# block 1

Block 1, register map, names as in the netlist:
Bar = 20 um. Other sequential cells in the stronger gray, the rest of the logic in the fainter gray.
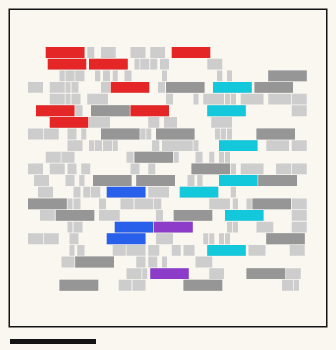

[src/rtl/serial_alu_ctrl.sv]
// serial_alu_ctrl: bit-serial add/subtract controller.
// One full-adder cell is sequenced over WIDTH bits, LSB first, one bit per
// clock, behind a start/busy/done handshake.
// Optional feature macro: SERIAL_ALU_FLAGS_EN adds overflow and zero outputs.

module serial_alu_ctrl #(
   parameter int WIDTH = 8
) (
   input  logic             clk,
   input  logic             rst,
   input  logic             start,
   input  logic             op,
   input  logic [WIDTH-1:0] a,
   input  logic [WIDTH-1:0] b,
   output logic             busy,
   output logic             done,
   output logic [WIDTH-1:0] result,
   output logic             carry_out
`ifdef SERIAL_ALU_FLAGS_EN
   ,
   output logic             overflow,
   output logic             zero
`endif
);

   localparam int CW = (WIDTH > 1) ? $clog2(WIDTH) : 1;
   localparam logic [CW-1:0] LAST = CW'(WIDTH - 1);

   typedef enum logic [1:0] {
      ST_IDLE = 2'd0,
      ST_RUN  = 2'd1,
      ST_DONE = 2'd2
   } state_t;

   state_t           state_q, state_d;
   logic [CW-1:0]    cnt_q, cnt_d;
   logic [WIDTH-1:0] a_sr_q, a_sr_d;
   logic [WIDTH-1:0] b_sr_q, b_sr_d;
   logic [WIDTH-1:0] res_sr_q, res_sr_d;
   logic [WIDTH-1:0] result_q, result_d;
   logic             op_q, op_d;
   logic             c_q, c_d;
   logic             cout_q, cout_d;
   logic             busy_q, busy_d;
   logic             done_q, done_d;
`ifdef SERIAL_ALU_FLAGS_EN
   logic             ov_q, ov_d;
   logic             zero_q, zero_d;
`endif

   // Bit-slice datapath signals for the current bit.
   logic ai, bi, sum, c_next;

   // Next-state, datapath and output decode for the IDLE/RUN/DONE sequencer.
   always_comb begin
      // NOTE: every signal gets a default first so no path leaves it unassigned,
      // which would otherwise infer a latch.
      state_d  = state_q;
      cnt_d    = cnt_q;
      a_sr_d   = a_sr_q;
      b_sr_d   = b_sr_q;
      res_sr_d = res_sr_q;
      result_d = result_q;
      op_d     = op_q;
      c_d      = c_q;
      cout_d   = cout_q;
`ifdef SERIAL_ALU_FLAGS_EN
      ov_d     = ov_q;
      zero_d   = zero_q;
`endif

      // Subtract feeds inverted B; the +1 comes from the carry preset at accept.
      ai     = a_sr_q[0];
      bi     = b_sr_q[0] ^ op_q;
      sum    = ai ^ bi ^ c_q;
      c_next = (ai & bi) | (ai & c_q) | (bi & c_q);

      case (state_q)
         ST_IDLE, ST_DONE: begin
            if (start) begin
               a_sr_d  = a;
               b_sr_d  = b;
               op_d    = op;
               c_d     = op;
               cnt_d   = '0;
               state_d = ST_RUN;
            end else if (state_q == ST_DONE) begin
               state_d = ST_IDLE;
            end
         end
         ST_RUN: begin
            a_sr_d   = a_sr_q >> 1;
            b_sr_d   = b_sr_q >> 1;
            res_sr_d = {sum, res_sr_q[WIDTH-1:1]};
            c_d      = c_next;
            cnt_d    = cnt_q + CW'(1);
            if (cnt_q == LAST) begin
               // Results become visible only at the completion edge.
               state_d  = ST_DONE;
               result_d = res_sr_d;
               cout_d   = c_next;
`ifdef SERIAL_ALU_FLAGS_EN
               ov_d     = c_q ^ c_next;
               zero_d   = (res_sr_d == '0);
`endif
            end
         end
         default: state_d = ST_IDLE;
      endcase

      busy_d = (state_d == ST_RUN);
      done_d = (state_d == ST_DONE);
   end

   // State, datapath and output registers; asynchronous reset clears all.
   always_ff @(posedge clk or posedge rst) begin
      if (rst) begin
         state_q  <= ST_IDLE;
         cnt_q    <= '0;
         a_sr_q   <= '0;
         b_sr_q   <= '0;
         res_sr_q <= '0;
         result_q <= '0;
         op_q     <= 1'b0;
         c_q      <= 1'b0;
         cout_q   <= 1'b0;
         busy_q   <= 1'b0;
         done_q   <= 1'b0;
`ifdef SERIAL_ALU_FLAGS_EN
         ov_q     <= 1'b0;
         zero_q   <= 1'b0;
`endif
      end else begin
         // NOTE: non-blocking assignments so every flop samples pre-edge values.
         state_q  <= state_d;
         cnt_q    <= cnt_d;
         a_sr_q   <= a_sr_d;
         b_sr_q   <= b_sr_d;
         res_sr_q <= res_sr_d;
         result_q <= result_d;
         op_q     <= op_d;
         c_q      <= c_d;
         cout_q   <= cout_d;
         busy_q   <= busy_d;
         done_q   <= done_d;
`ifdef SERIAL_ALU_FLAGS_EN
         ov_q     <= ov_d;
         zero_q   <= zero_d;
`endif
      end
   end

   assign busy      = busy_q;
   assign done      = done_q;
   assign result    = result_q;
   assign carry_out = cout_q;
`ifdef SERIAL_ALU_FLAGS_EN
   assign overflow  = ov_q;
   assign zero      = zero_q;
`endif

endmodule

[config.mk]
export PLATFORM = sky130hd
export DESIGN_NAME = serial_alu_ctrl
export DESIGN_NICKNAME = d
export VERILOG_FILES = /design/src/rtl/serial_alu_ctrl.sv
export SDC_FILE = /design/constraint.sdc
export NUM_CORES = 1
export LEC_CHECK = 0
export ABC_CLOCK_PERIOD_IN_PS = 3300
export CAP_MARGIN = 20
export CORE_MARGIN = 4
export CORE_UTILIZATION = 39
export DETAILED_ROUTE_END_ITERATION = 16
export HOLD_SLACK_MARGIN = 0.08
export MAX_ROUTING_LAYER = met4
export SETUP_SLACK_MARGIN = 0.02
export SLEW_MARGIN = 20
export SYNTH_ARGS = -nofsm -noshare
export SYNTH_HDL_FRONTEND = slang
export SYNTH_SLANG_ARGS = --single-unit
[constraint.sdc]
create_clock -name clk -period 3.3 [get_ports clk]
set_clock_uncertainty 0.05 [all_clocks]
set_input_delay 0.495 -clock clk [delete_from_list [all_inputs] [get_ports clk]]
set_output_delay 0.495 -clock clk [all_outputs]
set_load 0.01 [all_outputs]
# block 2

File: src/rtl/ui_uart_pkg.sv
// Shared UART-side definitions: ASCII control characters and the
// LF expansion state encoding used by ui_tx_char_fifo.
package ui_uart_pkg;

  localparam logic [7:0] ASCII_CR = 8'h0D;
  localparam logic [7:0] ASCII_LF = 8'h0A;

  // S_NORM: pass head through (or emit CR in front of an LF head).
  // S_LF:   CR already sent, now presenting the LF itself.
  typedef enum logic [0:0] {
    S_NORM = 1'b0,
    S_LF   = 1'b1
  } xstate_e;

endpackage

File: src/rtl/ui_char_ram.sv
// DEPTH x 8 character storage: synchronous write, asynchronous read.
// No reset on the array; occupancy is tracked by the owner.
module ui_char_ram #(
  parameter int unsigned DEPTH = 16,
  localparam int unsigned AW   = $clog2(DEPTH)
) (
  input  logic          clk_i,
  input  logic          we_i,
  input  logic [AW-1:0] waddr_i,
  input  logic [7:0]    wdata_i,
  input  logic [AW-1:0] raddr_i,
  output logic [7:0]    rdata_o
);

  logic [7:0] mem_q [DEPTH];

  // Write port: one character per cycle when enabled.
  always_ff @(posedge clk_i) begin
    if (we_i) begin
      mem_q[waddr_i] <= wdata_i;
    end
  end

  // Read port: head entry is visible in the same cycle the pointer moves.
  always_comb begin
    rdata_o = mem_q[raddr_i];
  end

endmodule

File: src/rtl/ui_tx_char_fifo.sv
// Character FIFO feeding the UART transmitter. Characters are popped only
// on tx_done; fill level and a sticky overflow flag go back to the producer.
// Optional LF -> CR+LF expansion is compiled in with UI_TX_LF_EXPAND_EN.
module ui_tx_char_fifo
  import ui_uart_pkg::*;
#(
  parameter int unsigned DEPTH = 16,
  localparam int unsigned CNT_W = $clog2(DEPTH) + 1
) (
  input  logic             clk,
  input  logic             rst_n,
  input  logic             wr_en,
  input  logic [7:0]       wr_data,
  output logic             wr_full,
  output logic [CNT_W-1:0] fill_cnt,
  output logic             ovf,
  input  logic             ovf_clr,
  output logic             tx_data_val,
  output logic [7:0]       tx_data,
  input  logic             tx_done
);

  localparam int unsigned PTR_W = $clog2(DEPTH);
  localparam logic [PTR_W-1:0] PtrOne  = PTR_W'(1);
  localparam logic [CNT_W-1:0] CntOne  = CNT_W'(1);
  localparam logic [CNT_W-1:0] CntFull = CNT_W'(DEPTH);

  logic [PTR_W-1:0] wr_ptr_q, wr_ptr_d;
  logic [PTR_W-1:0] rd_ptr_q, rd_ptr_d;
  logic [CNT_W-1:0] cnt_q, cnt_d;
  logic             ovf_q, ovf_d;

  logic       not_empty;
  logic       wr_acc;
  logic       pop;
  logic       lf_hold;
  logic [7:0] head;
  logic [7:0] present;

  ui_char_ram #(
    .DEPTH (DEPTH)
  ) u_ram (
    .clk_i   (clk),
    .we_i    (wr_acc),
    .waddr_i (wr_ptr_q),
    .wdata_i (wr_data),
    .raddr_i (rd_ptr_q),
    .rdata_o (head)
  );

`ifdef UI_TX_LF_EXPAND_EN
  xstate_e state_q, state_d;

  // Expansion: an LF head is first shown as CR without popping, then as LF.
  always_comb begin
    state_d = state_q;
    present = head;
    lf_hold = 1'b0;
    unique case (state_q)
      S_NORM: begin
        if (not_empty && (head == ASCII_LF)) begin
          present = ASCII_CR;
          lf_hold = 1'b1;
          if (tx_done) begin
            state_d = S_LF;
          end
        end
      end
      S_LF: begin
        // Only a pop leaves the head, so the LF is still present here.
        if (tx_done) begin
          state_d = S_NORM;
        end
      end
      default: state_d = S_NORM;
    endcase
  end

  // Expansion state register.
  always_ff @(posedge clk or negedge rst_n) begin
    if (!rst_n) begin
      state_q <= S_NORM;
    end else begin
      state_q <= state_d;
    end
  end
`else
  // No expansion: head passes straight through and every tx_done may pop.
  always_comb begin
    present = head;
    lf_hold = 1'b0;
  end
`endif

  // Handshake decode and next-state for pointers, count and overflow flag.
  always_comb begin
    not_empty = (cnt_q != '0);
    wr_full   = (cnt_q == CntFull);
    // Full is judged on the start-of-cycle count, even if a pop coincides.
    wr_acc    = wr_en && !wr_full;
    pop       = tx_done && not_empty && !lf_hold;

    wr_ptr_d = wr_acc ? (wr_ptr_q + PtrOne) : wr_ptr_q;
    rd_ptr_d = pop ? (rd_ptr_q + PtrOne) : rd_ptr_q;

    cnt_d = cnt_q;
    case ({wr_acc, pop})
      2'b10:   cnt_d = cnt_q + CntOne;
      2'b01:   cnt_d = cnt_q - CntOne;
      default: cnt_d = cnt_q;
    endcase

    // Set has priority over clear so a coincident drop is never lost.
    if (wr_en && wr_full) begin
      ovf_d = 1'b1;
    end else if (ovf_clr) begin
      ovf_d = 1'b0;
    end else begin
      ovf_d = ovf_q;
    end
  end

  // FIFO state registers; reset empties the FIFO immediately.
  always_ff @(posedge clk or negedge rst_n) begin
    if (!rst_n) begin
      wr_ptr_q <= '0;
      rd_ptr_q <= '0;
      cnt_q    <= '0;
      ovf_q    <= 1'b0;
    end else begin
      wr_ptr_q <= wr_ptr_d;
      rd_ptr_q <= rd_ptr_d;
      cnt_q    <= cnt_d;
      ovf_q    <= ovf_d;
    end
  end

  // Outputs; tx_data is forced to zero when nothing is stored.
  always_comb begin
    fill_cnt    = cnt_q;
    ovf         = ovf_q;
    tx_data_val = not_empty;
    tx_data     = not_empty ? present : 8'h00;
  end

endmodule

File: config.mk
export PLATFORM = sky130hd
export DESIGN_NAME = ui_tx_char_fifo
export DESIGN_NICKNAME = d
export VERILOG_FILES = /design/src/rtl/ui_uart_pkg.sv /design/src/rtl/ui_char_ram.sv /design/src/rtl/ui_tx_char_fifo.sv
export SDC_FILE = /design/constraint.sdc
export NUM_CORES = 1
export LEC_CHECK = 0
export ABC_AREA = 1
export CORE_UTILIZATION = 54
export DETAILED_ROUTE_END_ITERATION = 8
export HOLD_SLACK_MARGIN = 0.02
export PLACE_DENSITY = 0.75
export SETUP_SLACK_MARGIN = 0.2
export SYNTH_ARGS = -nofsm -noshare
export SYNTH_HDL_FRONTEND = slang
export SYNTH_HIERARCHICAL = 1
export SYNTH_SLANG_ARGS = --single-unit
File: constraint.sdc
create_clock -name clk -period 2.09 [get_ports clk]
set_clock_uncertainty 0.2 [all_clocks]
set_input_delay 0.418 -clock clk [delete_from_list [all_inputs] [get_ports clk]]
set_output_delay 0.418 -clock clk [all_outputs]
set_load 0.05 [all_outputs]
Block 1, cell classes on the final placement:
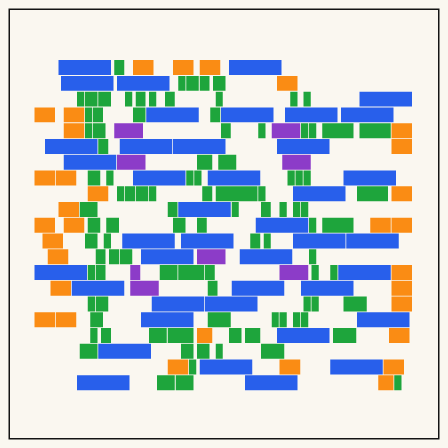
| color | class | cells | share of their area |
|---|---|---|---|
| purple | clock drivers and dummy loads | 8 | 5.0% |
| orange | remaining buffers and delay cells | 32 | 15% |
| green | combinational and other logic | 101 | 29% |
| blue | sequential cells | 41 | 50% |
Non-Filler Cell Area, Final: 2106 sq um
final core occ: 51.53%
core area: 4086 sq um

## Picture notes: 'register map, names as in the netlist' of block 1
| color | signal | flops |
|---|---|---|
| cyan | `res_sr_q` | 7 |
| blue | `cnt_q` | 3 |
| purple | `state_q` | 2 |
| red | `b_sr_q` | 8 |
not colored: 21
register fraction of the total cell area: 48.72%
Storage cell area: 1026 sq um
P_seq: 0.000877 W

==> ci_impl_report.md, block 1 <==
## Implementation flow summary

| Metric | Value |
|---|---|
| Synth unique cells | `25` |
| Maximum vdd drop | `0.3990 mV` |
| GRT Overall Usage | `approximately 14%` |
| Setup WS pre-CTS | `1.371 ns` |
| CP bufs+invs | `1` |
| End point of the critical path | `result[7]` |
| Die area | `between 5000 and 6000 sq um` |
| Pint | `0.001337 W` |
| Area Overhead vs Synth | `24.48%` |
| Fin crit period | `1.726 ns` |
| Share of cells above drive strength 1 | `a little over a tenth` |
| Status | `finished clean` |
| Top Layout Cells | `41 x dfrtp_1, 30 x clkdlybuf4s50_1, 24 x nand2_1, 14 x o22ai_1, 14 x nor2_1` |
| Flops after synth | `~40` |
| Flip-flops with a built-in enable | `0` |
| Gate Count Post-Synth | `152` |
| Via density | `5.082` |
| Most used DFF post-synth | `dfrtp_1` |
| CTS tree | `yes` |
| Final nets | `204` |
| Sw Ratio | `34.31%` |
| CTS Hold Bufs | `0` |
| Top cell area share | `60.65%` |
| Max cap viols | `0` |
| Final slew viol count | `0` |
| Setup WS post-layout | `1.574 ns` |
| Avg Cell Area, Syn | `~11 sq um` |
| Post-route ant nets | `0` |
| Clock Tree Buf Depth | `2` |
| Syn. warnings | `0` |
| Pwr Total | `0.002036 W` |
| Post-Place Cells | `224` |
| Cell type with the largest total area | `dfrtp_1` |
| # setup viols final | `0` |
| Non-Filler Instances | `232` |
| FP Rows | `23` |
| R2R setup slack | `roughly 1.6 ns` |
| Async set-reset flop share out of synthesis | `100.0%` |
| Relative slew slack | `between 30% and 40%` |
==> block 1: layer usage <==
layer  track usage (%)  share of wire, %  up-vias
li1                  -                 -      575
met2             20.87                45       37
met5                 -                 0        -
met3             4.651               5.7        5
met1             17.39                48      562
met4             5.030               1.4        0
==> block 1: layout make-up <==
cell class | count | area, sq um | area share [%]
Tap cell | 50 | 62.56 | 2.971
Clock inverter | 1 | 5.005 | 0.2377
Multi-Input combinational cell | 96 | 581.8 | 27.63
Sequential cell | 41 | 1026 | 48.72
Clock buffer | 7 | 96.34 | 4.575
Inverter | 5 | 18.77 | 0.8913
Timing Repair Buffer | 32 | 315.3 | 14.97
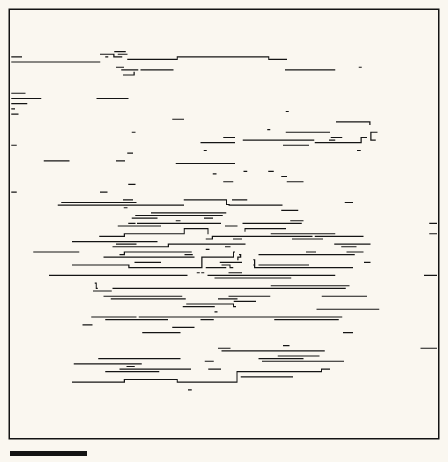
Block 2: the metal 3 layer
Bar = 20 um.
wire length on this layer: 1500 um
nets with wire on the layer: 88
main direction: horizontal
met3 Use GR: 5.825%
drt total wl: 17.00 mm

==> ci_impl_report.md, block 2 <==
## Implementation flow summary

| Metric | Value |
|---|---|
| Status | `complete, but fails checks` |
| Failing checks | `setup timing` |
| FP Rows | `39` |
| Area Overhead vs Synth | `34.11%` |
| Root Buffer | `clkbuf_16` |
| Synth cell count leaders | `222 x nand2_1, 128 x edfxtp_1, 121 x inv_1` |
| Final slew viol count | `0` |
| Setup WS post-layout | `-0.5457 ns` |
| Basic Gates by Area | `23.80%` |
| Slowest CP cell | `dfrtp_2` |
| Hold WS | `0.1004 ns` |
| R2R Path Start | `fill_cnt[1]$_DFFE_PN0P_` |
| Post-synthesis share of cell area spent on full adders, half adders and majority gates | `between 1 and 1.5%` |
| End point of the critical path | `tx_data[7]` |
| Non-Filler Cell Area, Final | `just under 9000 sq um` |
| Clk latency late pin | `approximately 0.43 ns` |
| Sw Ratio | `40.10%` |
| CTS Hold Bufs | `0` |
| Top cells by area, synth | `edfxtp_1 59%, nand2_1 13%, nand3_1 8.4%, inv_1 7.0%, dfrtp_1 5.4%` |
| # setup viols final | `57` |
| Critical Path Source | `rd_ptr_q[0]$_DFFE_PN0P_` |
| Switching power | `0.005513 W` |
| Placed instance area | `about 7400 sq um` |
| Combinational power | `0.00708 W` |
| Vias in the first global route | `approximately 4700` |
| Critical-path cell list | `clkinv_4, buf_8, buf_16, nand2_2, nand2_1, nand2_1, nand3_2, nand3_2, nand2_2, nand2_2, clkinvlp_4, buf_12` |
| Gate Count Post-Synth | `~670` |
[block 2: per-layer routing]
metal | vias to the layer above | track usage [%] | wire length, um
met5 | - | 0 | 0
met2 | 269 | 44.47 | 8516
met4 | 0 | 12.70 | 575
met3 | 50 | 5.825 | 1504
met1 | 2332 | 34.54 | 6404
li1 | 2306 | - | -
[block 2: kinds of logic after synthesis]
group                      after synthesis
AOI/OAI and AO/OA                        2
xor gates and xnor gates                 3
adders and majority gates                7
buffers and inverters                  148
DFF                                    142
and+or+nand+nor                        363

# block 3

Block 3, register map, names as in the netlist:
Bar = 10 um. Other sequential cells in the stronger gray, the rest of the logic in the fainter gray.
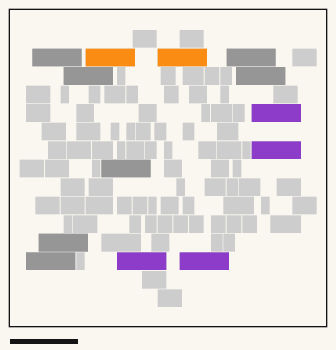

`config.mk`:
```
export PLATFORM = sky130hd
export DESIGN_NAME = flex_down_counter
export DESIGN_NICKNAME = d
export VERILOG_FILES = /design/src/rtl/flex_down_counter.sv
export SDC_FILE = /design/constraint.sdc
export NUM_CORES = 1
export LEC_CHECK = 0
export CELL_PAD_IN_SITES_DETAIL_PLACEMENT = 0
export CELL_PAD_IN_SITES_GLOBAL_PLACEMENT = 1
export CORE_UTILIZATION = 34
export DETAILED_ROUTE_END_ITERATION = 10
export PLACE_DENSITY = 0.84
export SLEW_MARGIN = 10
export SYNTH_ARGS = -nofsm -noshare
export SYNTH_HDL_FRONTEND = slang
export SYNTH_SLANG_ARGS = --single-unit
```
`constraint.sdc`:
```
create_clock -name clk -period 1.9 [get_ports clk]
set_input_delay 0.475 -clock clk [delete_from_list [all_inputs] [get_ports clk]]
set_output_delay 0.475 -clock clk [all_outputs]
set_load 0.02 [all_outputs]
```
`src/rtl/flex_down_counter.sv`:
```
// Programmable down-counter with one-shot and periodic auto-reload modes.
// Optional prescaler dividing the count rate by 2^PRESCALE_BITS when FLEX_DOWN_PRESCALE_EN is defined.
module flex_down_counter #(
    parameter int NUM_BITS      = 4,
    parameter int PRESCALE_BITS = 2
) (
    input  logic                clk,
    input  logic                rst,
    input  logic                clear,
    input  logic                load,
    input  logic [NUM_BITS-1:0] load_val,
    input  logic                count_enable,
    input  logic                periodic,
    output logic [NUM_BITS-1:0] count_out,
    output logic                busy,
    output logic                done,
    output logic                expire_pulse
);

    typedef enum logic [1:0] {
        IDLE    = 2'd0,
        RUN     = 2'd1,
        EXPIRED = 2'd2
    } state_t;

    state_t              state_reg, state_next;
    logic [NUM_BITS-1:0] count_reg, count_next;
    logic [NUM_BITS-1:0] reload_reg, reload_next;
    logic                expire_reg, expire_next;
    logic                busy_reg, done_reg;
    logic                tick;

`ifdef FLEX_DOWN_PRESCALE_EN
    logic [PRESCALE_BITS-1:0] pre_reg, pre_next;

    // Prescaler advances only while running; a decrement happens on its wrap.
    assign tick = count_enable && (pre_reg == '1);

    always_comb begin
        pre_next = pre_reg;
        if (clear || load) begin
            pre_next = '0;
        end else if (state_reg == RUN && count_enable) begin
            pre_next = pre_reg + 1'b1;
        end
    end

    always_ff @(posedge clk) begin
        if (rst) begin
            pre_reg <= '0;
        end else begin
            pre_reg <= pre_next;
        end
    end
`else
    // No prescaler: every enabled cycle is a tick (width is always positive).
    assign tick = count_enable && (PRESCALE_BITS > 0);
`endif

    always_comb begin
        state_next  = state_reg;
        count_next  = count_reg;
        reload_next = reload_reg;
        expire_next = 1'b0;
        if (clear) begin
            state_next = IDLE;
            count_next = '0;
        end else if (load) begin
            count_next  = load_val;
            reload_next = load_val;
            state_next  = (load_val == '0) ? IDLE : RUN;
        end else if (state_reg == RUN && tick) begin
            if (count_reg > NUM_BITS'(1)) begin
                count_next = count_reg - NUM_BITS'(1);
            end else if (periodic) begin
                count_next  = reload_reg;
                expire_next = 1'b1;
            end else begin
                count_next  = '0;
                state_next  = EXPIRED;
                expire_next = 1'b1;
            end
        end
    end

    always_ff @(posedge clk) begin
        if (rst) begin
            state_reg  <= IDLE;
            count_reg  <= '0;
            reload_reg <= '0;
            expire_reg <= 1'b0;
            busy_reg   <= 1'b0;
            done_reg   <= 1'b0;
        end else begin
            state_reg  <= state_next;
            count_reg  <= count_next;
            reload_reg <= reload_next;
            expire_reg <= expire_next;
            busy_reg   <= (state_next == RUN);
            done_reg   <= (state_next == EXPIRED);
        end
    end

    assign count_out    = count_reg;
    assign busy         = busy_reg;
    assign done         = done_reg;
    assign expire_pulse = expire_reg;

endmodule

```
# block 4

$ cat src/rtl/usadd_uni_dec.sv
// Unipolar stochastic-to-binary decoder: counts ones over a 2^BITWIDTH-cycle window
// and holds the count under valid/ready. Optional macro USADD_DEC_RESCALE_EN rescales by BINPUT.
module usadd_uni_dec #(
  parameter int unsigned BITWIDTH = 8,
  parameter int unsigned BINPUT   = 2
) (
  input  logic                iClk,
  input  logic                iRstN,
  input  logic                iStart,
  input  logic                iBit,
  input  logic                iReady,
  output logic                oBusy,
  output logic                oValid,
  output logic [BITWIDTH:0]   oCnt
);

  localparam int unsigned CNT_W  = BITWIDTH + 1;
  localparam int unsigned PROD_W = CNT_W + $clog2(BINPUT);
  localparam logic [CNT_W-1:0]    CNT_MAX  = CNT_W'(1) << BITWIDTH;
  localparam logic [BITWIDTH-1:0] WIN_LAST = '1;

  typedef enum logic [1:0] {IDLE, COUNT, HOLD} state_t;

  state_t              state_q, state_d;
  logic [BITWIDTH-1:0] win_q, win_d;
  logic [CNT_W-1:0]    acc_q, acc_d;
  logic [CNT_W-1:0]    cnt_d;
  logic                valid_d, busy_d;
  logic [CNT_W-1:0]    final_c;
  logic [PROD_W-1:0]   scaled_c;
  logic [CNT_W-1:0]    cnt_sat_c;

  // Final count includes the bit sampled on the last window edge.
  assign final_c = acc_q + CNT_W'(iBit);

`ifdef USADD_DEC_RESCALE_EN
  assign scaled_c = PROD_W'(final_c) * PROD_W'(BINPUT);
`else
  assign scaled_c = PROD_W'(final_c);
`endif

  assign cnt_sat_c = (scaled_c > PROD_W'(CNT_MAX)) ? CNT_MAX : CNT_W'(scaled_c);

  always_ff @(posedge iClk or negedge iRstN) begin
    if (!iRstN) begin
      state_q <= IDLE;
      win_q   <= '0;
      acc_q   <= '0;
      oCnt    <= '0;
      oValid  <= 1'b0;
      oBusy   <= 1'b0;
    end else begin
      state_q <= state_d;
      win_q   <= win_d;
      acc_q   <= acc_d;
      oCnt    <= cnt_d;
      oValid  <= valid_d;
      oBusy   <= busy_d;
    end
  end

  always_comb begin
    state_d = state_q;
    win_d   = win_q;
    acc_d   = acc_q;
    cnt_d   = oCnt;
    valid_d = oValid;
    busy_d  = oBusy;
    case (state_q)
      IDLE: begin
        if (iStart) begin
          state_d = COUNT;
          win_d   = '0;
          acc_d   = '0;
          busy_d  = 1'b1;
        end
      end
      COUNT: begin
        // Window counter wraps to 0 on the last sample by design.
        acc_d = final_c;
        win_d = win_q + BITWIDTH'(1);
        if (win_q == WIN_LAST) begin
          cnt_d   = cnt_sat_c;
          valid_d = 1'b1;
          busy_d  = 1'b0;
          state_d = HOLD;
        end
      end
      HOLD: begin
        if (iReady) begin
          valid_d = 1'b0;
          if (iStart) begin
            state_d = COUNT;
            win_d   = '0;
            acc_d   = '0;
            busy_d  = 1'b1;
          end else begin
            state_d = IDLE;
          end
        end
      end
      default: state_d = IDLE;
    endcase
  end

endmodule

$ cat config.mk
export PLATFORM = sky130hd
export DESIGN_NAME = usadd_uni_dec
export DESIGN_NICKNAME = d
export VERILOG_FILES = /design/src/rtl/usadd_uni_dec.sv
export SDC_FILE = /design/constraint.sdc
export NUM_CORES = 1
export LEC_CHECK = 0
export CORE_MARGIN = 5
export CORE_UTILIZATION = 62
export CTS_BUF_LIST = sky130_fd_sc_hd__clkbuf_4
export CTS_CLUSTER_DIAMETER = 60
export CTS_CLUSTER_SIZE = 40
export DETAILED_ROUTE_END_ITERATION = 10
export PLACE_DENSITY = 0.86
export SLEW_MARGIN = 20
export SYNTH_ARGS = -nofsm -noshare
export SYNTH_HDL_FRONTEND = slang
export SYNTH_SLANG_ARGS = --single-unit
$ cat constraint.sdc
create_clock -name iClk -period 2.8 [get_ports iClk]
set_input_delay 0.56 -clock iClk [delete_from_list [all_inputs] [get_ports iClk]]
set_output_delay 0.56 -clock iClk [all_outputs]
set_load 0.005 [all_outputs]
# block 5

## src/rtl/finger_input_conditioner.sv

```systemverilog
// Conditions four raw finger switches: 2-flop sync, per-bit debounce, and a
// hold-then-commit FSM that emits one strobe per gesture and re-arms on full release.
module finger_input_conditioner #(
    parameter int DEBOUNCE_CYCLES = 500000,
    parameter int HOLD_CYCLES     = 1000000
) (
    input  logic       clk,
    input  logic       reset,
    input  logic       a,
    input  logic       b,
    input  logic       c,
    input  logic       d,
    output logic       a_o,
    output logic       b_o,
    output logic       c_o,
    output logic       d_o,
    output logic [3:0] pattern,
    output logic       commit,
    output logic       busy
);

    localparam int DW = (DEBOUNCE_CYCLES > 1) ? $clog2(DEBOUNCE_CYCLES) : 1;
    localparam int HW = (HOLD_CYCLES > 1) ? $clog2(HOLD_CYCLES) : 1;
    localparam logic [DW-1:0] DEB_LAST  = DW'(DEBOUNCE_CYCLES - 1);
    localparam logic [HW-1:0] HOLD_LAST = HW'(HOLD_CYCLES - 1);

    typedef enum logic [1:0] {
        IDLE,
        ARMED,
        WAIT_RELEASE
    } state_t;

    logic [3:0]    w_raw;
    logic [3:0]    r_sync1;
    logic [3:0]    r_sync2;
    logic [DW-1:0] r_debCnt [4];
    logic [3:0]    r_clean;

    state_t        r_state;
    state_t        w_stateNext;
    logic [3:0]    r_cand;
    logic [3:0]    w_candNext;
    logic [HW-1:0] r_hold;
    logic [HW-1:0] w_holdNext;
    logic          w_commitNext;
    logic [3:0]    r_pattern;
    logic          r_commit;
    logic          r_busy;

    assign w_raw = {d, c, b, a};

    always_ff @(posedge clk or posedge reset) begin
        if (reset) begin
            r_sync1 <= '0;
            r_sync2 <= '0;
        end else begin
            r_sync1 <= w_raw;
            r_sync2 <= r_sync1;
        end
    end

    // Each bit keeps its own run-length of disagreement with the clean value.
    always_ff @(posedge clk or posedge reset) begin
        if (reset) begin
            for (int i = 0; i < 4; i++) begin
                r_debCnt[i] <= '0;
            end
            r_clean <= '0;
        end else begin
            for (int i = 0; i < 4; i++) begin
                if (r_sync2[i] == r_clean[i]) begin
                    r_debCnt[i] <= '0;
                end else if (r_debCnt[i] == DEB_LAST) begin
                    r_clean[i]  <= r_sync2[i];
                    r_debCnt[i] <= '0;
                end else begin
                    r_debCnt[i] <= r_debCnt[i] + DW'(1);
                end
            end
        end
    end

    // The hold counter starts at 1 because the edge that arms (or re-arms) the
    // timer is already one edge after the clean vector changed.
    always_comb begin
        w_stateNext  = r_state;
        w_candNext   = r_cand;
        w_holdNext   = r_hold;
        w_commitNext = 1'b0;
        case (r_state)
            IDLE: begin
                if (r_clean != 4'd0) begin
                    w_stateNext = ARMED;
                    w_candNext  = r_clean;
                    w_holdNext  = HW'(1);
                end
            end
            ARMED: begin
                if (r_clean == 4'd0) begin
                    w_stateNext = IDLE;
                end else if (r_clean != r_cand) begin
                    w_candNext = r_clean;
                    w_holdNext = HW'(1);
                end else if (r_hold == HOLD_LAST) begin
                    w_commitNext = 1'b1;
                    w_stateNext  = WAIT_RELEASE;
                end else begin
                    w_holdNext = r_hold + HW'(1);
                end
            end
            WAIT_RELEASE: begin
                if (r_clean == 4'd0) begin
                    w_stateNext = IDLE;
                end
            end
            default: begin
                w_stateNext = IDLE;
            end
        endcase
    end

    always_ff @(posedge clk or posedge reset) begin
        if (reset) begin
            r_state   <= IDLE;
            r_cand    <= '0;
            r_hold    <= '0;
            r_commit  <= 1'b0;
            r_pattern <= '0;
            r_busy    <= 1'b0;
        end else begin
            r_state  <= w_stateNext;
            r_cand   <= w_candNext;
            r_hold   <= w_holdNext;
            r_commit <= w_commitNext;
            r_busy   <= (w_stateNext != IDLE);
            if (w_commitNext) begin
                r_pattern <= r_cand;
            end
        end
    end

    assign a_o     = r_clean[0];
    assign b_o     = r_clean[1];
    assign c_o     = r_clean[2];
    assign d_o     = r_clean[3];
    assign pattern = r_pattern;
    assign commit  = r_commit;
    assign busy    = r_busy;

endmodule

```

## config.mk

```make
export PLATFORM = sky130hd
export DESIGN_NAME = finger_input_conditioner
export DESIGN_NICKNAME = d
export VERILOG_FILES = /design/src/rtl/finger_input_conditioner.sv
export SDC_FILE = /design/constraint.sdc
export NUM_CORES = 1
export LEC_CHECK = 0
export ABC_AREA = 1
export CAP_MARGIN = 20
export CORE_ASPECT_RATIO = 0.7
export CORE_MARGIN = 3
export CORE_UTILIZATION = 40
export DETAILED_ROUTE_END_ITERATION = 6
export HOLD_SLACK_MARGIN = 0.02
export PLACE_DENSITY_LB_ADDON = 0.3
export SETUP_SLACK_MARGIN = 0.05
export SLEW_MARGIN = 5
export SYNTH_ARGS = -nofsm -noshare
export SYNTH_HDL_FRONTEND = slang
export SYNTH_SLANG_ARGS = --single-unit
```

## constraint.sdc

```tcl
create_clock -name clk -period 4 [get_ports clk]
set_input_delay 0.4 -clock clk [delete_from_list [all_inputs] [get_ports clk]]
set_output_delay 0.4 -clock clk [all_outputs]
set_load 0.02 [all_outputs]
```

# block 6

## src/rtl/output_port_arbiter.sv

```systemverilog
// Credit-based output-port arbiter: round-robin allocation among local/x/y
// requesters, packet-granular lock until tail, downstream credit counter.
module output_port_arbiter #(
    parameter int CREDIT_MAX = 4
) (
    input  logic       clk,
    input  logic       rst_n,
    input  logic       en,
    input  logic [2:0] req,
    input  logic [2:0] tail,
    input  logic       credit_in,
    output logic [2:0] gnt,
    output logic       send_valid,
    output logic [2:0] credit_cnt,
    output logic       credit_err
);

    typedef enum logic {IDLE, LOCKED} state_t;

    localparam logic [2:0] CMAX = 3'(CREDIT_MAX);

    state_t     r_state;
    logic [1:0] r_ptr;
    logic [2:0] r_gnt;
    logic [2:0] r_credit;
    logic       r_err;

    logic [2:0] w_pick;
    logic [1:0] w_next_ptr;
    logic       w_own_req;
    logic       w_own_tail;
    logic       w_send;

    // Rotate so ptr lands on bit 0, take first set bit, rotate back.
    function automatic logic [2:0] rr_pick(input logic [2:0] r, input logic [1:0] p);
        logic [2:0] rot;
        logic [2:0] g;
        case (p)
            2'd1:    rot = {r[0], r[2], r[1]};
            2'd2:    rot = {r[1], r[0], r[2]};
            default: rot = r;
        endcase
        g = rot[0] ? 3'b001 : rot[1] ? 3'b010 : rot[2] ? 3'b100 : 3'b000;
        case (p)
            2'd1:    rr_pick = {g[1], g[0], g[2]};
            2'd2:    rr_pick = {g[0], g[2], g[1]};
            default: rr_pick = g;
        endcase
    endfunction

    // gnt is one-hot while locked, so masking selects the owner's bits.
    assign w_pick     = rr_pick(req, r_ptr);
    assign w_own_req  = |(req & r_gnt);
    assign w_own_tail = |(tail & r_gnt);
    assign w_next_ptr = r_gnt[0] ? 2'd1 : r_gnt[1] ? 2'd2 : 2'd0;
    assign w_send     = en && (r_state == LOCKED) && w_own_req && (r_credit != 3'd0);

    always_ff @(posedge clk or negedge rst_n) begin
        if (!rst_n) begin
            r_state  <= IDLE;
            r_ptr    <= 2'd0;
            r_gnt    <= 3'b000;
            r_credit <= CMAX;
            r_err    <= 1'b0;
        end else begin
            if (en) begin
                case (r_state)
                    IDLE: begin
                        if (|req) begin
                            r_gnt   <= w_pick;
                            r_state <= LOCKED;
                        end
                    end
                    LOCKED: begin
                        if (w_send && w_own_tail) begin
                            r_state <= IDLE;
                            r_gnt   <= 3'b000;
                            r_ptr   <= w_next_ptr;
                        end
                        if (w_own_tail && !w_own_req)
                            r_err <= 1'b1;
                    end
                    default: r_state <= IDLE;
                endcase
            end
            // Credit returns are counted even while disabled.
            case ({credit_in, w_send})
                2'b10: begin
                    if (r_credit == CMAX)
                        r_err <= 1'b1;
                    else
                        r_credit <= r_credit + 3'd1;
                end
                2'b01:   r_credit <= r_credit - 3'd1;
                default: r_credit <= r_credit;
            endcase
        end
    end

    assign gnt        = r_gnt;
    assign send_valid = w_send;
    assign credit_cnt = r_credit;
    assign credit_err = r_err;

endmodule

```

## config.mk

```make
export PLATFORM = sky130hd
export DESIGN_NAME = output_port_arbiter
export DESIGN_NICKNAME = d
export VERILOG_FILES = /design/src/rtl/output_port_arbiter.sv
export SDC_FILE = /design/constraint.sdc
export NUM_CORES = 1
export LEC_CHECK = 0
export CORE_ASPECT_RATIO = 0.8
export CORE_MARGIN = 8
export CORE_UTILIZATION = 25
export DETAILED_ROUTE_END_ITERATION = 16
export MAX_ROUTING_LAYER = met4
export SLEW_MARGIN = 25
export SYNTH_ARGS = -nofsm -noshare
export SYNTH_HDL_FRONTEND = slang
export SYNTH_SLANG_ARGS = --single-unit
```

## constraint.sdc

```tcl
create_clock -name clk -period 3.9 [get_ports clk]
set_clock_uncertainty 0.05 [all_clocks]
set_input_delay 0.39 -clock clk [delete_from_list [all_inputs] [get_ports clk]]
set_output_delay 0.39 -clock clk [all_outputs]
set_load 0.02 [all_outputs]
```

# block 7

==> config.mk <==
export PLATFORM = sky130hd
export DESIGN_NAME = seg7_scan
export DESIGN_NICKNAME = d
export VERILOG_FILES = /design/src/rtl/seg7_scan.sv
export SDC_FILE = /design/constraint.sdc
export NUM_CORES = 1
export LEC_CHECK = 0
export ABC_AREA = 1
export CAP_MARGIN = 40
export CORE_ASPECT_RATIO = 0.5
export CORE_MARGIN = 2
export CORE_UTILIZATION = 56
export CTS_BUF_LIST = sky130_fd_sc_hd__clkbuf_8
export DETAILED_ROUTE_END_ITERATION = 16
export PLACE_DENSITY = 0.82
export SYNTH_ARGS = -nofsm -noshare
export SYNTH_HDL_FRONTEND = slang
export SYNTH_SLANG_ARGS = --single-unit
==> constraint.sdc <==
create_clock -name clk -period 2.3 [get_ports clk]
set_input_delay 0.345 -clock clk [delete_from_list [all_inputs] [get_ports clk]]
set_output_delay 0.345 -clock clk [all_outputs]
set_load 0.02 [all_outputs]
==> src/rtl/seg7_scan.sv <==
// Multiplexed seven-segment scanner with frame-synchronous input snapshot and active-low outputs.
// Optional leading-zero suppression is enabled by defining SEG7_SCAN_LEADZERO_EN.
module seg7_scan #(
  parameter int DIGITS = 4,
  parameter int DIV    = 16,
  parameter int GAP    = 1
) (
  input  logic                  clk,
  input  logic                  reset,
  input  logic                  en,
  input  logic [4*DIGITS-1:0]   value,
  input  logic [DIGITS-1:0]     dp,
  input  logic [DIGITS-1:0]     blank,
  output logic [6:0]            seg_n,
  output logic                  dp_n,
  output logic [DIGITS-1:0]     an_n
);

  localparam int CW = (DIV > 1) ? $clog2(DIV) : 1;
  localparam int IW = (DIGITS > 1) ? $clog2(DIGITS) : 1;
  localparam logic [CW-1:0] CNT_LAST = CW'(DIV - 1);
  localparam logic [IW-1:0] IDX_LAST = IW'(DIGITS - 1);
  localparam logic [CW-1:0] GAP_C    = CW'(GAP);

  function automatic logic [6:0] hex7(input logic [3:0] nib);
    logic [6:0] pat;
    case (nib)
      4'h0: pat = 7'h3F;
      4'h1: pat = 7'h06;
      4'h2: pat = 7'h5B;
      4'h3: pat = 7'h4F;
      4'h4: pat = 7'h66;
      4'h5: pat = 7'h6D;
      4'h6: pat = 7'h7D;
      4'h7: pat = 7'h07;
      4'h8: pat = 7'h7F;
      4'h9: pat = 7'h6F;
      4'hA: pat = 7'h77;
      4'hB: pat = 7'h7C;
      4'hC: pat = 7'h39;
      4'hD: pat = 7'h5E;
      4'hE: pat = 7'h79;
      4'hF: pat = 7'h71;
      default: pat = 7'h00;
    endcase
    return pat;
  endfunction

  logic [CW-1:0]          r_cnt;
  logic [IW-1:0]          r_idx;
  logic                   r_armed;
  logic [4*DIGITS-1:0]    r_snap_value;
  logic [DIGITS-1:0]      r_snap_dp;
  logic [DIGITS-1:0]      r_snap_blank;
  logic [6:0]             r_seg_n;
  logic                   r_dp_n;
  logic [DIGITS-1:0]      r_an_n;

  logic                   w_slot_end;
  logic                   w_wrap;
  logic                   w_reload;
  logic [4*DIGITS-1:0]    w_cur_value;
  logic [DIGITS-1:0]      w_cur_dp;
  logic [DIGITS-1:0]      w_cur_blank;
  logic [DIGITS-1:0]      w_sup;
  logic [3:0]             w_nib;
  logic                   w_dig_dp;
  logic                   w_dig_off;
  logic [DIGITS-1:0]      w_an;

  assign w_slot_end = (r_cnt == CNT_LAST);
  assign w_wrap     = w_slot_end && (r_idx == IDX_LAST);
  assign w_reload   = !en || !r_armed || w_wrap;

  // Until the first clock after reset the snapshot is stale, so the live inputs stand in for it.
  assign w_cur_value = r_armed ? r_snap_value : value;
  assign w_cur_dp    = r_armed ? r_snap_dp    : dp;
  assign w_cur_blank = r_armed ? r_snap_blank : blank;

  // Per-digit suppression mask: explicit blanks, plus leading zeros when enabled.
  always_comb begin
    w_sup = w_cur_blank;
`ifdef SEG7_SCAN_LEADZERO_EN
    for (int i = 1; i < DIGITS; i++) begin
      w_sup[i] = w_cur_blank[i] | (((w_cur_value >> (4 * i)) == '0) && !w_cur_dp[i]);
    end
`else
    w_sup = w_cur_blank;
`endif
  end

  // Select the nibble, dot and anode for the current digit index.
  always_comb begin
    w_nib     = 4'h0;
    w_dig_dp  = 1'b0;
    w_dig_off = 1'b1;
    w_an      = '1;
    for (int i = 0; i < DIGITS; i++) begin
      w_nib     = (r_idx == IW'(i)) ? w_cur_value[4*i +: 4] : w_nib;
      w_dig_dp  = (r_idx == IW'(i)) ? w_cur_dp[i]           : w_dig_dp;
      w_dig_off = (r_idx == IW'(i)) ? w_sup[i]              : w_dig_off;
      w_an[i]   = (r_idx != IW'(i));
    end
  end

  // Slot timer and digit index.
  always_ff @(posedge clk or negedge reset) begin
    if (!reset) begin
      r_cnt <= '0;
      r_idx <= '0;
    end else if (!en) begin
      r_cnt <= '0;
      r_idx <= '0;
    end else if (w_slot_end) begin
      r_cnt <= '0;
      r_idx <= (r_idx == IDX_LAST) ? '0 : r_idx + IW'(1);
    end else begin
      r_cnt <= r_cnt + CW'(1);
    end
  end

  // Input snapshot, refreshed only at frame boundaries while scanning.
  always_ff @(posedge clk or negedge reset) begin
    if (!reset) begin
      r_armed      <= 1'b0;
      r_snap_value <= '0;
      r_snap_dp    <= '0;
      r_snap_blank <= '0;
    end else begin
      r_armed <= 1'b1;
      if (w_reload) begin
        r_snap_value <= value;
        r_snap_dp    <= dp;
        r_snap_blank <= blank;
      end
    end
  end

  // Registered display outputs; the gap keeps adjacent digits from ghosting.
  always_ff @(posedge clk or negedge reset) begin
    if (!reset) begin
      r_seg_n <= 7'h7F;
      r_dp_n  <= 1'b1;
      r_an_n  <= '1;
    end else if (!en || (r_cnt < GAP_C) || w_dig_off) begin
      r_seg_n <= 7'h7F;
      r_dp_n  <= 1'b1;
      r_an_n  <= '1;
    end else begin
      r_seg_n <= ~hex7(w_nib);
      r_dp_n  <= ~w_dig_dp;
      r_an_n  <= w_an;
    end
  end

  assign seg_n = r_seg_n;
  assign dp_n  = r_dp_n;
  assign an_n  = r_an_n;

endmodule


## Gallery

Placed standard cells.
image #1
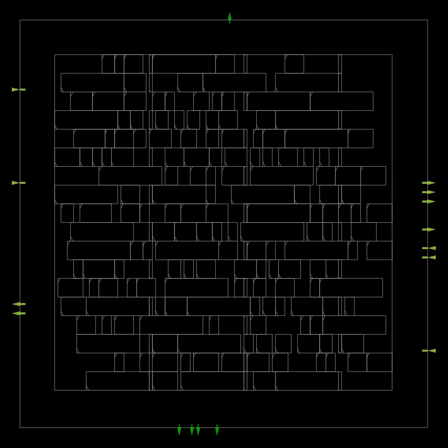
image #2
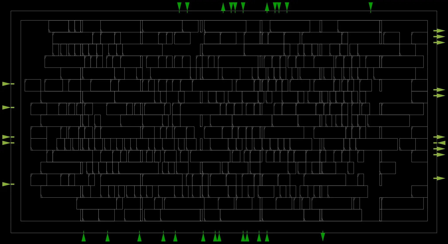
image #3
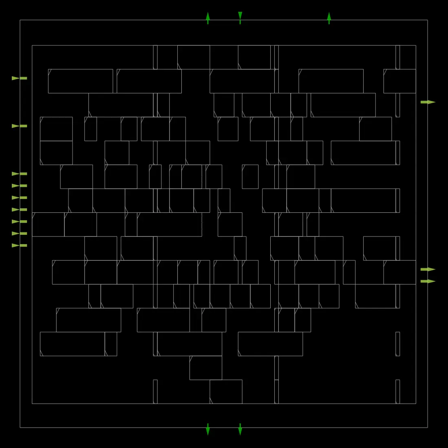
image #4
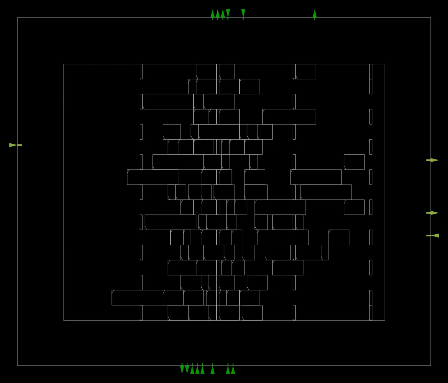
image #5
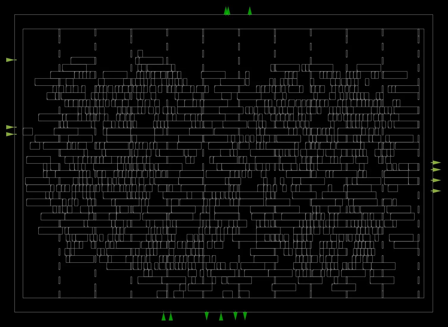
block 4: image #1
block 3: image #3
block 7: image #2
block 6: image #4
block 5: image #5
- lowest utilization: image #4
- most sequential cells: image #5

Block 5, cell classes on the final placement:
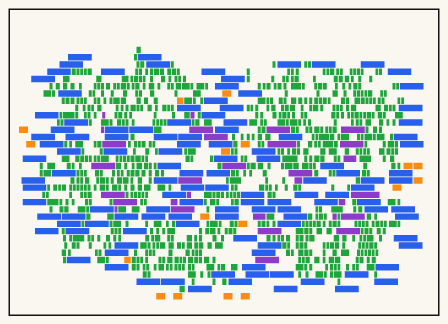
| color | class | cells | share of their area |
|---|---|---|---|
| blue | sequential cells | 120 | 41% |
| orange | remaining buffers and delay cells | 17 | 2.2% |
| green | combinational and other logic | 788 | 49% |
| purple | clock drivers and dummy loads | 30 | 7.6% |
final core occ: 48.01%
register fraction of the total cell area: 39.27%
Non-Filler Cell Area, Final: 7647 sq um
FP Rows: 38
core area: 15930 sq um

==> ci_impl_report.md, block 5 <==
## Implementation flow summary

| Metric | Value |
|---|---|
| Clock Tree Buf Depth | `2` |
| Setup WS pre-CTS | `slightly above 2 ns` |
| Status | `finished clean` |
| Xor/xnor share of the synthesized area | `under 10%` |
| Drt total wl | `~15 mm` |
| Hold WC Path Type | `flip-flop to flip-flop` |
| Maximum number of pins on one net before global-route repair | `around 67` |
| MUX area fraction | `0%` |
| Async set-reset flop share out of synthesis | `100.0%` |
| Most used DFF post-synth | `dfrtp_1` |
| # Cells Yosys | `approximately 900` |
| Slowest cell delay on critical path | `~0.37 ns` |
| Max reg flops | `76` |
| ClkCell Share | `~7.4%` |
| TritonCTS Buffers | `17` |
| R2R Path Start | `r_debCnt[0]$_DFF_PP0_` |
| Final TNS setup | `0 ns` |
| Tool warnings | `26` |
| # DRC | `0` |
| Yosys top cell by instances | `nand2_1` |
| Clk_skew | `around 0.012 ns` |
| Cts repair resizes | `0` |
| Worst-Margin Slew | `between 0.8 and 0.9 ns` |
| Combinational power | `0.0000675 W` |
| Hold EP | `r_sync2[3]$_DFF_PP0_` |
| Vias | `roughly 5800` |
| Post-CTS Setup Inserts | `0` |
| CTS sink cnt | `~120` |
| Switching power | `between 0.0005 and 0.0006 W` |
| CP Launch Type | `flip-flop` |
| # H-tree levels | `4` |
| Fin crit period | `about 2 ns` |
| Root Buffer | `clkbuf_16` |
| Placed instance area | `between 7000 and 8000 sq um` |
| Worst path depth | `8` |
| Period utilisation layout | `around half` |
-- block 5: placed cells by master (no fill, tap or decap), drive strengths merged, types with 7 or more instances in the layout --
| master | instances |
|---|---|
| nor2 | 180 |
| o21ai | 27 |
| nand2 | 220 |
| a21oi | 13 |
| clkdlybuf4s50 | 15 |
| nor3 | 49 |
| xor2 | 38 |
| nand3 | 72 |
| dfrtp | 120 |
| clkbuf | 22 |
| clkinv | 7 |
| inv | 123 |
| nand4 | 34 |
-- block 5: routing by layer --
metal  GRT usage, %  part of all wire, %
met1          28.84                   55
met2          23.07                   38
met5              0                    0
met3          4.013                  6.6
met4          4.527                 0.79
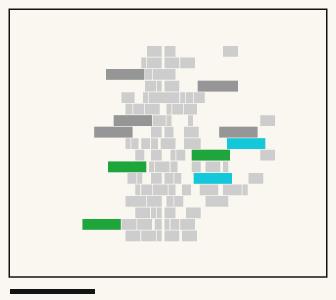
Block 6: register map, names as in the netlist
Bar = 20 um. Other sequential cells in the stronger gray, the rest of the logic in the fainter gray.
| color | signal | flops |
|---|---|---|
| green | `gnt` | 3 |
| cyan | `r_ptr` | 2 |
not colored: 5
register fraction of the total cell area: 27.02%
Storage cell area: 251.5 sq um

==> ci_impl_report.md, block 6 <==
## Implementation flow summary

| Metric | Value |
|---|---|
| Clk pwr share | `24.1%` |
| YS chip area | `slightly below 700 sq um` |
| Pleak | `approximately 0.39 nW` |
| Die W | `74.50 um` |
| Async set-reset flop share out of synthesis | `100.0%` |
| Grt met1 use | `8.824%` |
| Met3 routed WL | `about 90 um` |
| CP bufs+invs | `3` |
| M1 wire length | `roughly 740 um` |
| Max cap viols | `0` |
| # fillers | `about 280` |
| Top delay family on crit path | `buffers and inverters` |
| Vias in the first global route | `between 600 and 700` |
| Top Consumer | `combinational cells` |
| Most used DFF post-synth | `dfrtp_1` |
| CP Launch Type | `input pin` |
| Avg Cell Area, Syn | `around 9.4 sq um` |
| Switching power | `~0.00015 W` |
| Clk slew on worst S/H paths | `roughly 0.08 ns` |
| FP Rows | `17` |
| Final core occ | `34.73%` |
| Critical-path cell list | `clkdlybuf4s50_1, a222oi_1, or2_2, inv_2, clkdlybuf4s50_1` |
| Status | `finished clean` |
| Number of diodes | `0` |
| Gate Area | `around 380 sq um` |
| Starting DRC count in detailed routing | `32` |
| TritonRoute pass-1 iters | `4` |
| Synth unique cells | `35` |
| Final nets | `roughly 110` |
-- block 6: how the worst max path moves through the flow --
stage	startpoint	to	slack, ns	cells past startpoint
final	req[1]	send_valid	1.19	5
after global routing	req[1]	send_valid	1.06	5
after CTS	req[1]	send_valid	1.20	5
after detailed placement	req[1]	credit_cnt[1]$_DFFE_PN0P_	1.19	7
after global placement	req[1]	credit_cnt[1]$_DFFE_PN0P_	1.22	7
after floorplan	credit_cnt[2]$_DFFE_PN1P_	credit_cnt[1]$_DFFE_PN0P_	1.79	6
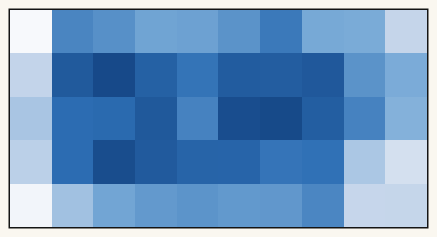
Block 7: cell area per tile
The die is cut into 10 by 5 equal tiles; white is low, dark blue is high, 0 to 100% covered.
mean over tiles: 60%
tiles over 75% full: 34%
densest ninth of the die: center
fullest tile: 90%

==> ci_impl_report.md, block 7 <==
## Implementation flow summary

| Metric | Value |
|---|---|
| Status | `finished clean` |
| Synth unique cells | `33` |
| Most flop-heavy register | `r_snap_value` |
| Register fraction of the total cell area | `35.46%` |
| Die span in y | `51.15 um` |
| End point of the critical path | `seg_n[3]$_DFF_PN1_` |
| Period utilisation layout | `between 90% and 100%` |
| Non-Filler Cell Area, Final | `approximately 3100 sq um` |
| CTS sink cnt | `43` |
| Core area | `4339 sq um` |
| Post-Place Cells | `~400` |
| FP Rows | `17` |
| P_seq | `between 0.0008 and 0.0009 W` |
| CTS Hold Bufs | `1` |
| Async set-reset flop share out of synthesis | `100.0%` |
| TritonRoute pass-1 iters | `4` |
| Area Overhead vs Synth | `23.57%` |
| Critical Path Source | `r_idx[1]$_DFFE_PN0P_` |
| Final-layout clock buffer total | `5` |
| Critical-path cell list | `inv_2, ha_4, buf_4, inv_1, nand3_1, nand2_1, nand3_1, nand3_1, nand2_1, ha_1, inv_1, nand2_1, nand3_1, nand3_1` |
| Non-clock buffer share | `approximately 17%` |
| # setup viols final | `0` |
| # Cells Yosys | `roughly 300` |
| TritonCTS Buffers | `5` |
| Root Buffer | `clkbuf_8` |
==> block 7: routing by layer <==
metal	wire length, um	track usage (%)
met3	244	5.609
met1	2413	28.33
met4	33	5.708
met5	0	0
met2	2505	38.21
==> block 7: kinds of logic (layout without fill, tap and decap cells) <==
kind of cell,count (synthesis),after routing,synth area share [%]
flops,43,43,43.82
buf+inv,54,102,10.25
xor+xnor,1,1,0.3518
fa+ha+maj,13,13,6.533
compound gates,58,58,13.87
mux,5,5,2.261
simple gates,128,128,22.76
other cells,1,1,0.1506
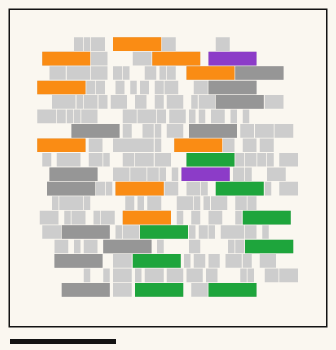
Block 4: register map, names as in the netlist
Bar = 20 um. Other sequential cells in the stronger gray, the rest of the logic in the fainter gray.
| color | signal | flops |
|---|---|---|
| purple | `state_q` | 2 |
| green | `win_q` | 8 |
| orange | `acc_q` | 9 |
register fraction of the total cell area: 42.89%
final core occ: 72.64%
Storage cell area: 750.7 sq um
P_seq: 0.000593 W

==> ci_impl_report.md, block 4 <==
## Implementation flow summary

| Metric | Value |
|---|---|
| Status | `finished clean` |
| Critical Path Source | `iBit` |
| WP data required | `3.04 ns` |
| Floorplan Utilization | `a little over three fifths` |
| Met3 routed WL | `between 100 and 150 um` |
| Synth Cell Area | `about 1500 sq um` |
| Post-route ant nets | `0` |
| Via density | `~5.8` |
| Register-to-Register Path Depth | `6` |
| Logic pwr share | `22.8%` |
| Die W | `59.46 um` |
| Top flop regs | `acc_q x9, oCnt x9, win_q x8` |
| Multi-input combinational area share | `between 40 and 50%` |
| CTS tree | `yes` |
| Syn Nets | `approximately 170` |
| Clk slew on worst S/H paths | `around 0.090 ns` |
| Pleak | `around 0.75 nW` |
| Largest class | `registers` |
| Cell type with the largest total area | `dfrtp_1` |
| Switching power | `around 0.00037 W` |
| Synth cell count leaders | `30 x dfrtp_1, 25 x nor2_1, 15 x nand2_1` |
| Slowest CP cell | `clkdlybuf4s50_1` |
| # DRC | `0` |
| I/O Buffers | `15` |
| Reg2reg end | `oCnt[5]$_DFFE_PN0P_` |
| Cts repair resizes | `0` |
| Endpoint class of the critical path | `flip-flop` |
| CP Data Arrival Time | `roughly 2.5 ns` |
| M1 wire length | `about 1.4 mm` |
| Num ports | `16` |
| CTS sink cnt | `30` |
| Area Overhead vs Synth | `15.43%` |
| Relative slew slack | `about 70%` |
| Final TNS setup | `0 ns` |
| YS chip area | `approximately 1500 sq um` |
| Maximum vdd drop | `0.5629 mV` |
| Pint | `between 0.0007 and 0.0008 W` |
| GRT Overall Usage | `20.30%` |
| DP HPWL | `2.200 mm` |
| Combinational power | `about 0.00025 W` |
| # setup viols final | `0` |
| Comb area leader | `simple AND/OR/NAND/NOR gates` |
| PD cells | `roughly 620 nW/um^2` |
| Hold depth | `2` |
| Sequential power share | `between 50% and 60%` |
| Top Metal Used | `met4` |
| Hold EP | `oCnt[4]$_DFFE_PN0P_` |
| Hold WC Path Type | `flip-flop to flip-flop` |
| CTS Hold Bufs | `0` |
| Gate Area | `approximately 700 sq um` |
| Grt met1 use | `approximately 25%` |
| CP max FO | `9` |
| Gr busiest metal | `met2` |
| Clk_skew | `about 0.0064 ns` |
| Initial antenna violation count | `0` |
| Avg Cell Area, Syn | `just under 10 sq um` |
| Final-layout clock buffer total | `6` |
| # fillers | `between 150 and 200` |
## block 4: per-stage QoR
step	power, W	setup WS, ns	std cells	instance area, sq um
final	0.001093	0.5206	206	1750
after global routing	0.001167	0.4064	206	1750
after floorplan	0.0007660	0.7160	157	1516
after detailed placement	0.0008478	0.1759	198	1697
after global placement	0.0008264	0.2560	198	1697
after CTS	0.001098	0.5286	206	1750
## block 4: worst reg2reg max path, stage by stage, from the launching register on
cell and delay (ns):
dfrtp_1 0.41, ha_1 0.21, and4_1 0.25, or3_1 0.34, o211a_1 0.13, o311a_4 0.39
a211oi_1 0.19
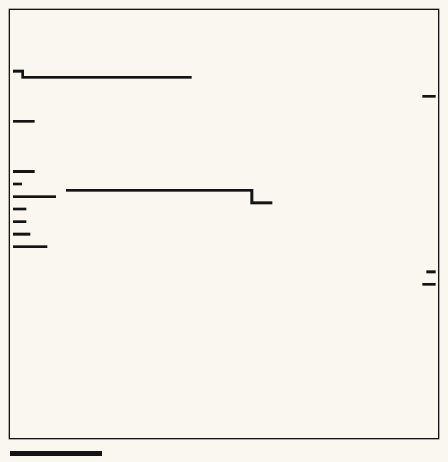
Block 3: the metal 3 layer
Bar = 10 um.
longest straight run: 20.0 um
wire length on this layer: 62.8 um
share of all routed wire: 4.3%
main direction: horizontal

About 'register map, names as in the netlist' of block 3:
| color | signal | flops |
|---|---|---|
| orange | `state_reg` | 2 |
| purple | `count_out` | 4 |

==> ci_impl_report.md, block 3 <==
## Implementation flow summary

| Metric | Value |
|---|---|
| Status | `finished clean` |
| # fillers | `about 180` |
| DP HPWL | `roughly 1.1 mm` |
| Final slew viol count | `0` |
| Hold WS | `between 0.4 and 0.5 ns` |
| Non-Filler Cell Area, Final | `slightly below 900 sq um` |
| Die area | `2154 sq um` |
| Flip-flops with a built-in enable | `0` |
| Multi-input combinational area share | `a little over two fifths` |
| Post-CTS Setup Inserts | `0` |
| Drt total wl | `~1.5 mm` |
| CP Data Arrival Time | `~1.3 ns` |
| Placed instance area | `864.6 sq um` |
| Syn. warnings | `0` |
| Largest class | `multi-input combinational cells` |
| Reg2reg end | `count_out[1]$_SDFFE_PP0P_` |
| Hold EP | `done$_SDFF_PP0_` |
| Async set-reset flop share out of synthesis | `0%` |
| FP Rows | `15` |
| Vias in the first global route | `589` |
| Non-clock buffer share | `20.51%` |
| Register fraction of the total cell area | `between 20% and 30%` |
| Final TNS setup | `0 ns` |
| Maximum number of pins on one net before global-route repair | `8` |
| PD cells | `about 640 nW/um^2` |
| Avg Cell Area, Syn | `approximately 8.8 sq um` |
| Tool warnings | `27` |
| Syn Nets | `88` |
| Non-CTS buffers | `19` |
| YS chip area | `between 600 and 700 sq um` |
| CTS Hold Bufs | `0` |
| Comb area leader | `simple AND/OR/NAND/NOR gates` |
| Met3 routed WL | `between 60 and 70 um` |
| Hold depth | `2` |
| Starting DRC count in detailed routing | `8` |
| Multi-input gates | `57` |
| Final nets | `between 100 and 150` |
| Clk slew on worst S/H paths | `approximately 0.080 ns` |
| Hold WC Path Type | `flip-flop to flip-flop` |
| Xor/xnor share of the synthesized area | `0%` |
| Mean routed wirelength per cell | `11.99 um` |
| Met2 Wirelength | `625 um` |
| Relative slew slack | `between 70 and 80%` |
| ClkCell Share | `around 2.9%` |
| Vias | `624` |
| # DRC | `0` |
| RSZ-0062 raised after global routing | `false` |
| Synth Cell Area | `roughly 670 sq um` |
| Max cap viols | `0` |
| CTS sink cnt | `13` |
| Endpoint class of the critical path | `output port` |
| Hold violation total from the final report | `0` |
| Die span in y | `between 40 and 50 um` |
| Setup CP Type | `flip-flop to output port` |
| Flops after synth | `13` |
| Seq_cells | `13` |
| Cts repair resizes | `0` |
| Hold path start | `state_reg[1]$_SDFF_PP0_` |
| Inverter count | `3` |
| Clk pwr share | `between 30% and 40%` |
==> block 3: power groups by stage <==
| stage | Combinational [W] | Sequential, W | Clock [W] |
|---|---|---|---|
| 5_1_grt | 0.000118 | 0.000292 | 0.000193 |
| 3_5_place_dp | 0.000107 | 0.000297 | 0 |
| 4_1_cts | 0.000107 | 0.000291 | 0.000182 |
| 3_3_place_gp | 0.000107 | 0.000297 | 0 |
| 2_1_floorplan | 0.0000563 | 0.000300 | 0 |
| 6_report | 0.000107 | 0.000290 | 0.000172 |

# block 8

Block 8, cell classes on the final placement:
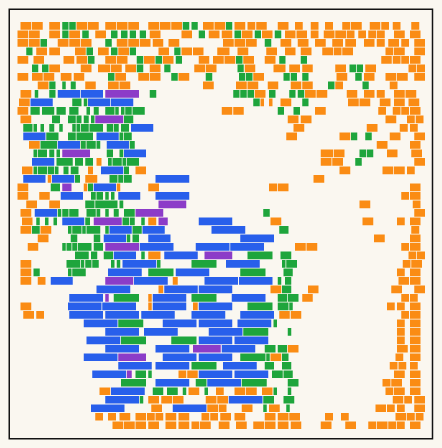

--- src/rtl/plab5_mcore_mem_acc_resp_tracker_pkg.sv ---
// Shared memory-message field widths and tracker entry layout for the
// memory access-control response tracker.
package plab5_mcore_mem_acc_resp_tracker_pkg;

    localparam int unsigned MEM_TYPE_NBITS = 3;

    typedef enum logic [MEM_TYPE_NBITS-1:0] {
        MEM_TYPE_READ    = 3'd0,
        MEM_TYPE_WRITE   = 3'd1,
        MEM_TYPE_INIT    = 3'd2,
        MEM_TYPE_AMO_ADD = 3'd3,
        MEM_TYPE_AMO_AND = 3'd4,
        MEM_TYPE_AMO_OR  = 3'd5
    } mem_type_e;

    // The len field encodes the access size in bytes, zero meaning a full word.
    function automatic int unsigned mem_len_nbits(input int unsigned data_nbits);
        return $clog2(data_nbits / 8);
    endfunction

    // Request control is {type, opaque, addr, len}.
    function automatic int unsigned mem_req_cnbits(input int unsigned opaque_nbits,
                                                   input int unsigned addr_nbits,
                                                   input int unsigned data_nbits);
        return MEM_TYPE_NBITS + opaque_nbits + addr_nbits + mem_len_nbits(data_nbits);
    endfunction

    // Response control is {type, opaque, len}.
    function automatic int unsigned mem_resp_cnbits(input int unsigned opaque_nbits,
                                                    input int unsigned data_nbits);
        return MEM_TYPE_NBITS + opaque_nbits + mem_len_nbits(data_nbits);
    endfunction

    // Tracker entry is {deny, sec_level, type, opaque, len}; the low part is a
    // ready-made response control word for locally answered requests.
    function automatic int unsigned trk_entry_nbits(input int unsigned opaque_nbits,
                                                    input int unsigned data_nbits);
        return 2 + mem_resp_cnbits(opaque_nbits, data_nbits);
    endfunction

endpackage

--- src/rtl/plab5_mcore_mem_acc_resp_tracker_if.sv ---
// Generic val/rdy message channel: a control word plus a data word.
// master produces the message, slave consumes it and drives rdy.
interface plab5_mcore_mem_acc_resp_tracker_if
    import plab5_mcore_mem_acc_resp_tracker_pkg::*;
#(
    parameter int unsigned p_ctl_nbits  = mem_req_cnbits(8, 32, 32),
    parameter int unsigned p_data_nbits = 32
) ();

    logic [p_ctl_nbits-1:0]  control;
    logic [p_data_nbits-1:0] data;
    logic                    val;
    logic                    rdy;

    modport master (output control, output data, output val, input  rdy);
    modport slave  (input  control, input  data, input  val, output rdy);

endinterface

--- src/rtl/plab5_mcore_mem_acc_tag_queue.sv ---
// In-order circular buffer of outstanding-request tags with a
// combinational head read; enqueue is ignored when full, dequeue when empty.
module plab5_mcore_mem_acc_tag_queue #(
    parameter int unsigned p_entry_nbits = 15,
    parameter int unsigned p_num_entries = 4
) (
    input  logic                     clk,
    input  logic                     reset,
    input  logic                     enq_val,
    input  logic [p_entry_nbits-1:0] enq_data,
    input  logic                     deq_val,
    output logic [p_entry_nbits-1:0] head_data,
    output logic                     full,
    output logic                     empty
);

    localparam int unsigned PTR_NBITS = $clog2(p_num_entries);
    localparam int unsigned CNT_NBITS = PTR_NBITS + 1;
    localparam logic [CNT_NBITS-1:0] CNT_FULL = CNT_NBITS'(p_num_entries);

    logic [p_entry_nbits-1:0] entries_q [p_num_entries];
    logic [PTR_NBITS-1:0]     wptr_q, wptr_d;
    logic [PTR_NBITS-1:0]     rptr_q, rptr_d;
    logic [CNT_NBITS-1:0]     count_q, count_d;
    logic                     do_enq;
    logic                     do_deq;

    assign full   = (count_q == CNT_FULL);
    assign empty  = (count_q == '0);
    assign do_enq = enq_val & ~full;
    assign do_deq = deq_val & ~empty;

    assign head_data = entries_q[rptr_q];

    // Depth is a power of two, so pointer wrap is plain binary overflow.
    always_comb begin
        wptr_d  = wptr_q;
        rptr_d  = rptr_q;
        count_d = count_q;
        if (do_enq) begin
            wptr_d = wptr_q + PTR_NBITS'(1);
        end
        if (do_deq) begin
            rptr_d = rptr_q + PTR_NBITS'(1);
        end
        case ({do_enq, do_deq})
            2'b10:   count_d = count_q + CNT_NBITS'(1);
            2'b01:   count_d = count_q - CNT_NBITS'(1);
            default: count_d = count_q;
        endcase
    end

    always_ff @(posedge clk) begin
        if (reset) begin
            wptr_q  <= '0;
            rptr_q  <= '0;
            count_q <= '0;
        end else begin
            wptr_q  <= wptr_d;
            rptr_q  <= rptr_d;
            count_q <= count_d;
        end
    end

    always_ff @(posedge clk) begin
        if (do_enq) begin
            entries_q[wptr_q] <= enq_data;
        end
    end

endmodule

--- src/rtl/plab5_mcore_mem_acc_resp_tracker.sv ---
// Forwards permitted requests to memory, answers denied ones locally with
// zero data, and returns exactly one response per request in arrival order.
module plab5_mcore_mem_acc_resp_tracker
    import plab5_mcore_mem_acc_resp_tracker_pkg::*;
#(
    parameter int unsigned p_opaque_nbits = 8,
    parameter int unsigned p_addr_nbits   = 32,
    parameter int unsigned p_data_nbits   = 32,
    parameter int unsigned p_num_entries  = 4,
    parameter int unsigned p_cnt_nbits    = 16
) (
    input  logic                   clk,
    input  logic                   reset,
    input  logic                   req_sec_level,
    input  logic                   mem_sec_level,
    plab5_mcore_mem_acc_resp_tracker_if.slave  net_req,
    plab5_mcore_mem_acc_resp_tracker_if.master mem_req,
    plab5_mcore_mem_acc_resp_tracker_if.slave  mem_resp,
    plab5_mcore_mem_acc_resp_tracker_if.master net_resp,
    output logic                   net_resp_sec_level,
    output logic [p_cnt_nbits-1:0] denied_count,
    output logic                   order_err
);

    localparam int unsigned LEN_NBITS   = mem_len_nbits(p_data_nbits);
    localparam int unsigned REQ_CN      = mem_req_cnbits(p_opaque_nbits, p_addr_nbits, p_data_nbits);
    localparam int unsigned RESP_CN     = mem_resp_cnbits(p_opaque_nbits, p_data_nbits);
    localparam int unsigned ENTRY_NBITS = trk_entry_nbits(p_opaque_nbits, p_data_nbits);
    localparam int unsigned REQ_OPQ_MSB  = REQ_CN - MEM_TYPE_NBITS - 1;
    localparam int unsigned RESP_OPQ_MSB = RESP_CN - MEM_TYPE_NBITS - 1;

    logic                      deny;
    logic                      q_full;
    logic                      q_empty;
    logic                      push;
    logic                      pop;
    logic                      opq_mismatch;
    logic [ENTRY_NBITS-1:0]    enq_entry;
    logic [ENTRY_NBITS-1:0]    head_entry;
    logic                      head_deny;
    logic                      head_sec;
    logic [RESP_CN-1:0]        head_ctl;
    logic [MEM_TYPE_NBITS-1:0] req_type;
    logic [p_opaque_nbits-1:0] req_opaque;
    logic [LEN_NBITS-1:0]      req_len;
    logic [p_opaque_nbits-1:0] head_opaque;
    logic [p_opaque_nbits-1:0] mem_resp_opaque;
    logic [p_cnt_nbits-1:0]    denied_q, denied_d;
    logic                      order_err_q, order_err_d;

    // Non-secure requester touching secure memory is the only denied case.
    assign deny = ~req_sec_level & mem_sec_level;

    assign mem_req.control = net_req.control;
    assign mem_req.data    = net_req.data;
    assign mem_req.val     = net_req.val & ~deny & ~q_full;
    assign net_req.rdy     = ~q_full & (deny | mem_req.rdy);
    assign push            = net_req.val & net_req.rdy;

    assign req_type   = net_req.control[REQ_CN-1 -: MEM_TYPE_NBITS];
    assign req_opaque = net_req.control[REQ_OPQ_MSB -: p_opaque_nbits];
    assign req_len    = net_req.control[LEN_NBITS-1:0];
    assign enq_entry  = {deny, req_sec_level, req_type, req_opaque, req_len};

    plab5_mcore_mem_acc_tag_queue #(
        .p_entry_nbits (ENTRY_NBITS),
        .p_num_entries (p_num_entries)
    ) u_tag_queue (
        .clk       (clk),
        .reset     (reset),
        .enq_val   (push),
        .enq_data  (enq_entry),
        .deq_val   (pop),
        .head_data (head_entry),
        .full      (q_full),
        .empty     (q_empty)
    );

    assign head_deny       = head_entry[ENTRY_NBITS-1];
    assign head_sec        = head_entry[ENTRY_NBITS-2];
    assign head_ctl        = head_entry[RESP_CN-1:0];
    assign head_opaque     = head_ctl[RESP_OPQ_MSB -: p_opaque_nbits];
    assign mem_resp_opaque = mem_resp.control[RESP_OPQ_MSB -: p_opaque_nbits];

    // Empty keeps every response output at zero so stale memory responses
    // are never accepted after a reset.
    always_comb begin
        net_resp.val     = 1'b0;
        net_resp.control = '0;
        net_resp.data    = '0;
        mem_resp.rdy     = 1'b0;
        pop              = 1'b0;
        opq_mismatch     = 1'b0;
        if (!q_empty) begin
            if (head_deny) begin
                net_resp.val     = 1'b1;
                net_resp.control = head_ctl;
                pop              = net_resp.rdy;
            end else begin
                net_resp.val     = mem_resp.val;
                net_resp.control = mem_resp.control;
                net_resp.data    = mem_resp.data;
                mem_resp.rdy     = net_resp.rdy;
                pop              = mem_resp.val & net_resp.rdy;
                opq_mismatch     = pop & (mem_resp_opaque != head_opaque);
            end
        end
    end

    assign net_resp_sec_level = ~q_empty & head_sec;

    always_comb begin
        denied_d = denied_q;
        if (push && deny && (denied_q != '1)) begin
            denied_d = denied_q + p_cnt_nbits'(1);
        end
        order_err_d = order_err_q | opq_mismatch;
    end

    always_ff @(posedge clk) begin
        if (reset) begin
            denied_q    <= '0;
            order_err_q <= 1'b0;
        end else begin
            denied_q    <= denied_d;
            order_err_q <= order_err_d;
        end
    end

    assign denied_count = denied_q;
    assign order_err    = order_err_q;

endmodule
--- src/flat_wrapper.sv ---
// flat-port wrapper written by rule: the top's interface ports become plain ports
module plab5_mcore_mem_acc_resp_tracker_flat import plab5_mcore_mem_acc_resp_tracker_pkg::*;
#(
    parameter int unsigned p_opaque_nbits = 8,
    parameter int unsigned p_addr_nbits   = 32,
    parameter int unsigned p_data_nbits   = 32,
    parameter int unsigned p_num_entries  = 4,
    parameter int unsigned p_cnt_nbits    = 16
)
  (clk, reset, req_sec_level, mem_sec_level, net_resp_sec_level, denied_count, order_err, net_req_control, net_req_data, net_req_val, net_req_rdy, mem_req_control, mem_req_data, mem_req_val, mem_req_rdy, mem_resp_control, mem_resp_data, mem_resp_val, mem_resp_rdy, net_resp_control, net_resp_data, net_resp_val, net_resp_rdy);
  plab5_mcore_mem_acc_resp_tracker_if #(.p_data_nbits(p_data_nbits)) net_req_i ();
  plab5_mcore_mem_acc_resp_tracker_if #(.p_data_nbits(p_data_nbits)) mem_req_i ();
  plab5_mcore_mem_acc_resp_tracker_if #(.p_data_nbits(p_data_nbits)) mem_resp_i ();
  plab5_mcore_mem_acc_resp_tracker_if #(.p_data_nbits(p_data_nbits)) net_resp_i ();
  input  logic clk;
  input  logic reset;
  input  logic req_sec_level;
  input  logic mem_sec_level;
  output logic net_resp_sec_level;
  output logic [p_cnt_nbits-1:0] denied_count;
  output logic order_err;
  input wire logic [$bits(net_req_i.control)-1:0] net_req_control;
  input wire logic [$bits(net_req_i.data)-1:0] net_req_data;
  input wire logic [$bits(net_req_i.val)-1:0] net_req_val;
  output wire logic [$bits(net_req_i.rdy)-1:0] net_req_rdy;
  output wire logic [$bits(mem_req_i.control)-1:0] mem_req_control;
  output wire logic [$bits(mem_req_i.data)-1:0] mem_req_data;
  output wire logic [$bits(mem_req_i.val)-1:0] mem_req_val;
  input wire logic [$bits(mem_req_i.rdy)-1:0] mem_req_rdy;
  input wire logic [$bits(mem_resp_i.control)-1:0] mem_resp_control;
  input wire logic [$bits(mem_resp_i.data)-1:0] mem_resp_data;
  input wire logic [$bits(mem_resp_i.val)-1:0] mem_resp_val;
  output wire logic [$bits(mem_resp_i.rdy)-1:0] mem_resp_rdy;
  output wire logic [$bits(net_resp_i.control)-1:0] net_resp_control;
  output wire logic [$bits(net_resp_i.data)-1:0] net_resp_data;
  output wire logic [$bits(net_resp_i.val)-1:0] net_resp_val;
  input wire logic [$bits(net_resp_i.rdy)-1:0] net_resp_rdy;
  assign net_req_i.control = net_req_control;
  assign net_req_i.data = net_req_data;
  assign net_req_i.val = net_req_val;
  assign net_req_rdy = net_req_i.rdy;
  assign mem_req_control = mem_req_i.control;
  assign mem_req_data = mem_req_i.data;
  assign mem_req_val = mem_req_i.val;
  assign mem_req_i.rdy = mem_req_rdy;
  assign mem_resp_i.control = mem_resp_control;
  assign mem_resp_i.data = mem_resp_data;
  assign mem_resp_i.val = mem_resp_val;
  assign mem_resp_rdy = mem_resp_i.rdy;
  assign net_resp_control = net_resp_i.control;
  assign net_resp_data = net_resp_i.data;
  assign net_resp_val = net_resp_i.val;
  assign net_resp_i.rdy = net_resp_rdy;
  plab5_mcore_mem_acc_resp_tracker #(.p_opaque_nbits(p_opaque_nbits), .p_addr_nbits(p_addr_nbits), .p_data_nbits(p_data_nbits), .p_num_entries(p_num_entries), .p_cnt_nbits(p_cnt_nbits)) u_core (.clk(clk), .reset(reset), .req_sec_level(req_sec_level), .mem_sec_level(mem_sec_level), .net_req(net_req_i), .mem_req(mem_req_i), .mem_resp(mem_resp_i), .net_resp(net_resp_i), .net_resp_sec_level(net_resp_sec_level), .denied_count(denied_count), .order_err(order_err));
endmodule
--- config.mk ---
export PLATFORM = sky130hd
export DESIGN_NAME = plab5_mcore_mem_acc_resp_tracker_flat
export DESIGN_NICKNAME = d
export VERILOG_FILES = /design/src/rtl/plab5_mcore_mem_acc_resp_tracker_pkg.sv /design/src/rtl/plab5_mcore_mem_acc_resp_tracker_if.sv /design/src/rtl/plab5_mcore_mem_acc_tag_queue.sv /design/src/rtl/plab5_mcore_mem_acc_resp_tracker.sv /design/src/flat_wrapper.sv
export SDC_FILE = /design/constraint.sdc
export NUM_CORES = 1
export LEC_CHECK = 0
export ABC_CLOCK_PERIOD_IN_PS = 6300
export CAP_MARGIN = 20
export CORE_AREA = 2 2 133 135
export DETAILED_ROUTE_END_ITERATION = 8
export DIE_AREA = 0 0 135 137
export GPL_TIMING_DRIVEN = 0
export PLACE_DENSITY = 0.77
export SETUP_SLACK_MARGIN = 0.4
export SYNTH_ARGS = -nofsm -noshare
export SYNTH_HDL_FRONTEND = slang
export SYNTH_SLANG_ARGS = --single-unit
--- constraint.sdc ---
create_clock -name clk -period 6.3 [get_ports clk]
set_clock_uncertainty 0.15 [all_clocks]
set_input_delay 1.26 -clock clk [delete_from_list [all_inputs] [get_ports clk]]
set_output_delay 1.26 -clock clk [all_outputs]
set_load 0.01 [all_outputs]
# block 9

File: config.mk
export PLATFORM = sky130hd
export DESIGN_NAME = cpu_sequencer_flat
export DESIGN_NICKNAME = d
export VERILOG_FILES = /design/src/rtl/cpu_pkg.sv /design/src/rtl/cpu_sequencer_if.sv /design/src/rtl/cpu_sequencer.sv /design/src/flat_wrapper.sv
export SDC_FILE = /design/constraint.sdc
export NUM_CORES = 1
export LEC_CHECK = 0
export CORE_ASPECT_RATIO = 1.75
export CORE_MARGIN = 2
export CORE_UTILIZATION = 46
export DETAILED_ROUTE_END_ITERATION = 6
export GPL_TIMING_DRIVEN = 0
export PLACE_DENSITY = 0.81
export SETUP_SLACK_MARGIN = 0.05
export SLEW_MARGIN = 20
export SYNTH_ARGS = -nofsm -noshare
export SYNTH_HDL_FRONTEND = slang
export SYNTH_SLANG_ARGS = --single-unit
File: constraint.sdc
create_clock -name clk -period 1.9 [get_ports clk]
set_input_delay 0.285 -clock clk [delete_from_list [all_inputs] [get_ports clk]]
set_output_delay 0.285 -clock clk [all_outputs]
set_load 0.05 [all_outputs]
File: src/rtl/cpu_pkg.sv
// Shared constants for the 8-bit CPU: sequencer state codes, opcodes and instruction fields.
// The control LUT imports the same package, so both sides agree on the encodings.
package cpu_pkg;

    typedef enum logic [2:0] {
        FETCH     = 3'b000,
        DECODE    = 3'b001,
        EXECUTE   = 3'b010,
        WRITEBACK = 3'b011,
        OUTPUT    = 3'b100
    } state_t;

    localparam logic [3:0] OP_NOP  = 4'h0;
    localparam logic [3:0] OP_LOAD = 4'hA;

    localparam int OPCODE_LSB = 0;
    localparam int OPCODE_MSB = 3;
    localparam int DEST_LSB   = 4;
    localparam int DEST_MSB   = 5;
    localparam int SRC2_LSB   = 6;
    localparam int SRC2_MSB   = 7;

    function automatic logic [3:0] opcode_of(input logic [7:0] instr);
        return instr[OPCODE_MSB:OPCODE_LSB];
    endfunction

endpackage

File: src/rtl/cpu_sequencer_if.sv
// Instruction handshake, LUT hookup and debug readout of the sequencer.
// The master side feeds instructions and the LUT decode result; the slave is the sequencer.
interface cpu_sequencer_if #(
    parameter int CNT_W = 8
);
    logic [7:0]       instr_in;
    logic             instr_valid;
    logic             instr_ready;
    logic             decode_zero;
    logic [7:0]       ir;
    logic [2:0]       state;
    logic             out_valid;
    logic             illegal;
    logic [CNT_W-1:0] retired_cnt;
    logic [CNT_W-1:0] illegal_cnt;

    modport master (
        output instr_in, instr_valid, decode_zero,
        input  instr_ready, ir, state, out_valid, illegal, retired_cnt, illegal_cnt
    );

    modport slave (
        input  instr_in, instr_valid, decode_zero,
        output instr_ready, ir, state, out_valid, illegal, retired_cnt, illegal_cnt
    );

endinterface

File: src/rtl/cpu_sequencer.sv
// Instruction sequencer: latches an instruction byte and steps FETCH/DECODE/EXECUTE/WRITEBACK/OUTPUT,
// aborting instructions whose LUT control word is zero and counting retired/illegal instructions.
module cpu_sequencer
    import cpu_pkg::*;
#(
    parameter int CNT_W = 8
) (
    input  logic            clk,
    input  logic            rst_n,
    input  logic            ena,
    cpu_sequencer_if.slave  bus
);

    state_t           state_q,       state_d;
    logic [7:0]       ir_q,          ir_d;
    logic             illegal_q,     illegal_d;
    logic [CNT_W-1:0] retired_cnt_q, retired_cnt_d;
    logic [CNT_W-1:0] illegal_cnt_q, illegal_cnt_d;
    logic             run_q,         run_d;
    logic             instr_ready;

    // run_q keeps instr_ready low until the first enabled edge after reset releases
    assign instr_ready = ena && run_q && (state_q == FETCH);

    always_comb begin
        state_d       = state_q;
        ir_d          = ir_q;
        illegal_d     = illegal_q;
        retired_cnt_d = retired_cnt_q;
        illegal_cnt_d = illegal_cnt_q;
        run_d         = run_q;
        if (ena) begin
            run_d     = 1'b1;
            illegal_d = 1'b0;
            case (state_q)
                FETCH: begin
                    if (bus.instr_valid && instr_ready) begin
                        ir_d    = bus.instr_in;
                        state_d = DECODE;
                    end
                end
                DECODE: begin
                    if (bus.decode_zero) begin
                        illegal_d = 1'b1;
                        if (illegal_cnt_q != {CNT_W{1'b1}}) begin
                            illegal_cnt_d = illegal_cnt_q + CNT_W'(1);
                        end
                        state_d = FETCH;
                    end else begin
                        state_d = EXECUTE;
                    end
                end
                EXECUTE: begin
                    // NOP has nothing to write back, so it retires here
                    if (opcode_of(ir_q) == OP_NOP) begin
                        retired_cnt_d = retired_cnt_q + CNT_W'(1);
                        state_d       = FETCH;
                    end else begin
                        state_d = WRITEBACK;
                    end
                end
                WRITEBACK: state_d = OUTPUT;
                OUTPUT: begin
                    retired_cnt_d = retired_cnt_q + CNT_W'(1);
                    state_d       = FETCH;
                end
                default: state_d = FETCH;
            endcase
        end
    end

    always_ff @(posedge clk or negedge rst_n) begin
        if (!rst_n) begin
            state_q       <= FETCH;
            ir_q          <= 8'h00;
            illegal_q     <= 1'b0;
            retired_cnt_q <= '0;
            illegal_cnt_q <= '0;
            run_q         <= 1'b0;
        end else begin
            state_q       <= state_d;
            ir_q          <= ir_d;
            illegal_q     <= illegal_d;
            retired_cnt_q <= retired_cnt_d;
            illegal_cnt_q <= illegal_cnt_d;
            run_q         <= run_d;
        end
    end

    assign bus.instr_ready = instr_ready;
    assign bus.ir          = ir_q;
    assign bus.state       = state_q;
    assign bus.out_valid   = (state_q == OUTPUT);
    assign bus.illegal     = illegal_q;
    assign bus.retired_cnt = retired_cnt_q;
    assign bus.illegal_cnt = illegal_cnt_q;

endmodule

File: src/flat_wrapper.sv
// flat-port wrapper written by rule: the top's interface ports become plain ports
module cpu_sequencer_flat import cpu_pkg::*;
#(
    parameter int CNT_W = 8
)
  (clk, rst_n, ena, bus_instr_in, bus_instr_valid, bus_decode_zero, bus_instr_ready, bus_ir, bus_state, bus_out_valid, bus_illegal, bus_retired_cnt, bus_illegal_cnt);
  cpu_sequencer_if #(.CNT_W(CNT_W)) bus_i ();
  input  logic clk;
  input  logic rst_n;
  input  logic ena;
  input wire logic [$bits(bus_i.instr_in)-1:0] bus_instr_in;
  input wire logic [$bits(bus_i.instr_valid)-1:0] bus_instr_valid;
  input wire logic [$bits(bus_i.decode_zero)-1:0] bus_decode_zero;
  output wire logic [$bits(bus_i.instr_ready)-1:0] bus_instr_ready;
  output wire logic [$bits(bus_i.ir)-1:0] bus_ir;
  output wire logic [$bits(bus_i.state)-1:0] bus_state;
  output wire logic [$bits(bus_i.out_valid)-1:0] bus_out_valid;
  output wire logic [$bits(bus_i.illegal)-1:0] bus_illegal;
  output wire logic [$bits(bus_i.retired_cnt)-1:0] bus_retired_cnt;
  output wire logic [$bits(bus_i.illegal_cnt)-1:0] bus_illegal_cnt;
  assign bus_i.instr_in = bus_instr_in;
  assign bus_i.instr_valid = bus_instr_valid;
  assign bus_i.decode_zero = bus_decode_zero;
  assign bus_instr_ready = bus_i.instr_ready;
  assign bus_ir = bus_i.ir;
  assign bus_state = bus_i.state;
  assign bus_out_valid = bus_i.out_valid;
  assign bus_illegal = bus_i.illegal;
  assign bus_retired_cnt = bus_i.retired_cnt;
  assign bus_illegal_cnt = bus_i.illegal_cnt;
  cpu_sequencer #(.CNT_W(CNT_W)) u_core (.clk(clk), .rst_n(rst_n), .ena(ena), .bus(bus_i));
endmodule
# block 10

File: src/rtl/uart_resend_sched_pkg.sv
// Shared definitions for the resend back-channel scheduler.
//   state_e  : scheduler FSM states (2-bit encoding)
//   RETRY_W  : per-channel retry counter width (matches receiver resend_count)
//   CH_IDX_W : width of the back-channel channel index
//   sat_inc  : saturating increment for retry counters
package uart_resend_sched_pkg;

  localparam int RETRY_W  = 5;
  localparam int CH_IDX_W = 3;

  typedef enum logic [1:0] {
    S_IDLE  = 2'd0,
    S_GRANT = 2'd1,
    S_WAIT  = 2'd2,
    S_GAP   = 2'd3
  } state_e;

  function automatic logic [RETRY_W-1:0] sat_inc(input logic [RETRY_W-1:0] v);
    return (v == '1) ? v : v + 1'b1;
  endfunction

endpackage

File: src/rtl/uart_resend_sched_rr_arbiter.sv
// Combinational round-robin arbiter.
//   req  : request vector (one bit per channel)
//   ptr  : highest-priority index this round
//   gnt  : one-hot grant for the first request at or after ptr (wrapping)
//   idx  : binary index of the granted channel, zero-extended
//   any  : at least one request present
module uart_resend_sched_rr_arbiter
  import uart_resend_sched_pkg::*;
#(
  parameter int N = 4
) (
  input  logic [N-1:0]          req,
  input  logic [CH_IDX_W-1:0]   ptr,
  output logic [N-1:0]          gnt,
  output logic [CH_IDX_W-1:0]   idx,
  output logic                  any
);

  localparam int IW = $clog2(N);

  int            sum;
  logic [IW-1:0] cand;

  always_comb begin
    gnt  = '0;
    idx  = '0;
    any  = 1'b0;
    sum  = 0;
    cand = '0;
    // Walk N slots starting at ptr; the first hit wins.
    for (int off = 0; off < N; off++) begin
      sum = int'(ptr) + off;
      if (sum >= N) sum = sum - N;
      cand = IW'(sum);
      if (!any && req[cand]) begin
        any       = 1'b1;
        gnt[cand] = 1'b1;
        idx       = CH_IDX_W'(sum);
      end
    end
  end

endmodule

File: src/rtl/uart_resend_sched.sv
// Round-robin scheduler sharing one resend back-channel among N_CH receivers.
//   clk, reset   : clock, synchronous active-high reset
//   ch_req       : request_resend level per receiver
//   ch_valid     : frame-accepted pulse per receiver; clears its retry budget
//   ch_ack       : one-hot, one-cycle ack to the granted receiver
//   bc_start     : one-cycle start pulse to the back-channel
//   bc_ch        : channel index for the back-channel, held through the transaction
//   bc_done      : back-channel completion pulse
//   give_up      : sticky per channel, retry budget exhausted
//   timeout_err  : one-cycle pulse when the back-channel times out
//   busy         : scheduler not idle
module uart_resend_sched
  import uart_resend_sched_pkg::*;
#(
  parameter int N_CH      = 4,
  parameter int MAX_RETRY = 5,
  parameter int TIMEOUT   = 16,
  parameter int GAP       = 2
) (
  input  logic                clk,
  input  logic                reset,
  input  logic [N_CH-1:0]     ch_req,
  input  logic [N_CH-1:0]     ch_valid,
  output logic [N_CH-1:0]     ch_ack,
  output logic                bc_start,
  output logic [CH_IDX_W-1:0] bc_ch,
  input  logic                bc_done,
  output logic [N_CH-1:0]     give_up,
  output logic                timeout_err,
  output logic                busy
);

  localparam logic [RETRY_W-1:0]  MAX_R    = RETRY_W'(MAX_RETRY);
  localparam logic [7:0]          TO_LAST  = 8'(TIMEOUT - 1);
  // GAP=0 still spends one cycle in S_GAP.
  localparam logic [7:0]          GAP_LAST = 8'((GAP == 0) ? 0 : GAP - 1);
  localparam logic [CH_IDX_W-1:0] LAST_CH  = CH_IDX_W'(N_CH - 1);

  state_e                           state_q, state_d;
  logic [7:0]                       timer_q, timer_d;
  logic [CH_IDX_W-1:0]              rr_ptr_q, rr_ptr_d;
  logic [CH_IDX_W-1:0]              bc_ch_q, bc_ch_d;
  logic [N_CH-1:0]                  gnt_q, gnt_d;
  logic [N_CH-1:0][RETRY_W-1:0]     retry_q, retry_d;
  logic [N_CH-1:0]                  give_up_q, give_up_d;

  logic [N_CH-1:0]     arb_gnt;
  logic [CH_IDX_W-1:0] arb_idx;
  logic                arb_any;
  logic [N_CH-1:0]     at_max_vec;
  logic [N_CH-1:0]     ack_c;
  logic                start_c, to_c;

  uart_resend_sched_rr_arbiter #(.N(N_CH)) u_arb (
    .req (ch_req & ~give_up_q),
    .ptr (rr_ptr_q),
    .gnt (arb_gnt),
    .idx (arb_idx),
    .any (arb_any)
  );

  always_comb begin
    for (int i = 0; i < N_CH; i++) at_max_vec[i] = (retry_q[i] == MAX_R);
  end

  always_comb begin
    state_d   = state_q;
    timer_d   = timer_q;
    rr_ptr_d  = rr_ptr_q;
    bc_ch_d   = bc_ch_q;
    gnt_d     = gnt_q;
    retry_d   = retry_q;
    give_up_d = give_up_q;
    ack_c     = '0;
    start_c   = 1'b0;
    to_c      = 1'b0;

    unique case (state_q)
      S_IDLE: begin
        if (arb_any) begin
          bc_ch_d = arb_idx;
          gnt_d   = arb_gnt;
          state_d = S_GRANT;
        end
      end
      S_GRANT: begin
        if (|(gnt_q & at_max_vec)) begin
          give_up_d = give_up_q | gnt_q;
          state_d   = S_IDLE;
        end else begin
          ack_c   = gnt_q;
          start_c = 1'b1;
          for (int i = 0; i < N_CH; i++)
            if (gnt_q[i]) retry_d[i] = sat_inc(retry_q[i]);
          timer_d = '0;
          state_d = S_WAIT;
        end
      end
      S_WAIT: begin
        // done takes priority over a same-cycle timeout
        if (bc_done) begin
          timer_d = '0;
          state_d = S_GAP;
        end else if (timer_q == TO_LAST) begin
          to_c    = 1'b1;
          timer_d = '0;
          state_d = S_GAP;
        end else begin
          timer_d = timer_q + 8'd1;
        end
      end
      S_GAP: begin
        if (timer_q == GAP_LAST) begin
          rr_ptr_d = (bc_ch_q == LAST_CH) ? '0 : bc_ch_q + 1'b1;
          state_d  = S_IDLE;
        end else begin
          timer_d = timer_q + 8'd1;
        end
      end
      default: state_d = S_IDLE;
    endcase

    // Frame accepted: clear budget; overrides a same-edge increment or give_up.
    for (int i = 0; i < N_CH; i++) begin
      if (ch_valid[i]) begin
        retry_d[i]   = '0;
        give_up_d[i] = 1'b0;
      end
    end
  end

  always_ff @(posedge clk) begin
    if (reset) begin
      state_q   <= S_IDLE;
      timer_q   <= '0;
      rr_ptr_q  <= '0;
      bc_ch_q   <= '0;
      gnt_q     <= '0;
      retry_q   <= '0;
      give_up_q <= '0;
    end else begin
      state_q   <= state_d;
      timer_q   <= timer_d;
      rr_ptr_q  <= rr_ptr_d;
      bc_ch_q   <= bc_ch_d;
      gnt_q     <= gnt_d;
      retry_q   <= retry_d;
      give_up_q <= give_up_d;
    end
  end

  // Pulses are masked during reset so an aborted GRANT never leaks an ack.
  assign ch_ack      = reset ? '0 : ack_c;
  assign bc_start    = ~reset & start_c;
  assign timeout_err = ~reset & to_c;
  assign bc_ch       = bc_ch_q;
  assign give_up     = give_up_q;
  assign busy        = (state_q != S_IDLE);

endmodule

File: config.mk
export PLATFORM = sky130hd
export DESIGN_NAME = uart_resend_sched
export DESIGN_NICKNAME = d
export VERILOG_FILES = /design/src/rtl/uart_resend_sched_pkg.sv /design/src/rtl/uart_resend_sched_rr_arbiter.sv /design/src/rtl/uart_resend_sched.sv
export SDC_FILE = /design/constraint.sdc
export NUM_CORES = 1
export LEC_CHECK = 0
export ABC_AREA = 0
export ABC_CLOCK_PERIOD_IN_PS = 2650
export CAP_MARGIN = 10
export CORE_MARGIN = 2
export CORE_UTILIZATION = 30
export DETAILED_ROUTE_END_ITERATION = 10
export GPL_TIMING_DRIVEN = 0
export PLACE_DENSITY = 0.54
export SLEW_MARGIN = 20
export SYNTH_ARGS = -nofsm -noshare
export SYNTH_HDL_FRONTEND = slang
export SYNTH_SLANG_ARGS = --single-unit
File: constraint.sdc
create_clock -name clk -period 2.65 [get_ports clk]
set_input_delay 0.53 -clock clk [delete_from_list [all_inputs] [get_ports clk]]
set_output_delay 0.53 -clock clk [all_outputs]
set_load 0.005 [all_outputs]
Block 9, cell classes on the final placement:
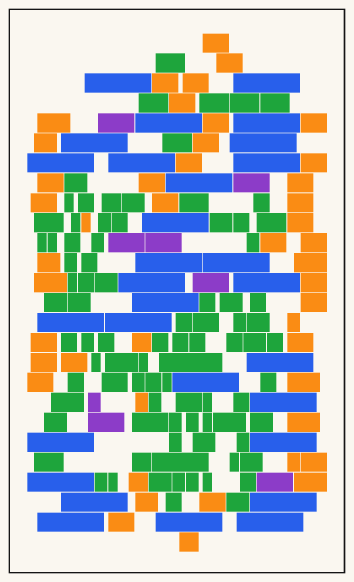
| color | class | cells | share of their area |
|---|---|---|---|
| orange | remaining buffers and delay cells | 45 | 23% |
| green | combinational and other logic | 87 | 34% |
| blue | sequential cells | 29 | 38% |
| purple | clock drivers and dummy loads | 8 | 5.3% |

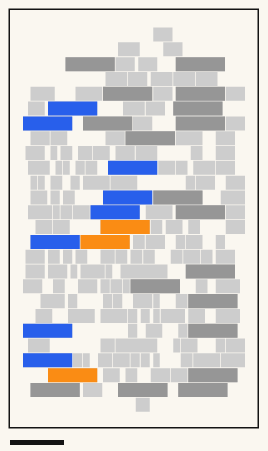
Block 9: register map, names as in the netlist
Bar = 10 um. Other sequential cells in the stronger gray, the rest of the logic in the fainter gray.
| color | signal | flops |
|---|---|---|
| orange | `u_core.bus.state` | 3 |
| blue | `u_core.bus.illegal_cnt` | 8 |
not colored: 18
register fraction of the total cell area: 37.25%
P_seq: 0.000974 W
Storage cell area: 725.7 sq um
final core occ: 67.29%

==> ci_impl_report.md, block 9 <==
## Implementation flow summary

| Metric | Value |
|---|---|
| Async set-reset flop share out of synthesis | `100.0%` |
| CTS Hold Bufs | `0` |
| YS chip area | `1385 sq um` |
| First-pass GRT wire length | `approximately 5.2 mm` |
| Initial antenna violation count | `0` |
| Critical Path Source | `u_core.bus.state[0]$_DFFE_PN0P_` |
| Most used DFF post-synth | `dfrtp_1` |
| Starting DRC count in detailed routing | `16` |
| R2R Path Start | `u_core.bus.state[0]$_DFFE_PN0P_` |
| Status | `finished clean` |
| Non-Filler Cell Area, Final | `between 1500 and 2000 sq um` |
| GRT Overall Usage | `between 20% and 30%` |
| DP HPWL | `2.284 mm` |
| Top cell area share | `between 50 and 60%` |
| M1 wire length | `around 1.1 mm` |
| Die span in y | `~77 um` |
| Register-to-Register Path Depth | `3` |
| Synth cell count leaders | `29 x dfrtp_1, 10 x mux2_2, 9 x xnor2_1` |
| Tool warnings | `26` |
| WP data required | `~1.6 ns` |
block 9: cell families (layout without fill, tap and decap cells):
kind of cell	Yosys count	in the layout
XOR/XNOR	11	11
buffers and inverters	6	55
multiplexers	11	11
AND/OR/NAND/NOR	47	47
flip-flops	29	29
adder cells (fa/ha/maj)	2	2
AND-OR/OR-AND	14	14
block 9: cell type report:
cell class / count / share of cell area, %
tap: 28 / 1.798
timing repair buffer: 41 / 21.00
inverter: 2 / 0.3854
buffer: 4 / 1.220
multi-input combinational: 85 / 33.14
clock inverter: 1 / 0.2569
sequential: 29 / 37.25
clock buffer: 7 / 4.945
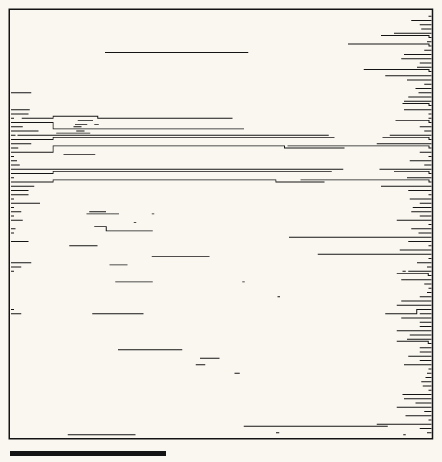
Block 8: the metal 3 layer
Bar = 50 um.
share of all routed wire: 11%
wire length on this layer: 1940 um
nets with wire on the layer: 154
longest straight run: 106 um

About 'cell classes on the final placement' of block 8:
| color | class | cells | share of their area |
|---|---|---|---|
| green | combinational and other logic | 241 | 23% |
| purple | clock drivers and dummy loads | 15 | 3.9% |
| blue | sequential cells | 86 | 29% |
| orange | remaining buffers and delay cells | 369 | 44% |
final core occ: 47.89%
FP Rows: 48
register fraction of the total cell area: 28.43%

==> ci_impl_report.md, block 8 <==
## Implementation flow summary

| Metric | Value |
|---|---|
| DP HPWL | `between 10 and 15 mm` |
| Basic Gates by Area | `around 17%` |
| Maximum number of pins on one net before global-route repair | `16` |
| Top cells by area, synth | `edfxtp_1 37%, buf_4 12%, dfxtp_1 11%, and2_1 8.6%, mux4_2 7.0%` |
| Post-synthesis share of cell area spent on full adders, half adders and majority gates | `1.962%` |
| Share of cells above drive strength 1 | `a little under a fifth` |
| Setup WS post-layout | `approximately 1.8 ns` |
| Setup WS pre-CTS | `between 1.5 and 2 ns` |
| TritonRoute pass-1 iters | `4` |
| Core area | `between 15000 and 20000 sq um` |
| Pleak | `about 3 nW` |
| Slowest CP cell | `clkdlybuf4s50_1` |
| Via density | `4.337` |
| CTS tree | `yes` |
| GP Congestion | `approximately 0.87` |
| Status | `finished clean` |
| CTS Hold Bufs | `0` |
| Post-Place Cells | `a little over 900` |
| Endpoint class of the critical path | `output port` |
| RSZ-0062 raised after global routing | `false` |
| Final TNS setup | `0 ns` |
| Final slew viol count | `0` |
| Max cap viols | `0` |
| Sw Ratio | `between 30% and 40%` |
| Pwr Total | `roughly 0.0023 W` |
| CP Launch Type | `input pin` |
| Relative slew slack | `46.42%` |
| Num ports | `around 340` |
| Most flop-heavy register | `u_core.u_tag_queue.entries_q` |
| Syn Nets | `between 500 and 600` |
| Yosys top cell by instances | `buf_4` |
| Pint | `around 0.0016 W` |
| Mean routed wirelength per cell | `19.08 um` |
| WP data required | `just under 5 ns` |
| End point of the critical path | `net_req_rdy` |
| Reg2reg end | `u_core.u_tag_queue.count_q[2]$_SDFFE_PP0P_` |
| Met3 Use GR | `7.370%` |
| Post-route ant nets | `0` |
| Clock Tree Buf Depth | `2` |
## block 8: layout make-up
type	instances	area, sq um
fill	1561	8887
timing repair buffer	273	2730
sequential	86	2322
multi-input combinational	231	1782
buffer	96	704.4
tap	225	281.5
clock buffer	9	225.2
clock inverter	6	86.33
inverter	10	37.54
## block 8: power by group through the flow
stage                     clock [W]  combinational, W  sequential [W]
final                      0.000554           0.00112        0.000658
after CTS                  0.000561           0.00113        0.000658
after global routing       0.000584           0.00120        0.000661
after floorplan                   0          0.000528        0.000665
after global placement            0           0.00112        0.000668
after detailed placement          0           0.00113        0.000670
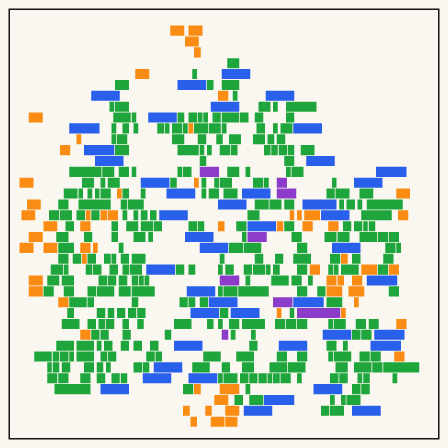
Block 10: cell classes on the final placement
| color | class | cells | share of their area |
|---|---|---|---|
| green | combinational and other logic | 318 | 61% |
| orange | remaining buffers and delay cells | 62 | 12% |
| blue | sequential cells | 44 | 24% |
| purple | clock drivers and dummy loads | 8 | 3.0% |

==> ci_impl_report.md, block 10 <==
## Implementation flow summary

| Metric | Value |
|---|---|
| Met3 routed WL | `roughly 300 um` |
| Share of cells above drive strength 1 | `between 10% and 20%` |
| Final slew viol count | `0` |
| Total gr overflow | `0` |
| M1 wire length | `around 4.3 mm` |
| Hold path start | `retry_q[3]$_SDFFE_PP0P_` |
| Non-Filler Instances | `~570` |
| # setup viols final | `4` |
| Failing checks | `setup timing` |
| Mean routed wirelength per cell | `~17 um` |
| Hold violation total from the final report | `0` |
| Post-synthesis compound-gate area fraction | `between 20% and 30%` |
| Reg2reg end | `gnt_q[2]$_SDFFE_PP0P_` |
| # DRC | `0` |
| Multi-input combinational area share | `55.72%` |
| Largest class | `multi-input combinational cells` |
| Final nets | `between 400 and 500` |
| Hold WC Path Type | `flip-flop to flip-flop` |
| Post-Place Cells | `approximately 550` |
| Setup WS post-layout | `-0.07815 ns` |
| Most used DFF post-synth | `dfxtp_1` |
| Drt total wl | `around 9.5 mm` |
| Grt met1 use | `between 20 and 25%` |
| ClkCell Share | `~2.8%` |
| Via density | `between 5 and 6` |
| Comb area leader | `simple AND/OR/NAND/NOR gates` |
| Clk slew on worst S/H paths | `0.10 ns` |
| Status | `complete, but fails checks` |
| Maximum vdd drop | `~0.27 mV` |
| MUX area fraction | `~6.1%` |
| Xor/xnor share of the synthesized area | `less than 1%` |
| GP Congestion | `0.9218` |
| Non-Filler Cell Area, Final | `between 3000 and 4000 sq um` |
| Synth unique cells | `around 56` |
| CP Launch Type | `flip-flop` |
| TritonRoute pass-1 iters | `4` |
| Top Layout Cells | `35 x dfxtp_1, 25 x nand2_1, 24 x nor2_1, 20 x ha_1, 19 x inv_1` |
| CP bufs+invs | `3` |
| Synth cell count leaders | `44 x dfxtp_1, 25 x nand2_1, 24 x nor2_1` |
| Final core occ | `a little under two fifths` |
| Final TNS setup | `-0.2321 ns` |
| GRT Overall Usage | `roughly 17%` |
| Pwr Total | `0.001633 W` |
| Die span in y | `~110 um` |
| Yosys top cell by instances | `dfxtp_1` |
| Post-route ant nets | `0` |
| Hold WS | `approximately 0.49 ns` |
block 10: registers in the layout, summed over array words and instances (netlist names), named ones only:
name      flops
give_up       4
timer_q       8
bc_ch         3
gnt_q         4
state_q       1
retry_q      20
rr_ptr_q      3
block 10: power by group:
part	leakage, nW	switching, W	internal, W	total [W]
combinational	0.968	0.000236	0.000141	0.000377
sequential	0.362	0.0000414	0.000689	0.000730
clock	0.0541	0.000246	0.000279	0.000526
total	1.38	0.000524	0.00111	0.00163

==> notes/layouts.md <==
Pictures saved along the way, in no particular order.

Cell area per tile.
(a)
The die is cut into 14 by 14 equal tiles; white is low, dark blue is high, 0 to 100% covered.
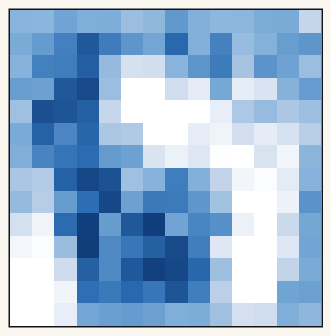
(b)
The die is cut into 11 by 11 equal tiles; white is low, dark blue is high, 0 to 100% covered.
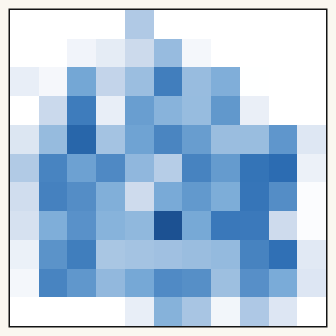
(c)
The die is cut into 5 by 8 equal tiles; white is low, dark blue is high, 0 to 100% covered.
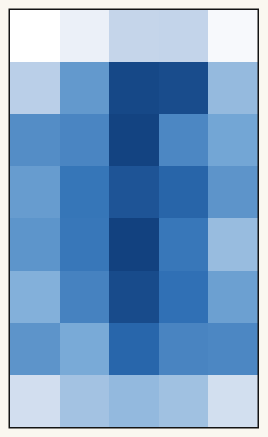
(b) -> block 10
(c) -> block 9
(a) -> block 8


# block 11

==> src/rtl/pipe_hazard_ctrl_if.sv <==
`default_nettype none
// ============================================================================
// Module   : pipe_hazard_ctrl_if
// Purpose  : Hazard-detect inputs and stall/bubble controls of the pipeline.
// Revision : 1.0 - initial release
// ============================================================================
interface pipe_hazard_ctrl_if;
  logic [4:0] d_rs;
  logic [4:0] d_rt;
  logic       d_use_rs;
  logic       d_use_rt;
  logic       d_branch_taken;
  logic       e_wreg;
  logic       e_m2reg;
  logic [4:0] e_rn;
  logic       e_md_start;
  logic       m_mem_req;
  logic       dmem_ack;

  logic       f_stall;
  logic       d_stall;
  logic       d_bubble;
  logic       e_stall;
  logic       e_bubble;
  logic       m_stall;
  logic       m_bubble;
  logic       w_stall;
  logic       w_bubble;
  logic       md_busy;

  // Pipeline side: reports hazard terms, consumes the bank controls.
  modport master (
    output d_rs, d_rt, d_use_rs, d_use_rt, d_branch_taken,
           e_wreg, e_m2reg, e_rn, e_md_start, m_mem_req, dmem_ack,
    input  f_stall, d_stall, d_bubble, e_stall, e_bubble,
           m_stall, m_bubble, w_stall, w_bubble, md_busy
  );

  // Sequencer side.
  modport slave (
    input  d_rs, d_rt, d_use_rs, d_use_rt, d_branch_taken,
           e_wreg, e_m2reg, e_rn, e_md_start, m_mem_req, dmem_ack,
    output f_stall, d_stall, d_bubble, e_stall, e_bubble,
           m_stall, m_bubble, w_stall, w_bubble, md_busy
  );
endinterface
`default_nettype wire

==> src/rtl/pipe_hazard_ctrl.sv <==
`default_nettype none
// ============================================================================
// Module   : pipe_hazard_ctrl
// Purpose  : Stall/bubble sequencer for the 5-stage pipeline (load-use,
//            branch flush, mul/div occupancy, dmem wait states).
//            Optional perf counters: define PIPE_HAZARD_PERF_EN.
// Revision : 1.0 - initial release
// ============================================================================
module pipe_hazard_ctrl #(
  parameter int MD_LAT     = 4,
  parameter int DELAY_SLOT = 1
) (
  input  wire logic         clk,
  input  wire logic         resetn,
  pipe_hazard_ctrl_if.slave hz
`ifdef PIPE_HAZARD_PERF_EN
  ,
  output logic [31:0]       perf_memwait_cnt,
  output logic [31:0]       perf_md_cnt,
  output logic [31:0]       perf_loaduse_cnt,
  output logic [31:0]       perf_flush_cnt
`endif
);

  typedef enum logic [0:0] {
    RUN     = 1'b0,
    MD_BUSY = 1'b1
  } state_t;

  localparam logic [3:0] c_md_init  = 4'(MD_LAT - 1);
  localparam logic       c_flush_en = (DELAY_SLOT == 0);

  state_t     r_state, w_state_nxt;
  logic [3:0] r_md_cnt, w_md_cnt_nxt;

  logic w_memwait, w_mdhold, w_loaduse, w_flush;
  logic w_rs_hit, w_rt_hit;
  logic w_sel_mw, w_sel_md, w_sel_lu, w_sel_fl;

  assign w_memwait = hz.m_mem_req & ~hz.dmem_ack;
  assign w_mdhold  = ((r_state == RUN) & hz.e_md_start) |
                     ((r_state == MD_BUSY) & (r_md_cnt != 4'd0));
  assign w_rs_hit  = hz.d_use_rs & (hz.d_rs == hz.e_rn);
  assign w_rt_hit  = hz.d_use_rt & (hz.d_rt == hz.e_rn);
  assign w_loaduse = hz.e_wreg & hz.e_m2reg & (hz.e_rn != 5'd0) & (w_rs_hit | w_rt_hit);
  assign w_flush   = hz.d_branch_taken & c_flush_en;

  // One-hot winner of the priority chain; a suppressed branch simply re-evaluates next cycle.
  assign w_sel_mw = w_memwait;
  assign w_sel_md = ~w_memwait & w_mdhold;
  assign w_sel_lu = ~w_memwait & ~w_mdhold & w_loaduse;
  assign w_sel_fl = ~w_memwait & ~w_mdhold & ~w_loaduse & w_flush;

  always_ff @(posedge clk or negedge resetn) begin
    if (!resetn) begin
      r_state  <= RUN;
      r_md_cnt <= 4'd0;
    end else begin
      r_state  <= w_state_nxt;
      r_md_cnt <= w_md_cnt_nxt;
    end
  end

  // The mul/div unit counts down even while memwait freezes the pipeline.
  always_comb begin
    w_state_nxt  = r_state;
    w_md_cnt_nxt = r_md_cnt;
    case (r_state)
      RUN: begin
        if (hz.e_md_start && !w_memwait) begin
          w_state_nxt  = MD_BUSY;
          w_md_cnt_nxt = c_md_init;
        end
      end
      MD_BUSY: begin
        if (r_md_cnt != 4'd0) begin
          w_md_cnt_nxt = r_md_cnt - 4'd1;
        end else if (!w_memwait) begin
          w_state_nxt = RUN;
        end
      end
      default: w_state_nxt = RUN;
    endcase
  end

  always_comb begin
    hz.f_stall  = 1'b0;
    hz.d_stall  = 1'b0;
    hz.d_bubble = 1'b0;
    hz.e_stall  = 1'b0;
    hz.e_bubble = 1'b0;
    hz.m_stall  = 1'b0;
    hz.m_bubble = 1'b0;
    hz.w_stall  = 1'b0;
    hz.w_bubble = 1'b0;
    if (resetn) begin
      if (w_sel_mw) begin
        hz.f_stall  = 1'b1;
        hz.d_stall  = 1'b1;
        hz.e_stall  = 1'b1;
        hz.m_stall  = 1'b1;
        hz.w_bubble = 1'b1;
      end else if (w_sel_md) begin
        hz.f_stall  = 1'b1;
        hz.d_stall  = 1'b1;
        hz.e_stall  = 1'b1;
        hz.m_bubble = 1'b1;
      end else if (w_sel_lu) begin
        hz.f_stall  = 1'b1;
        hz.d_stall  = 1'b1;
        hz.e_bubble = 1'b1;
      end else if (w_sel_fl) begin
        hz.d_bubble = 1'b1;
      end
    end
  end

  assign hz.md_busy = (r_state == MD_BUSY);

`ifdef PIPE_HAZARD_PERF_EN
  always_ff @(posedge clk or negedge resetn) begin
    if (!resetn) begin
      perf_memwait_cnt <= 32'd0;
      perf_md_cnt      <= 32'd0;
      perf_loaduse_cnt <= 32'd0;
      perf_flush_cnt   <= 32'd0;
    end else begin
      if (w_sel_mw) perf_memwait_cnt <= perf_memwait_cnt + 32'd1;
      if (w_sel_md) perf_md_cnt      <= perf_md_cnt + 32'd1;
      if (w_sel_lu) perf_loaduse_cnt <= perf_loaduse_cnt + 32'd1;
      if (w_sel_fl) perf_flush_cnt   <= perf_flush_cnt + 32'd1;
    end
  end
`endif

endmodule
`default_nettype wire

==> src/flat_wrapper.sv <==
// flat-port wrapper written by rule: the top's interface ports become plain ports
module pipe_hazard_ctrl_flat 
#(
  parameter int MD_LAT     = 4,
  parameter int DELAY_SLOT = 1
)
  (clk, resetn, hz_d_rs, hz_d_rt, hz_d_use_rs, hz_d_use_rt, hz_d_branch_taken, hz_e_wreg, hz_e_m2reg, hz_e_rn, hz_e_md_start, hz_m_mem_req, hz_dmem_ack, hz_f_stall, hz_d_stall, hz_d_bubble, hz_e_stall, hz_e_bubble, hz_m_stall, hz_m_bubble, hz_w_stall, hz_w_bubble, hz_md_busy);
  pipe_hazard_ctrl_if hz_i ();
  input  wire logic clk;
  input  wire logic resetn;
  input wire logic [$bits(hz_i.d_rs)-1:0] hz_d_rs;
  input wire logic [$bits(hz_i.d_rt)-1:0] hz_d_rt;
  input wire logic [$bits(hz_i.d_use_rs)-1:0] hz_d_use_rs;
  input wire logic [$bits(hz_i.d_use_rt)-1:0] hz_d_use_rt;
  input wire logic [$bits(hz_i.d_branch_taken)-1:0] hz_d_branch_taken;
  input wire logic [$bits(hz_i.e_wreg)-1:0] hz_e_wreg;
  input wire logic [$bits(hz_i.e_m2reg)-1:0] hz_e_m2reg;
  input wire logic [$bits(hz_i.e_rn)-1:0] hz_e_rn;
  input wire logic [$bits(hz_i.e_md_start)-1:0] hz_e_md_start;
  input wire logic [$bits(hz_i.m_mem_req)-1:0] hz_m_mem_req;
  input wire logic [$bits(hz_i.dmem_ack)-1:0] hz_dmem_ack;
  output wire logic [$bits(hz_i.f_stall)-1:0] hz_f_stall;
  output wire logic [$bits(hz_i.d_stall)-1:0] hz_d_stall;
  output wire logic [$bits(hz_i.d_bubble)-1:0] hz_d_bubble;
  output wire logic [$bits(hz_i.e_stall)-1:0] hz_e_stall;
  output wire logic [$bits(hz_i.e_bubble)-1:0] hz_e_bubble;
  output wire logic [$bits(hz_i.m_stall)-1:0] hz_m_stall;
  output wire logic [$bits(hz_i.m_bubble)-1:0] hz_m_bubble;
  output wire logic [$bits(hz_i.w_stall)-1:0] hz_w_stall;
  output wire logic [$bits(hz_i.w_bubble)-1:0] hz_w_bubble;
  output wire logic [$bits(hz_i.md_busy)-1:0] hz_md_busy;
  assign hz_i.d_rs = hz_d_rs;
  assign hz_i.d_rt = hz_d_rt;
  assign hz_i.d_use_rs = hz_d_use_rs;
  assign hz_i.d_use_rt = hz_d_use_rt;
  assign hz_i.d_branch_taken = hz_d_branch_taken;
  assign hz_i.e_wreg = hz_e_wreg;
  assign hz_i.e_m2reg = hz_e_m2reg;
  assign hz_i.e_rn = hz_e_rn;
  assign hz_i.e_md_start = hz_e_md_start;
  assign hz_i.m_mem_req = hz_m_mem_req;
  assign hz_i.dmem_ack = hz_dmem_ack;
  assign hz_f_stall = hz_i.f_stall;
  assign hz_d_stall = hz_i.d_stall;
  assign hz_d_bubble = hz_i.d_bubble;
  assign hz_e_stall = hz_i.e_stall;
  assign hz_e_bubble = hz_i.e_bubble;
  assign hz_m_stall = hz_i.m_stall;
  assign hz_m_bubble = hz_i.m_bubble;
  assign hz_w_stall = hz_i.w_stall;
  assign hz_w_bubble = hz_i.w_bubble;
  assign hz_md_busy = hz_i.md_busy;
  pipe_hazard_ctrl #(.MD_LAT(MD_LAT), .DELAY_SLOT(DELAY_SLOT)) u_core (.clk(clk), .resetn(resetn), .hz(hz_i));
endmodule
==> config.mk <==
export PLATFORM = sky130hd
export DESIGN_NAME = pipe_hazard_ctrl_flat
export DESIGN_NICKNAME = d
export VERILOG_FILES = /design/src/rtl/pipe_hazard_ctrl_if.sv /design/src/rtl/pipe_hazard_ctrl.sv /design/src/flat_wrapper.sv
export SDC_FILE = /design/constraint.sdc
export NUM_CORES = 1
export LEC_CHECK = 0
export ABC_AREA = 1
export CAP_MARGIN = 20
export CORE_MARGIN = 5
export CORE_UTILIZATION = 36
export DETAILED_ROUTE_END_ITERATION = 10
export PLACE_DENSITY = 0.73
export SETUP_SLACK_MARGIN = 0.1
export SLEW_MARGIN = 25
export SYNTH_ARGS = -nofsm -noshare
export SYNTH_HDL_FRONTEND = slang
export SYNTH_SLANG_ARGS = --single-unit
==> constraint.sdc <==
create_clock -name clk -period 1.73 [get_ports clk]
set_input_delay 0.346 -clock clk [delete_from_list [all_inputs] [get_ports clk]]
set_output_delay 0.346 -clock clk [all_outputs]
set_load 0.05 [all_outputs]
# block 12

**src/rtl/piso_shift_tx.sv**
```systemverilog
// Parallel-in serial-out transmitter: loads a WIDTH-bit word and sends it one bit
// per clock, MSB- or LSB-first, with a one-cycle done pulse after the last bit.
module piso_shift_tx #(
  parameter int WIDTH     = 8,
  parameter bit MSB_FIRST = 1'b1
) (
  input  logic             Clk,
  input  logic             rst,
  input  logic             load_valid,
  input  logic [WIDTH-1:0] din,
  output logic             load_ready,
  input  logic             abort,
  output logic             sout,
  output logic             sout_valid,
  output logic             busy,
  output logic             done
);

  localparam int CW = $clog2(WIDTH);

  typedef enum logic {IDLE, SHIFT} state_t;

  state_t           state, state_nxt;
  logic [WIDTH-1:0] shreg, shreg_nxt;
  logic [CW-1:0]    cnt, cnt_nxt;
  logic             done_nxt;

  always_ff @(posedge Clk or negedge rst) begin
    if (!rst) begin
      state <= IDLE;
      shreg <= '0;
      cnt   <= '0;
      done  <= 1'b0;
    end else begin
      state <= state_nxt;
      shreg <= shreg_nxt;
      cnt   <= cnt_nxt;
      done  <= done_nxt;
    end
  end

  always_comb begin
    state_nxt = state;
    shreg_nxt = shreg;
    cnt_nxt   = cnt;
    done_nxt  = 1'b0;
    case (state)
      IDLE: begin
        // abort outranks a pending load while idle
        if (load_valid && !abort) begin
          shreg_nxt = din;
          cnt_nxt   = CW'(WIDTH - 1);
          state_nxt = SHIFT;
        end
      end
      SHIFT: begin
        if (abort) begin
          shreg_nxt = '0;
          cnt_nxt   = '0;
          state_nxt = IDLE;
        end else if (cnt == '0) begin
          shreg_nxt = '0;
          done_nxt  = 1'b1;
          state_nxt = IDLE;
        end else begin
          if (MSB_FIRST) shreg_nxt = {shreg[WIDTH-2:0], 1'b0};
          else           shreg_nxt = {1'b0, shreg[WIDTH-1:1]};
          cnt_nxt = cnt - CW'(1);
        end
      end
      default: state_nxt = IDLE;
    endcase
  end

  // Outputs decode only state and registers, so no input reaches an output.
  assign busy       = (state == SHIFT);
  assign load_ready = (state == IDLE);
  assign sout_valid = busy;
  assign sout       = busy & (MSB_FIRST ? shreg[WIDTH-1] : shreg[0]);

endmodule
```
**config.mk**
```make
export PLATFORM = sky130hd
export DESIGN_NAME = piso_shift_tx
export DESIGN_NICKNAME = d
export VERILOG_FILES = /design/src/rtl/piso_shift_tx.sv
export SDC_FILE = /design/constraint.sdc
export NUM_CORES = 1
export LEC_CHECK = 0
export ABC_AREA = 0
export CORE_MARGIN = 5
export CORE_UTILIZATION = 45
export DETAILED_ROUTE_END_ITERATION = 8
export GPL_TIMING_DRIVEN = 0
export PLACE_DENSITY = 0.74
export SLEW_MARGIN = 10
export SYNTH_ARGS = -nofsm -noshare
export SYNTH_HDL_FRONTEND = slang
export SYNTH_SLANG_ARGS = --single-unit
```
**constraint.sdc**
```tcl
create_clock -name Clk -period 1.3 [get_ports Clk]
set_input_delay 0.26 -clock Clk [delete_from_list [all_inputs] [get_ports Clk]]
set_output_delay 0.26 -clock Clk [all_outputs]
set_load 0.02 [all_outputs]
```
Block 12, register map, names as in the netlist:
Bar = 10 um. Other sequential cells in the stronger gray, the rest of the logic in the fainter gray.
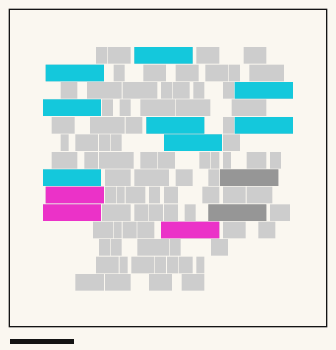
| color | signal | flops |
|---|---|---|
| cyan | `shreg` | 8 |
| magenta | `cnt` | 3 |
not colored: 2

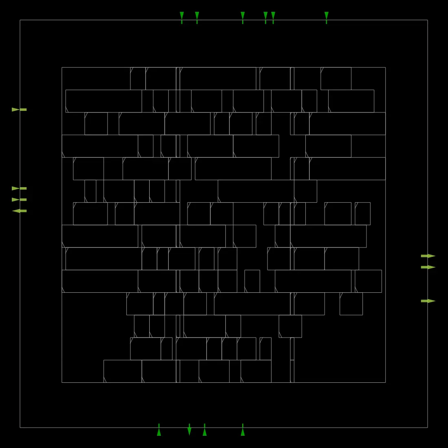
Block 12: placed standard cells
Non-Filler Instances: 110
core area: 1489 sq um
FP Rows: 14
register fraction of the total cell area: 32.46%

==> ci_impl_report.md, block 12 <==
## Implementation flow summary

| Metric | Value |
|---|---|
| Grt met1 use | `17.11%` |
| Status | `complete, but fails checks` |
| Synth Cell Area | `about 690 sq um` |
| Failing checks | `setup timing` |
| Critical-path cell list | `buf_6, inv_6, buf_8, buf_6` |
| # setup viols final | `3` |
| CP max FO | `7` |
| Hold WC Path Type | `input pin to flip-flop` |
| Setup WS post-layout | `-0.07762 ns` |
| Seq_cells | `13` |
| Area Overhead vs Synth | `44.58%` |
| Setup WS pre-CTS | `-0.4197 ns` |
| Max reg flops | `8` |
| Hold violation total from the final report | `0` |
| Non-clock buffer share | `roughly 24%` |
| Sequential share of the synthesized area | `a little under half` |
| Sequential power share | `around 39%` |
==> block 12: cell families (layout without fill, tap and decap cells) <==
group | after synthesis | count (layout) | synth area share, %
buf+inv | 10 | 34 | 8.302
fa+ha+maj | 2 | 2 | 3.610
mux | 1 | 1 | 1.444
flops | 13 | 13 | 46.93
compound gates | 24 | 24 | 21.84
simple gates | 20 | 20 | 17.87
==> block 12: timing repair <==
action | in CTS | in global routing
setup buffers | 1 | 4
gates resized | 22 | 14
pin swaps | 0 | 5
endpoints found under the hold margin | 0 | 0
endpoints found under the setup margin | 10 | 12
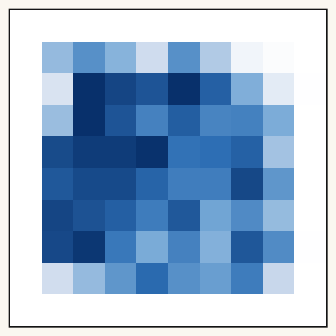
Block 11: cell area per tile
The die is cut into 10 by 10 equal tiles; white is low, dark blue is high, 0 to 100% covered.
nearly empty tiles: 37%
tiles over 75% full: 26%
fullest tile: 100%
mean over tiles: 42%

==> ci_impl_report.md, block 11 <==
## Implementation flow summary

| Metric | Value |
|---|---|
| Status | `finished clean` |
| Storage cell area | `approximately 130 sq um` |
| Non-Filler Cell Area, Final | `between 1000 and 1500 sq um` |
| Core area | `between 1500 and 2000 sq um` |
| # fillers | `approximately 130` |
| Logic pwr share | `slightly below 70%` |
| Sequential power share | `19.5%` |
| Final TNS setup | `0 ns` |
| CP Data Arrival Time | `~1.4 ns` |
| Critical-path cell list | `inv_2, ha_4, nand2_4, nand2_4, nand3_4, nand2_4, nand2_4, buf_12` |
| Xor/xnor share of the synthesized area | `between 1 and 1.5%` |
| Vias in the first global route | `between 600 and 700` |
| Multi-input combinational area share | `slightly below 40%` |
| Post-synthesis share of cell area spent on full adders, half adders and majority gates | `around 2.1%` |
| CP dominant cell by count | `nand2_4` |
| Max cap viols | `0` |
| Top cell area share | `between 20% and 30%` |
| Peak Freq | `roughly 580 MHz` |
| Top Layout Cells | `33 x nand2_1, 13 x inv_1, 10 x dlygate4sd2_1, 10 x buf_4` |
| Period utilisation layout | `99.30%` |
-- block 11: sequential cells by signal, summed over array words and instances, names as in the netlist --
signal	count
u_core.r_md_cnt	4
u_core.hz.md_busy	1
-- block 11: metal layers --
| metal | up-vias | routed length (um) | share of wire [%] | global-route usage, % |
|---|---|---|---|---|
| met5 | - | 0 | 0 | 0 |
| met4 | 0 | 31 | 1.9 | 7.660 |
| met3 | 5 | 106 | 6.4 | 3.254 |
| met2 | 19 | 842 | 51 | 23.14 |
| met1 | 303 | 676 | 41 | 16.49 |
| li1 | 393 | - | - | - |


==> layout pictures side by side <==
The metal 3 layer.
Plate I
Bar = 20 um.
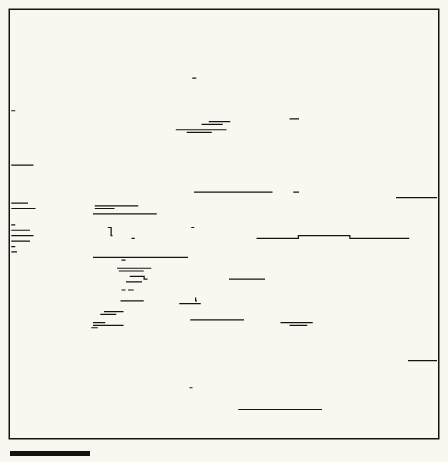
Plate II
Bar = 20 um.
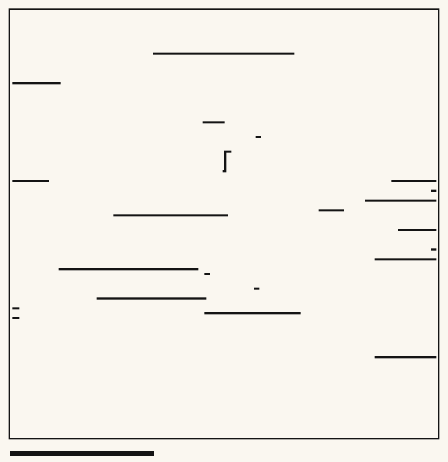
Plate III
Bar = 10 um.
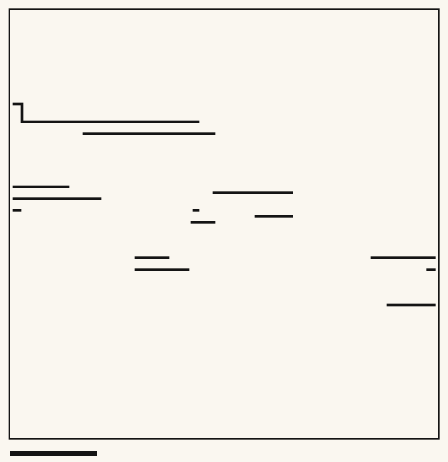
Plate IV
Bar = 10 um.
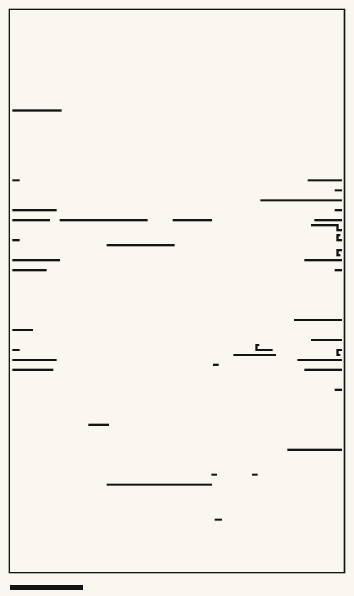
Plate V
Bar = 20 um.
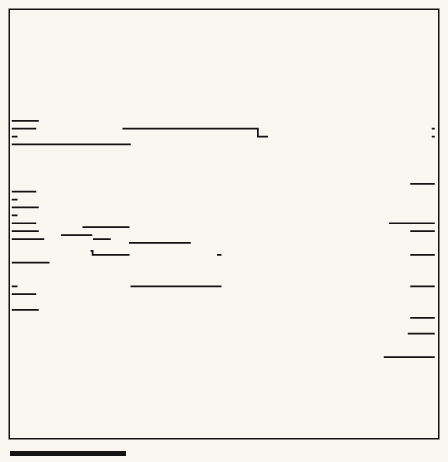
Plate VI
Bar = 20 um.
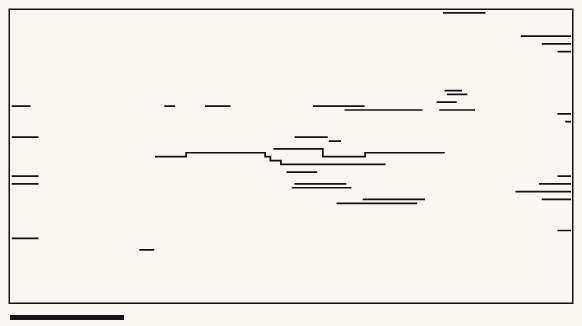
Plate V is block 1.
Plate III is block 12.
Plate II is block 4.
Plate VI is block 7.
Plate IV is block 9.
Plate I is block 10.
- smallest die: Plate III

Key to Plate I:
main direction: horizontal
wire length on this layer: 309 um
nets with wire on the layer: 38


==> layout pictures side by side <==
Cell area per tile.
picture 1
The die is cut into 16 by 11 equal tiles; white is low, dark blue is high, 0 to 100% covered.
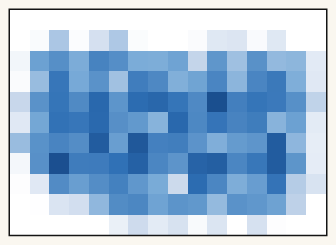
picture 2
The die is cut into 11 by 11 equal tiles; white is low, dark blue is high, 0 to 100% covered.
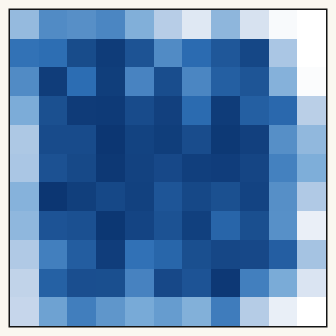
picture 3
The die is cut into 10 by 10 equal tiles; white is low, dark blue is high, 0 to 100% covered.
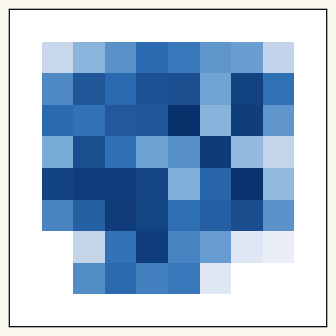
picture 4
The die is cut into 7 by 6 equal tiles; white is low, dark blue is high, 0 to 100% covered.
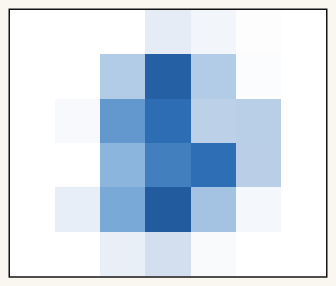
picture 5
The die is cut into 9 by 9 equal tiles; white is low, dark blue is high, 0 to 100% covered.
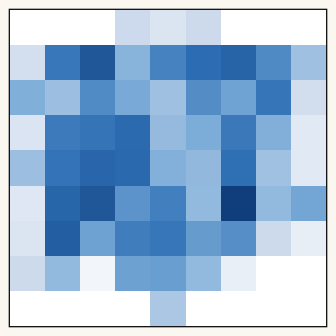
picture 6
The die is cut into 7 by 7 equal tiles; white is low, dark blue is high, 0 to 100% covered.
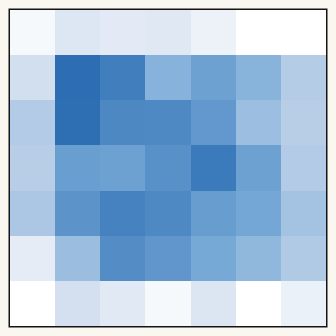
block 12: picture 3
block 3: picture 5
block 1: picture 6
block 2: picture 2
block 5: picture 1
block 6: picture 4
The one with the lowest utilization is picture 4.

Power figures rest on the tool's default switching activity, not on a simulated workload.
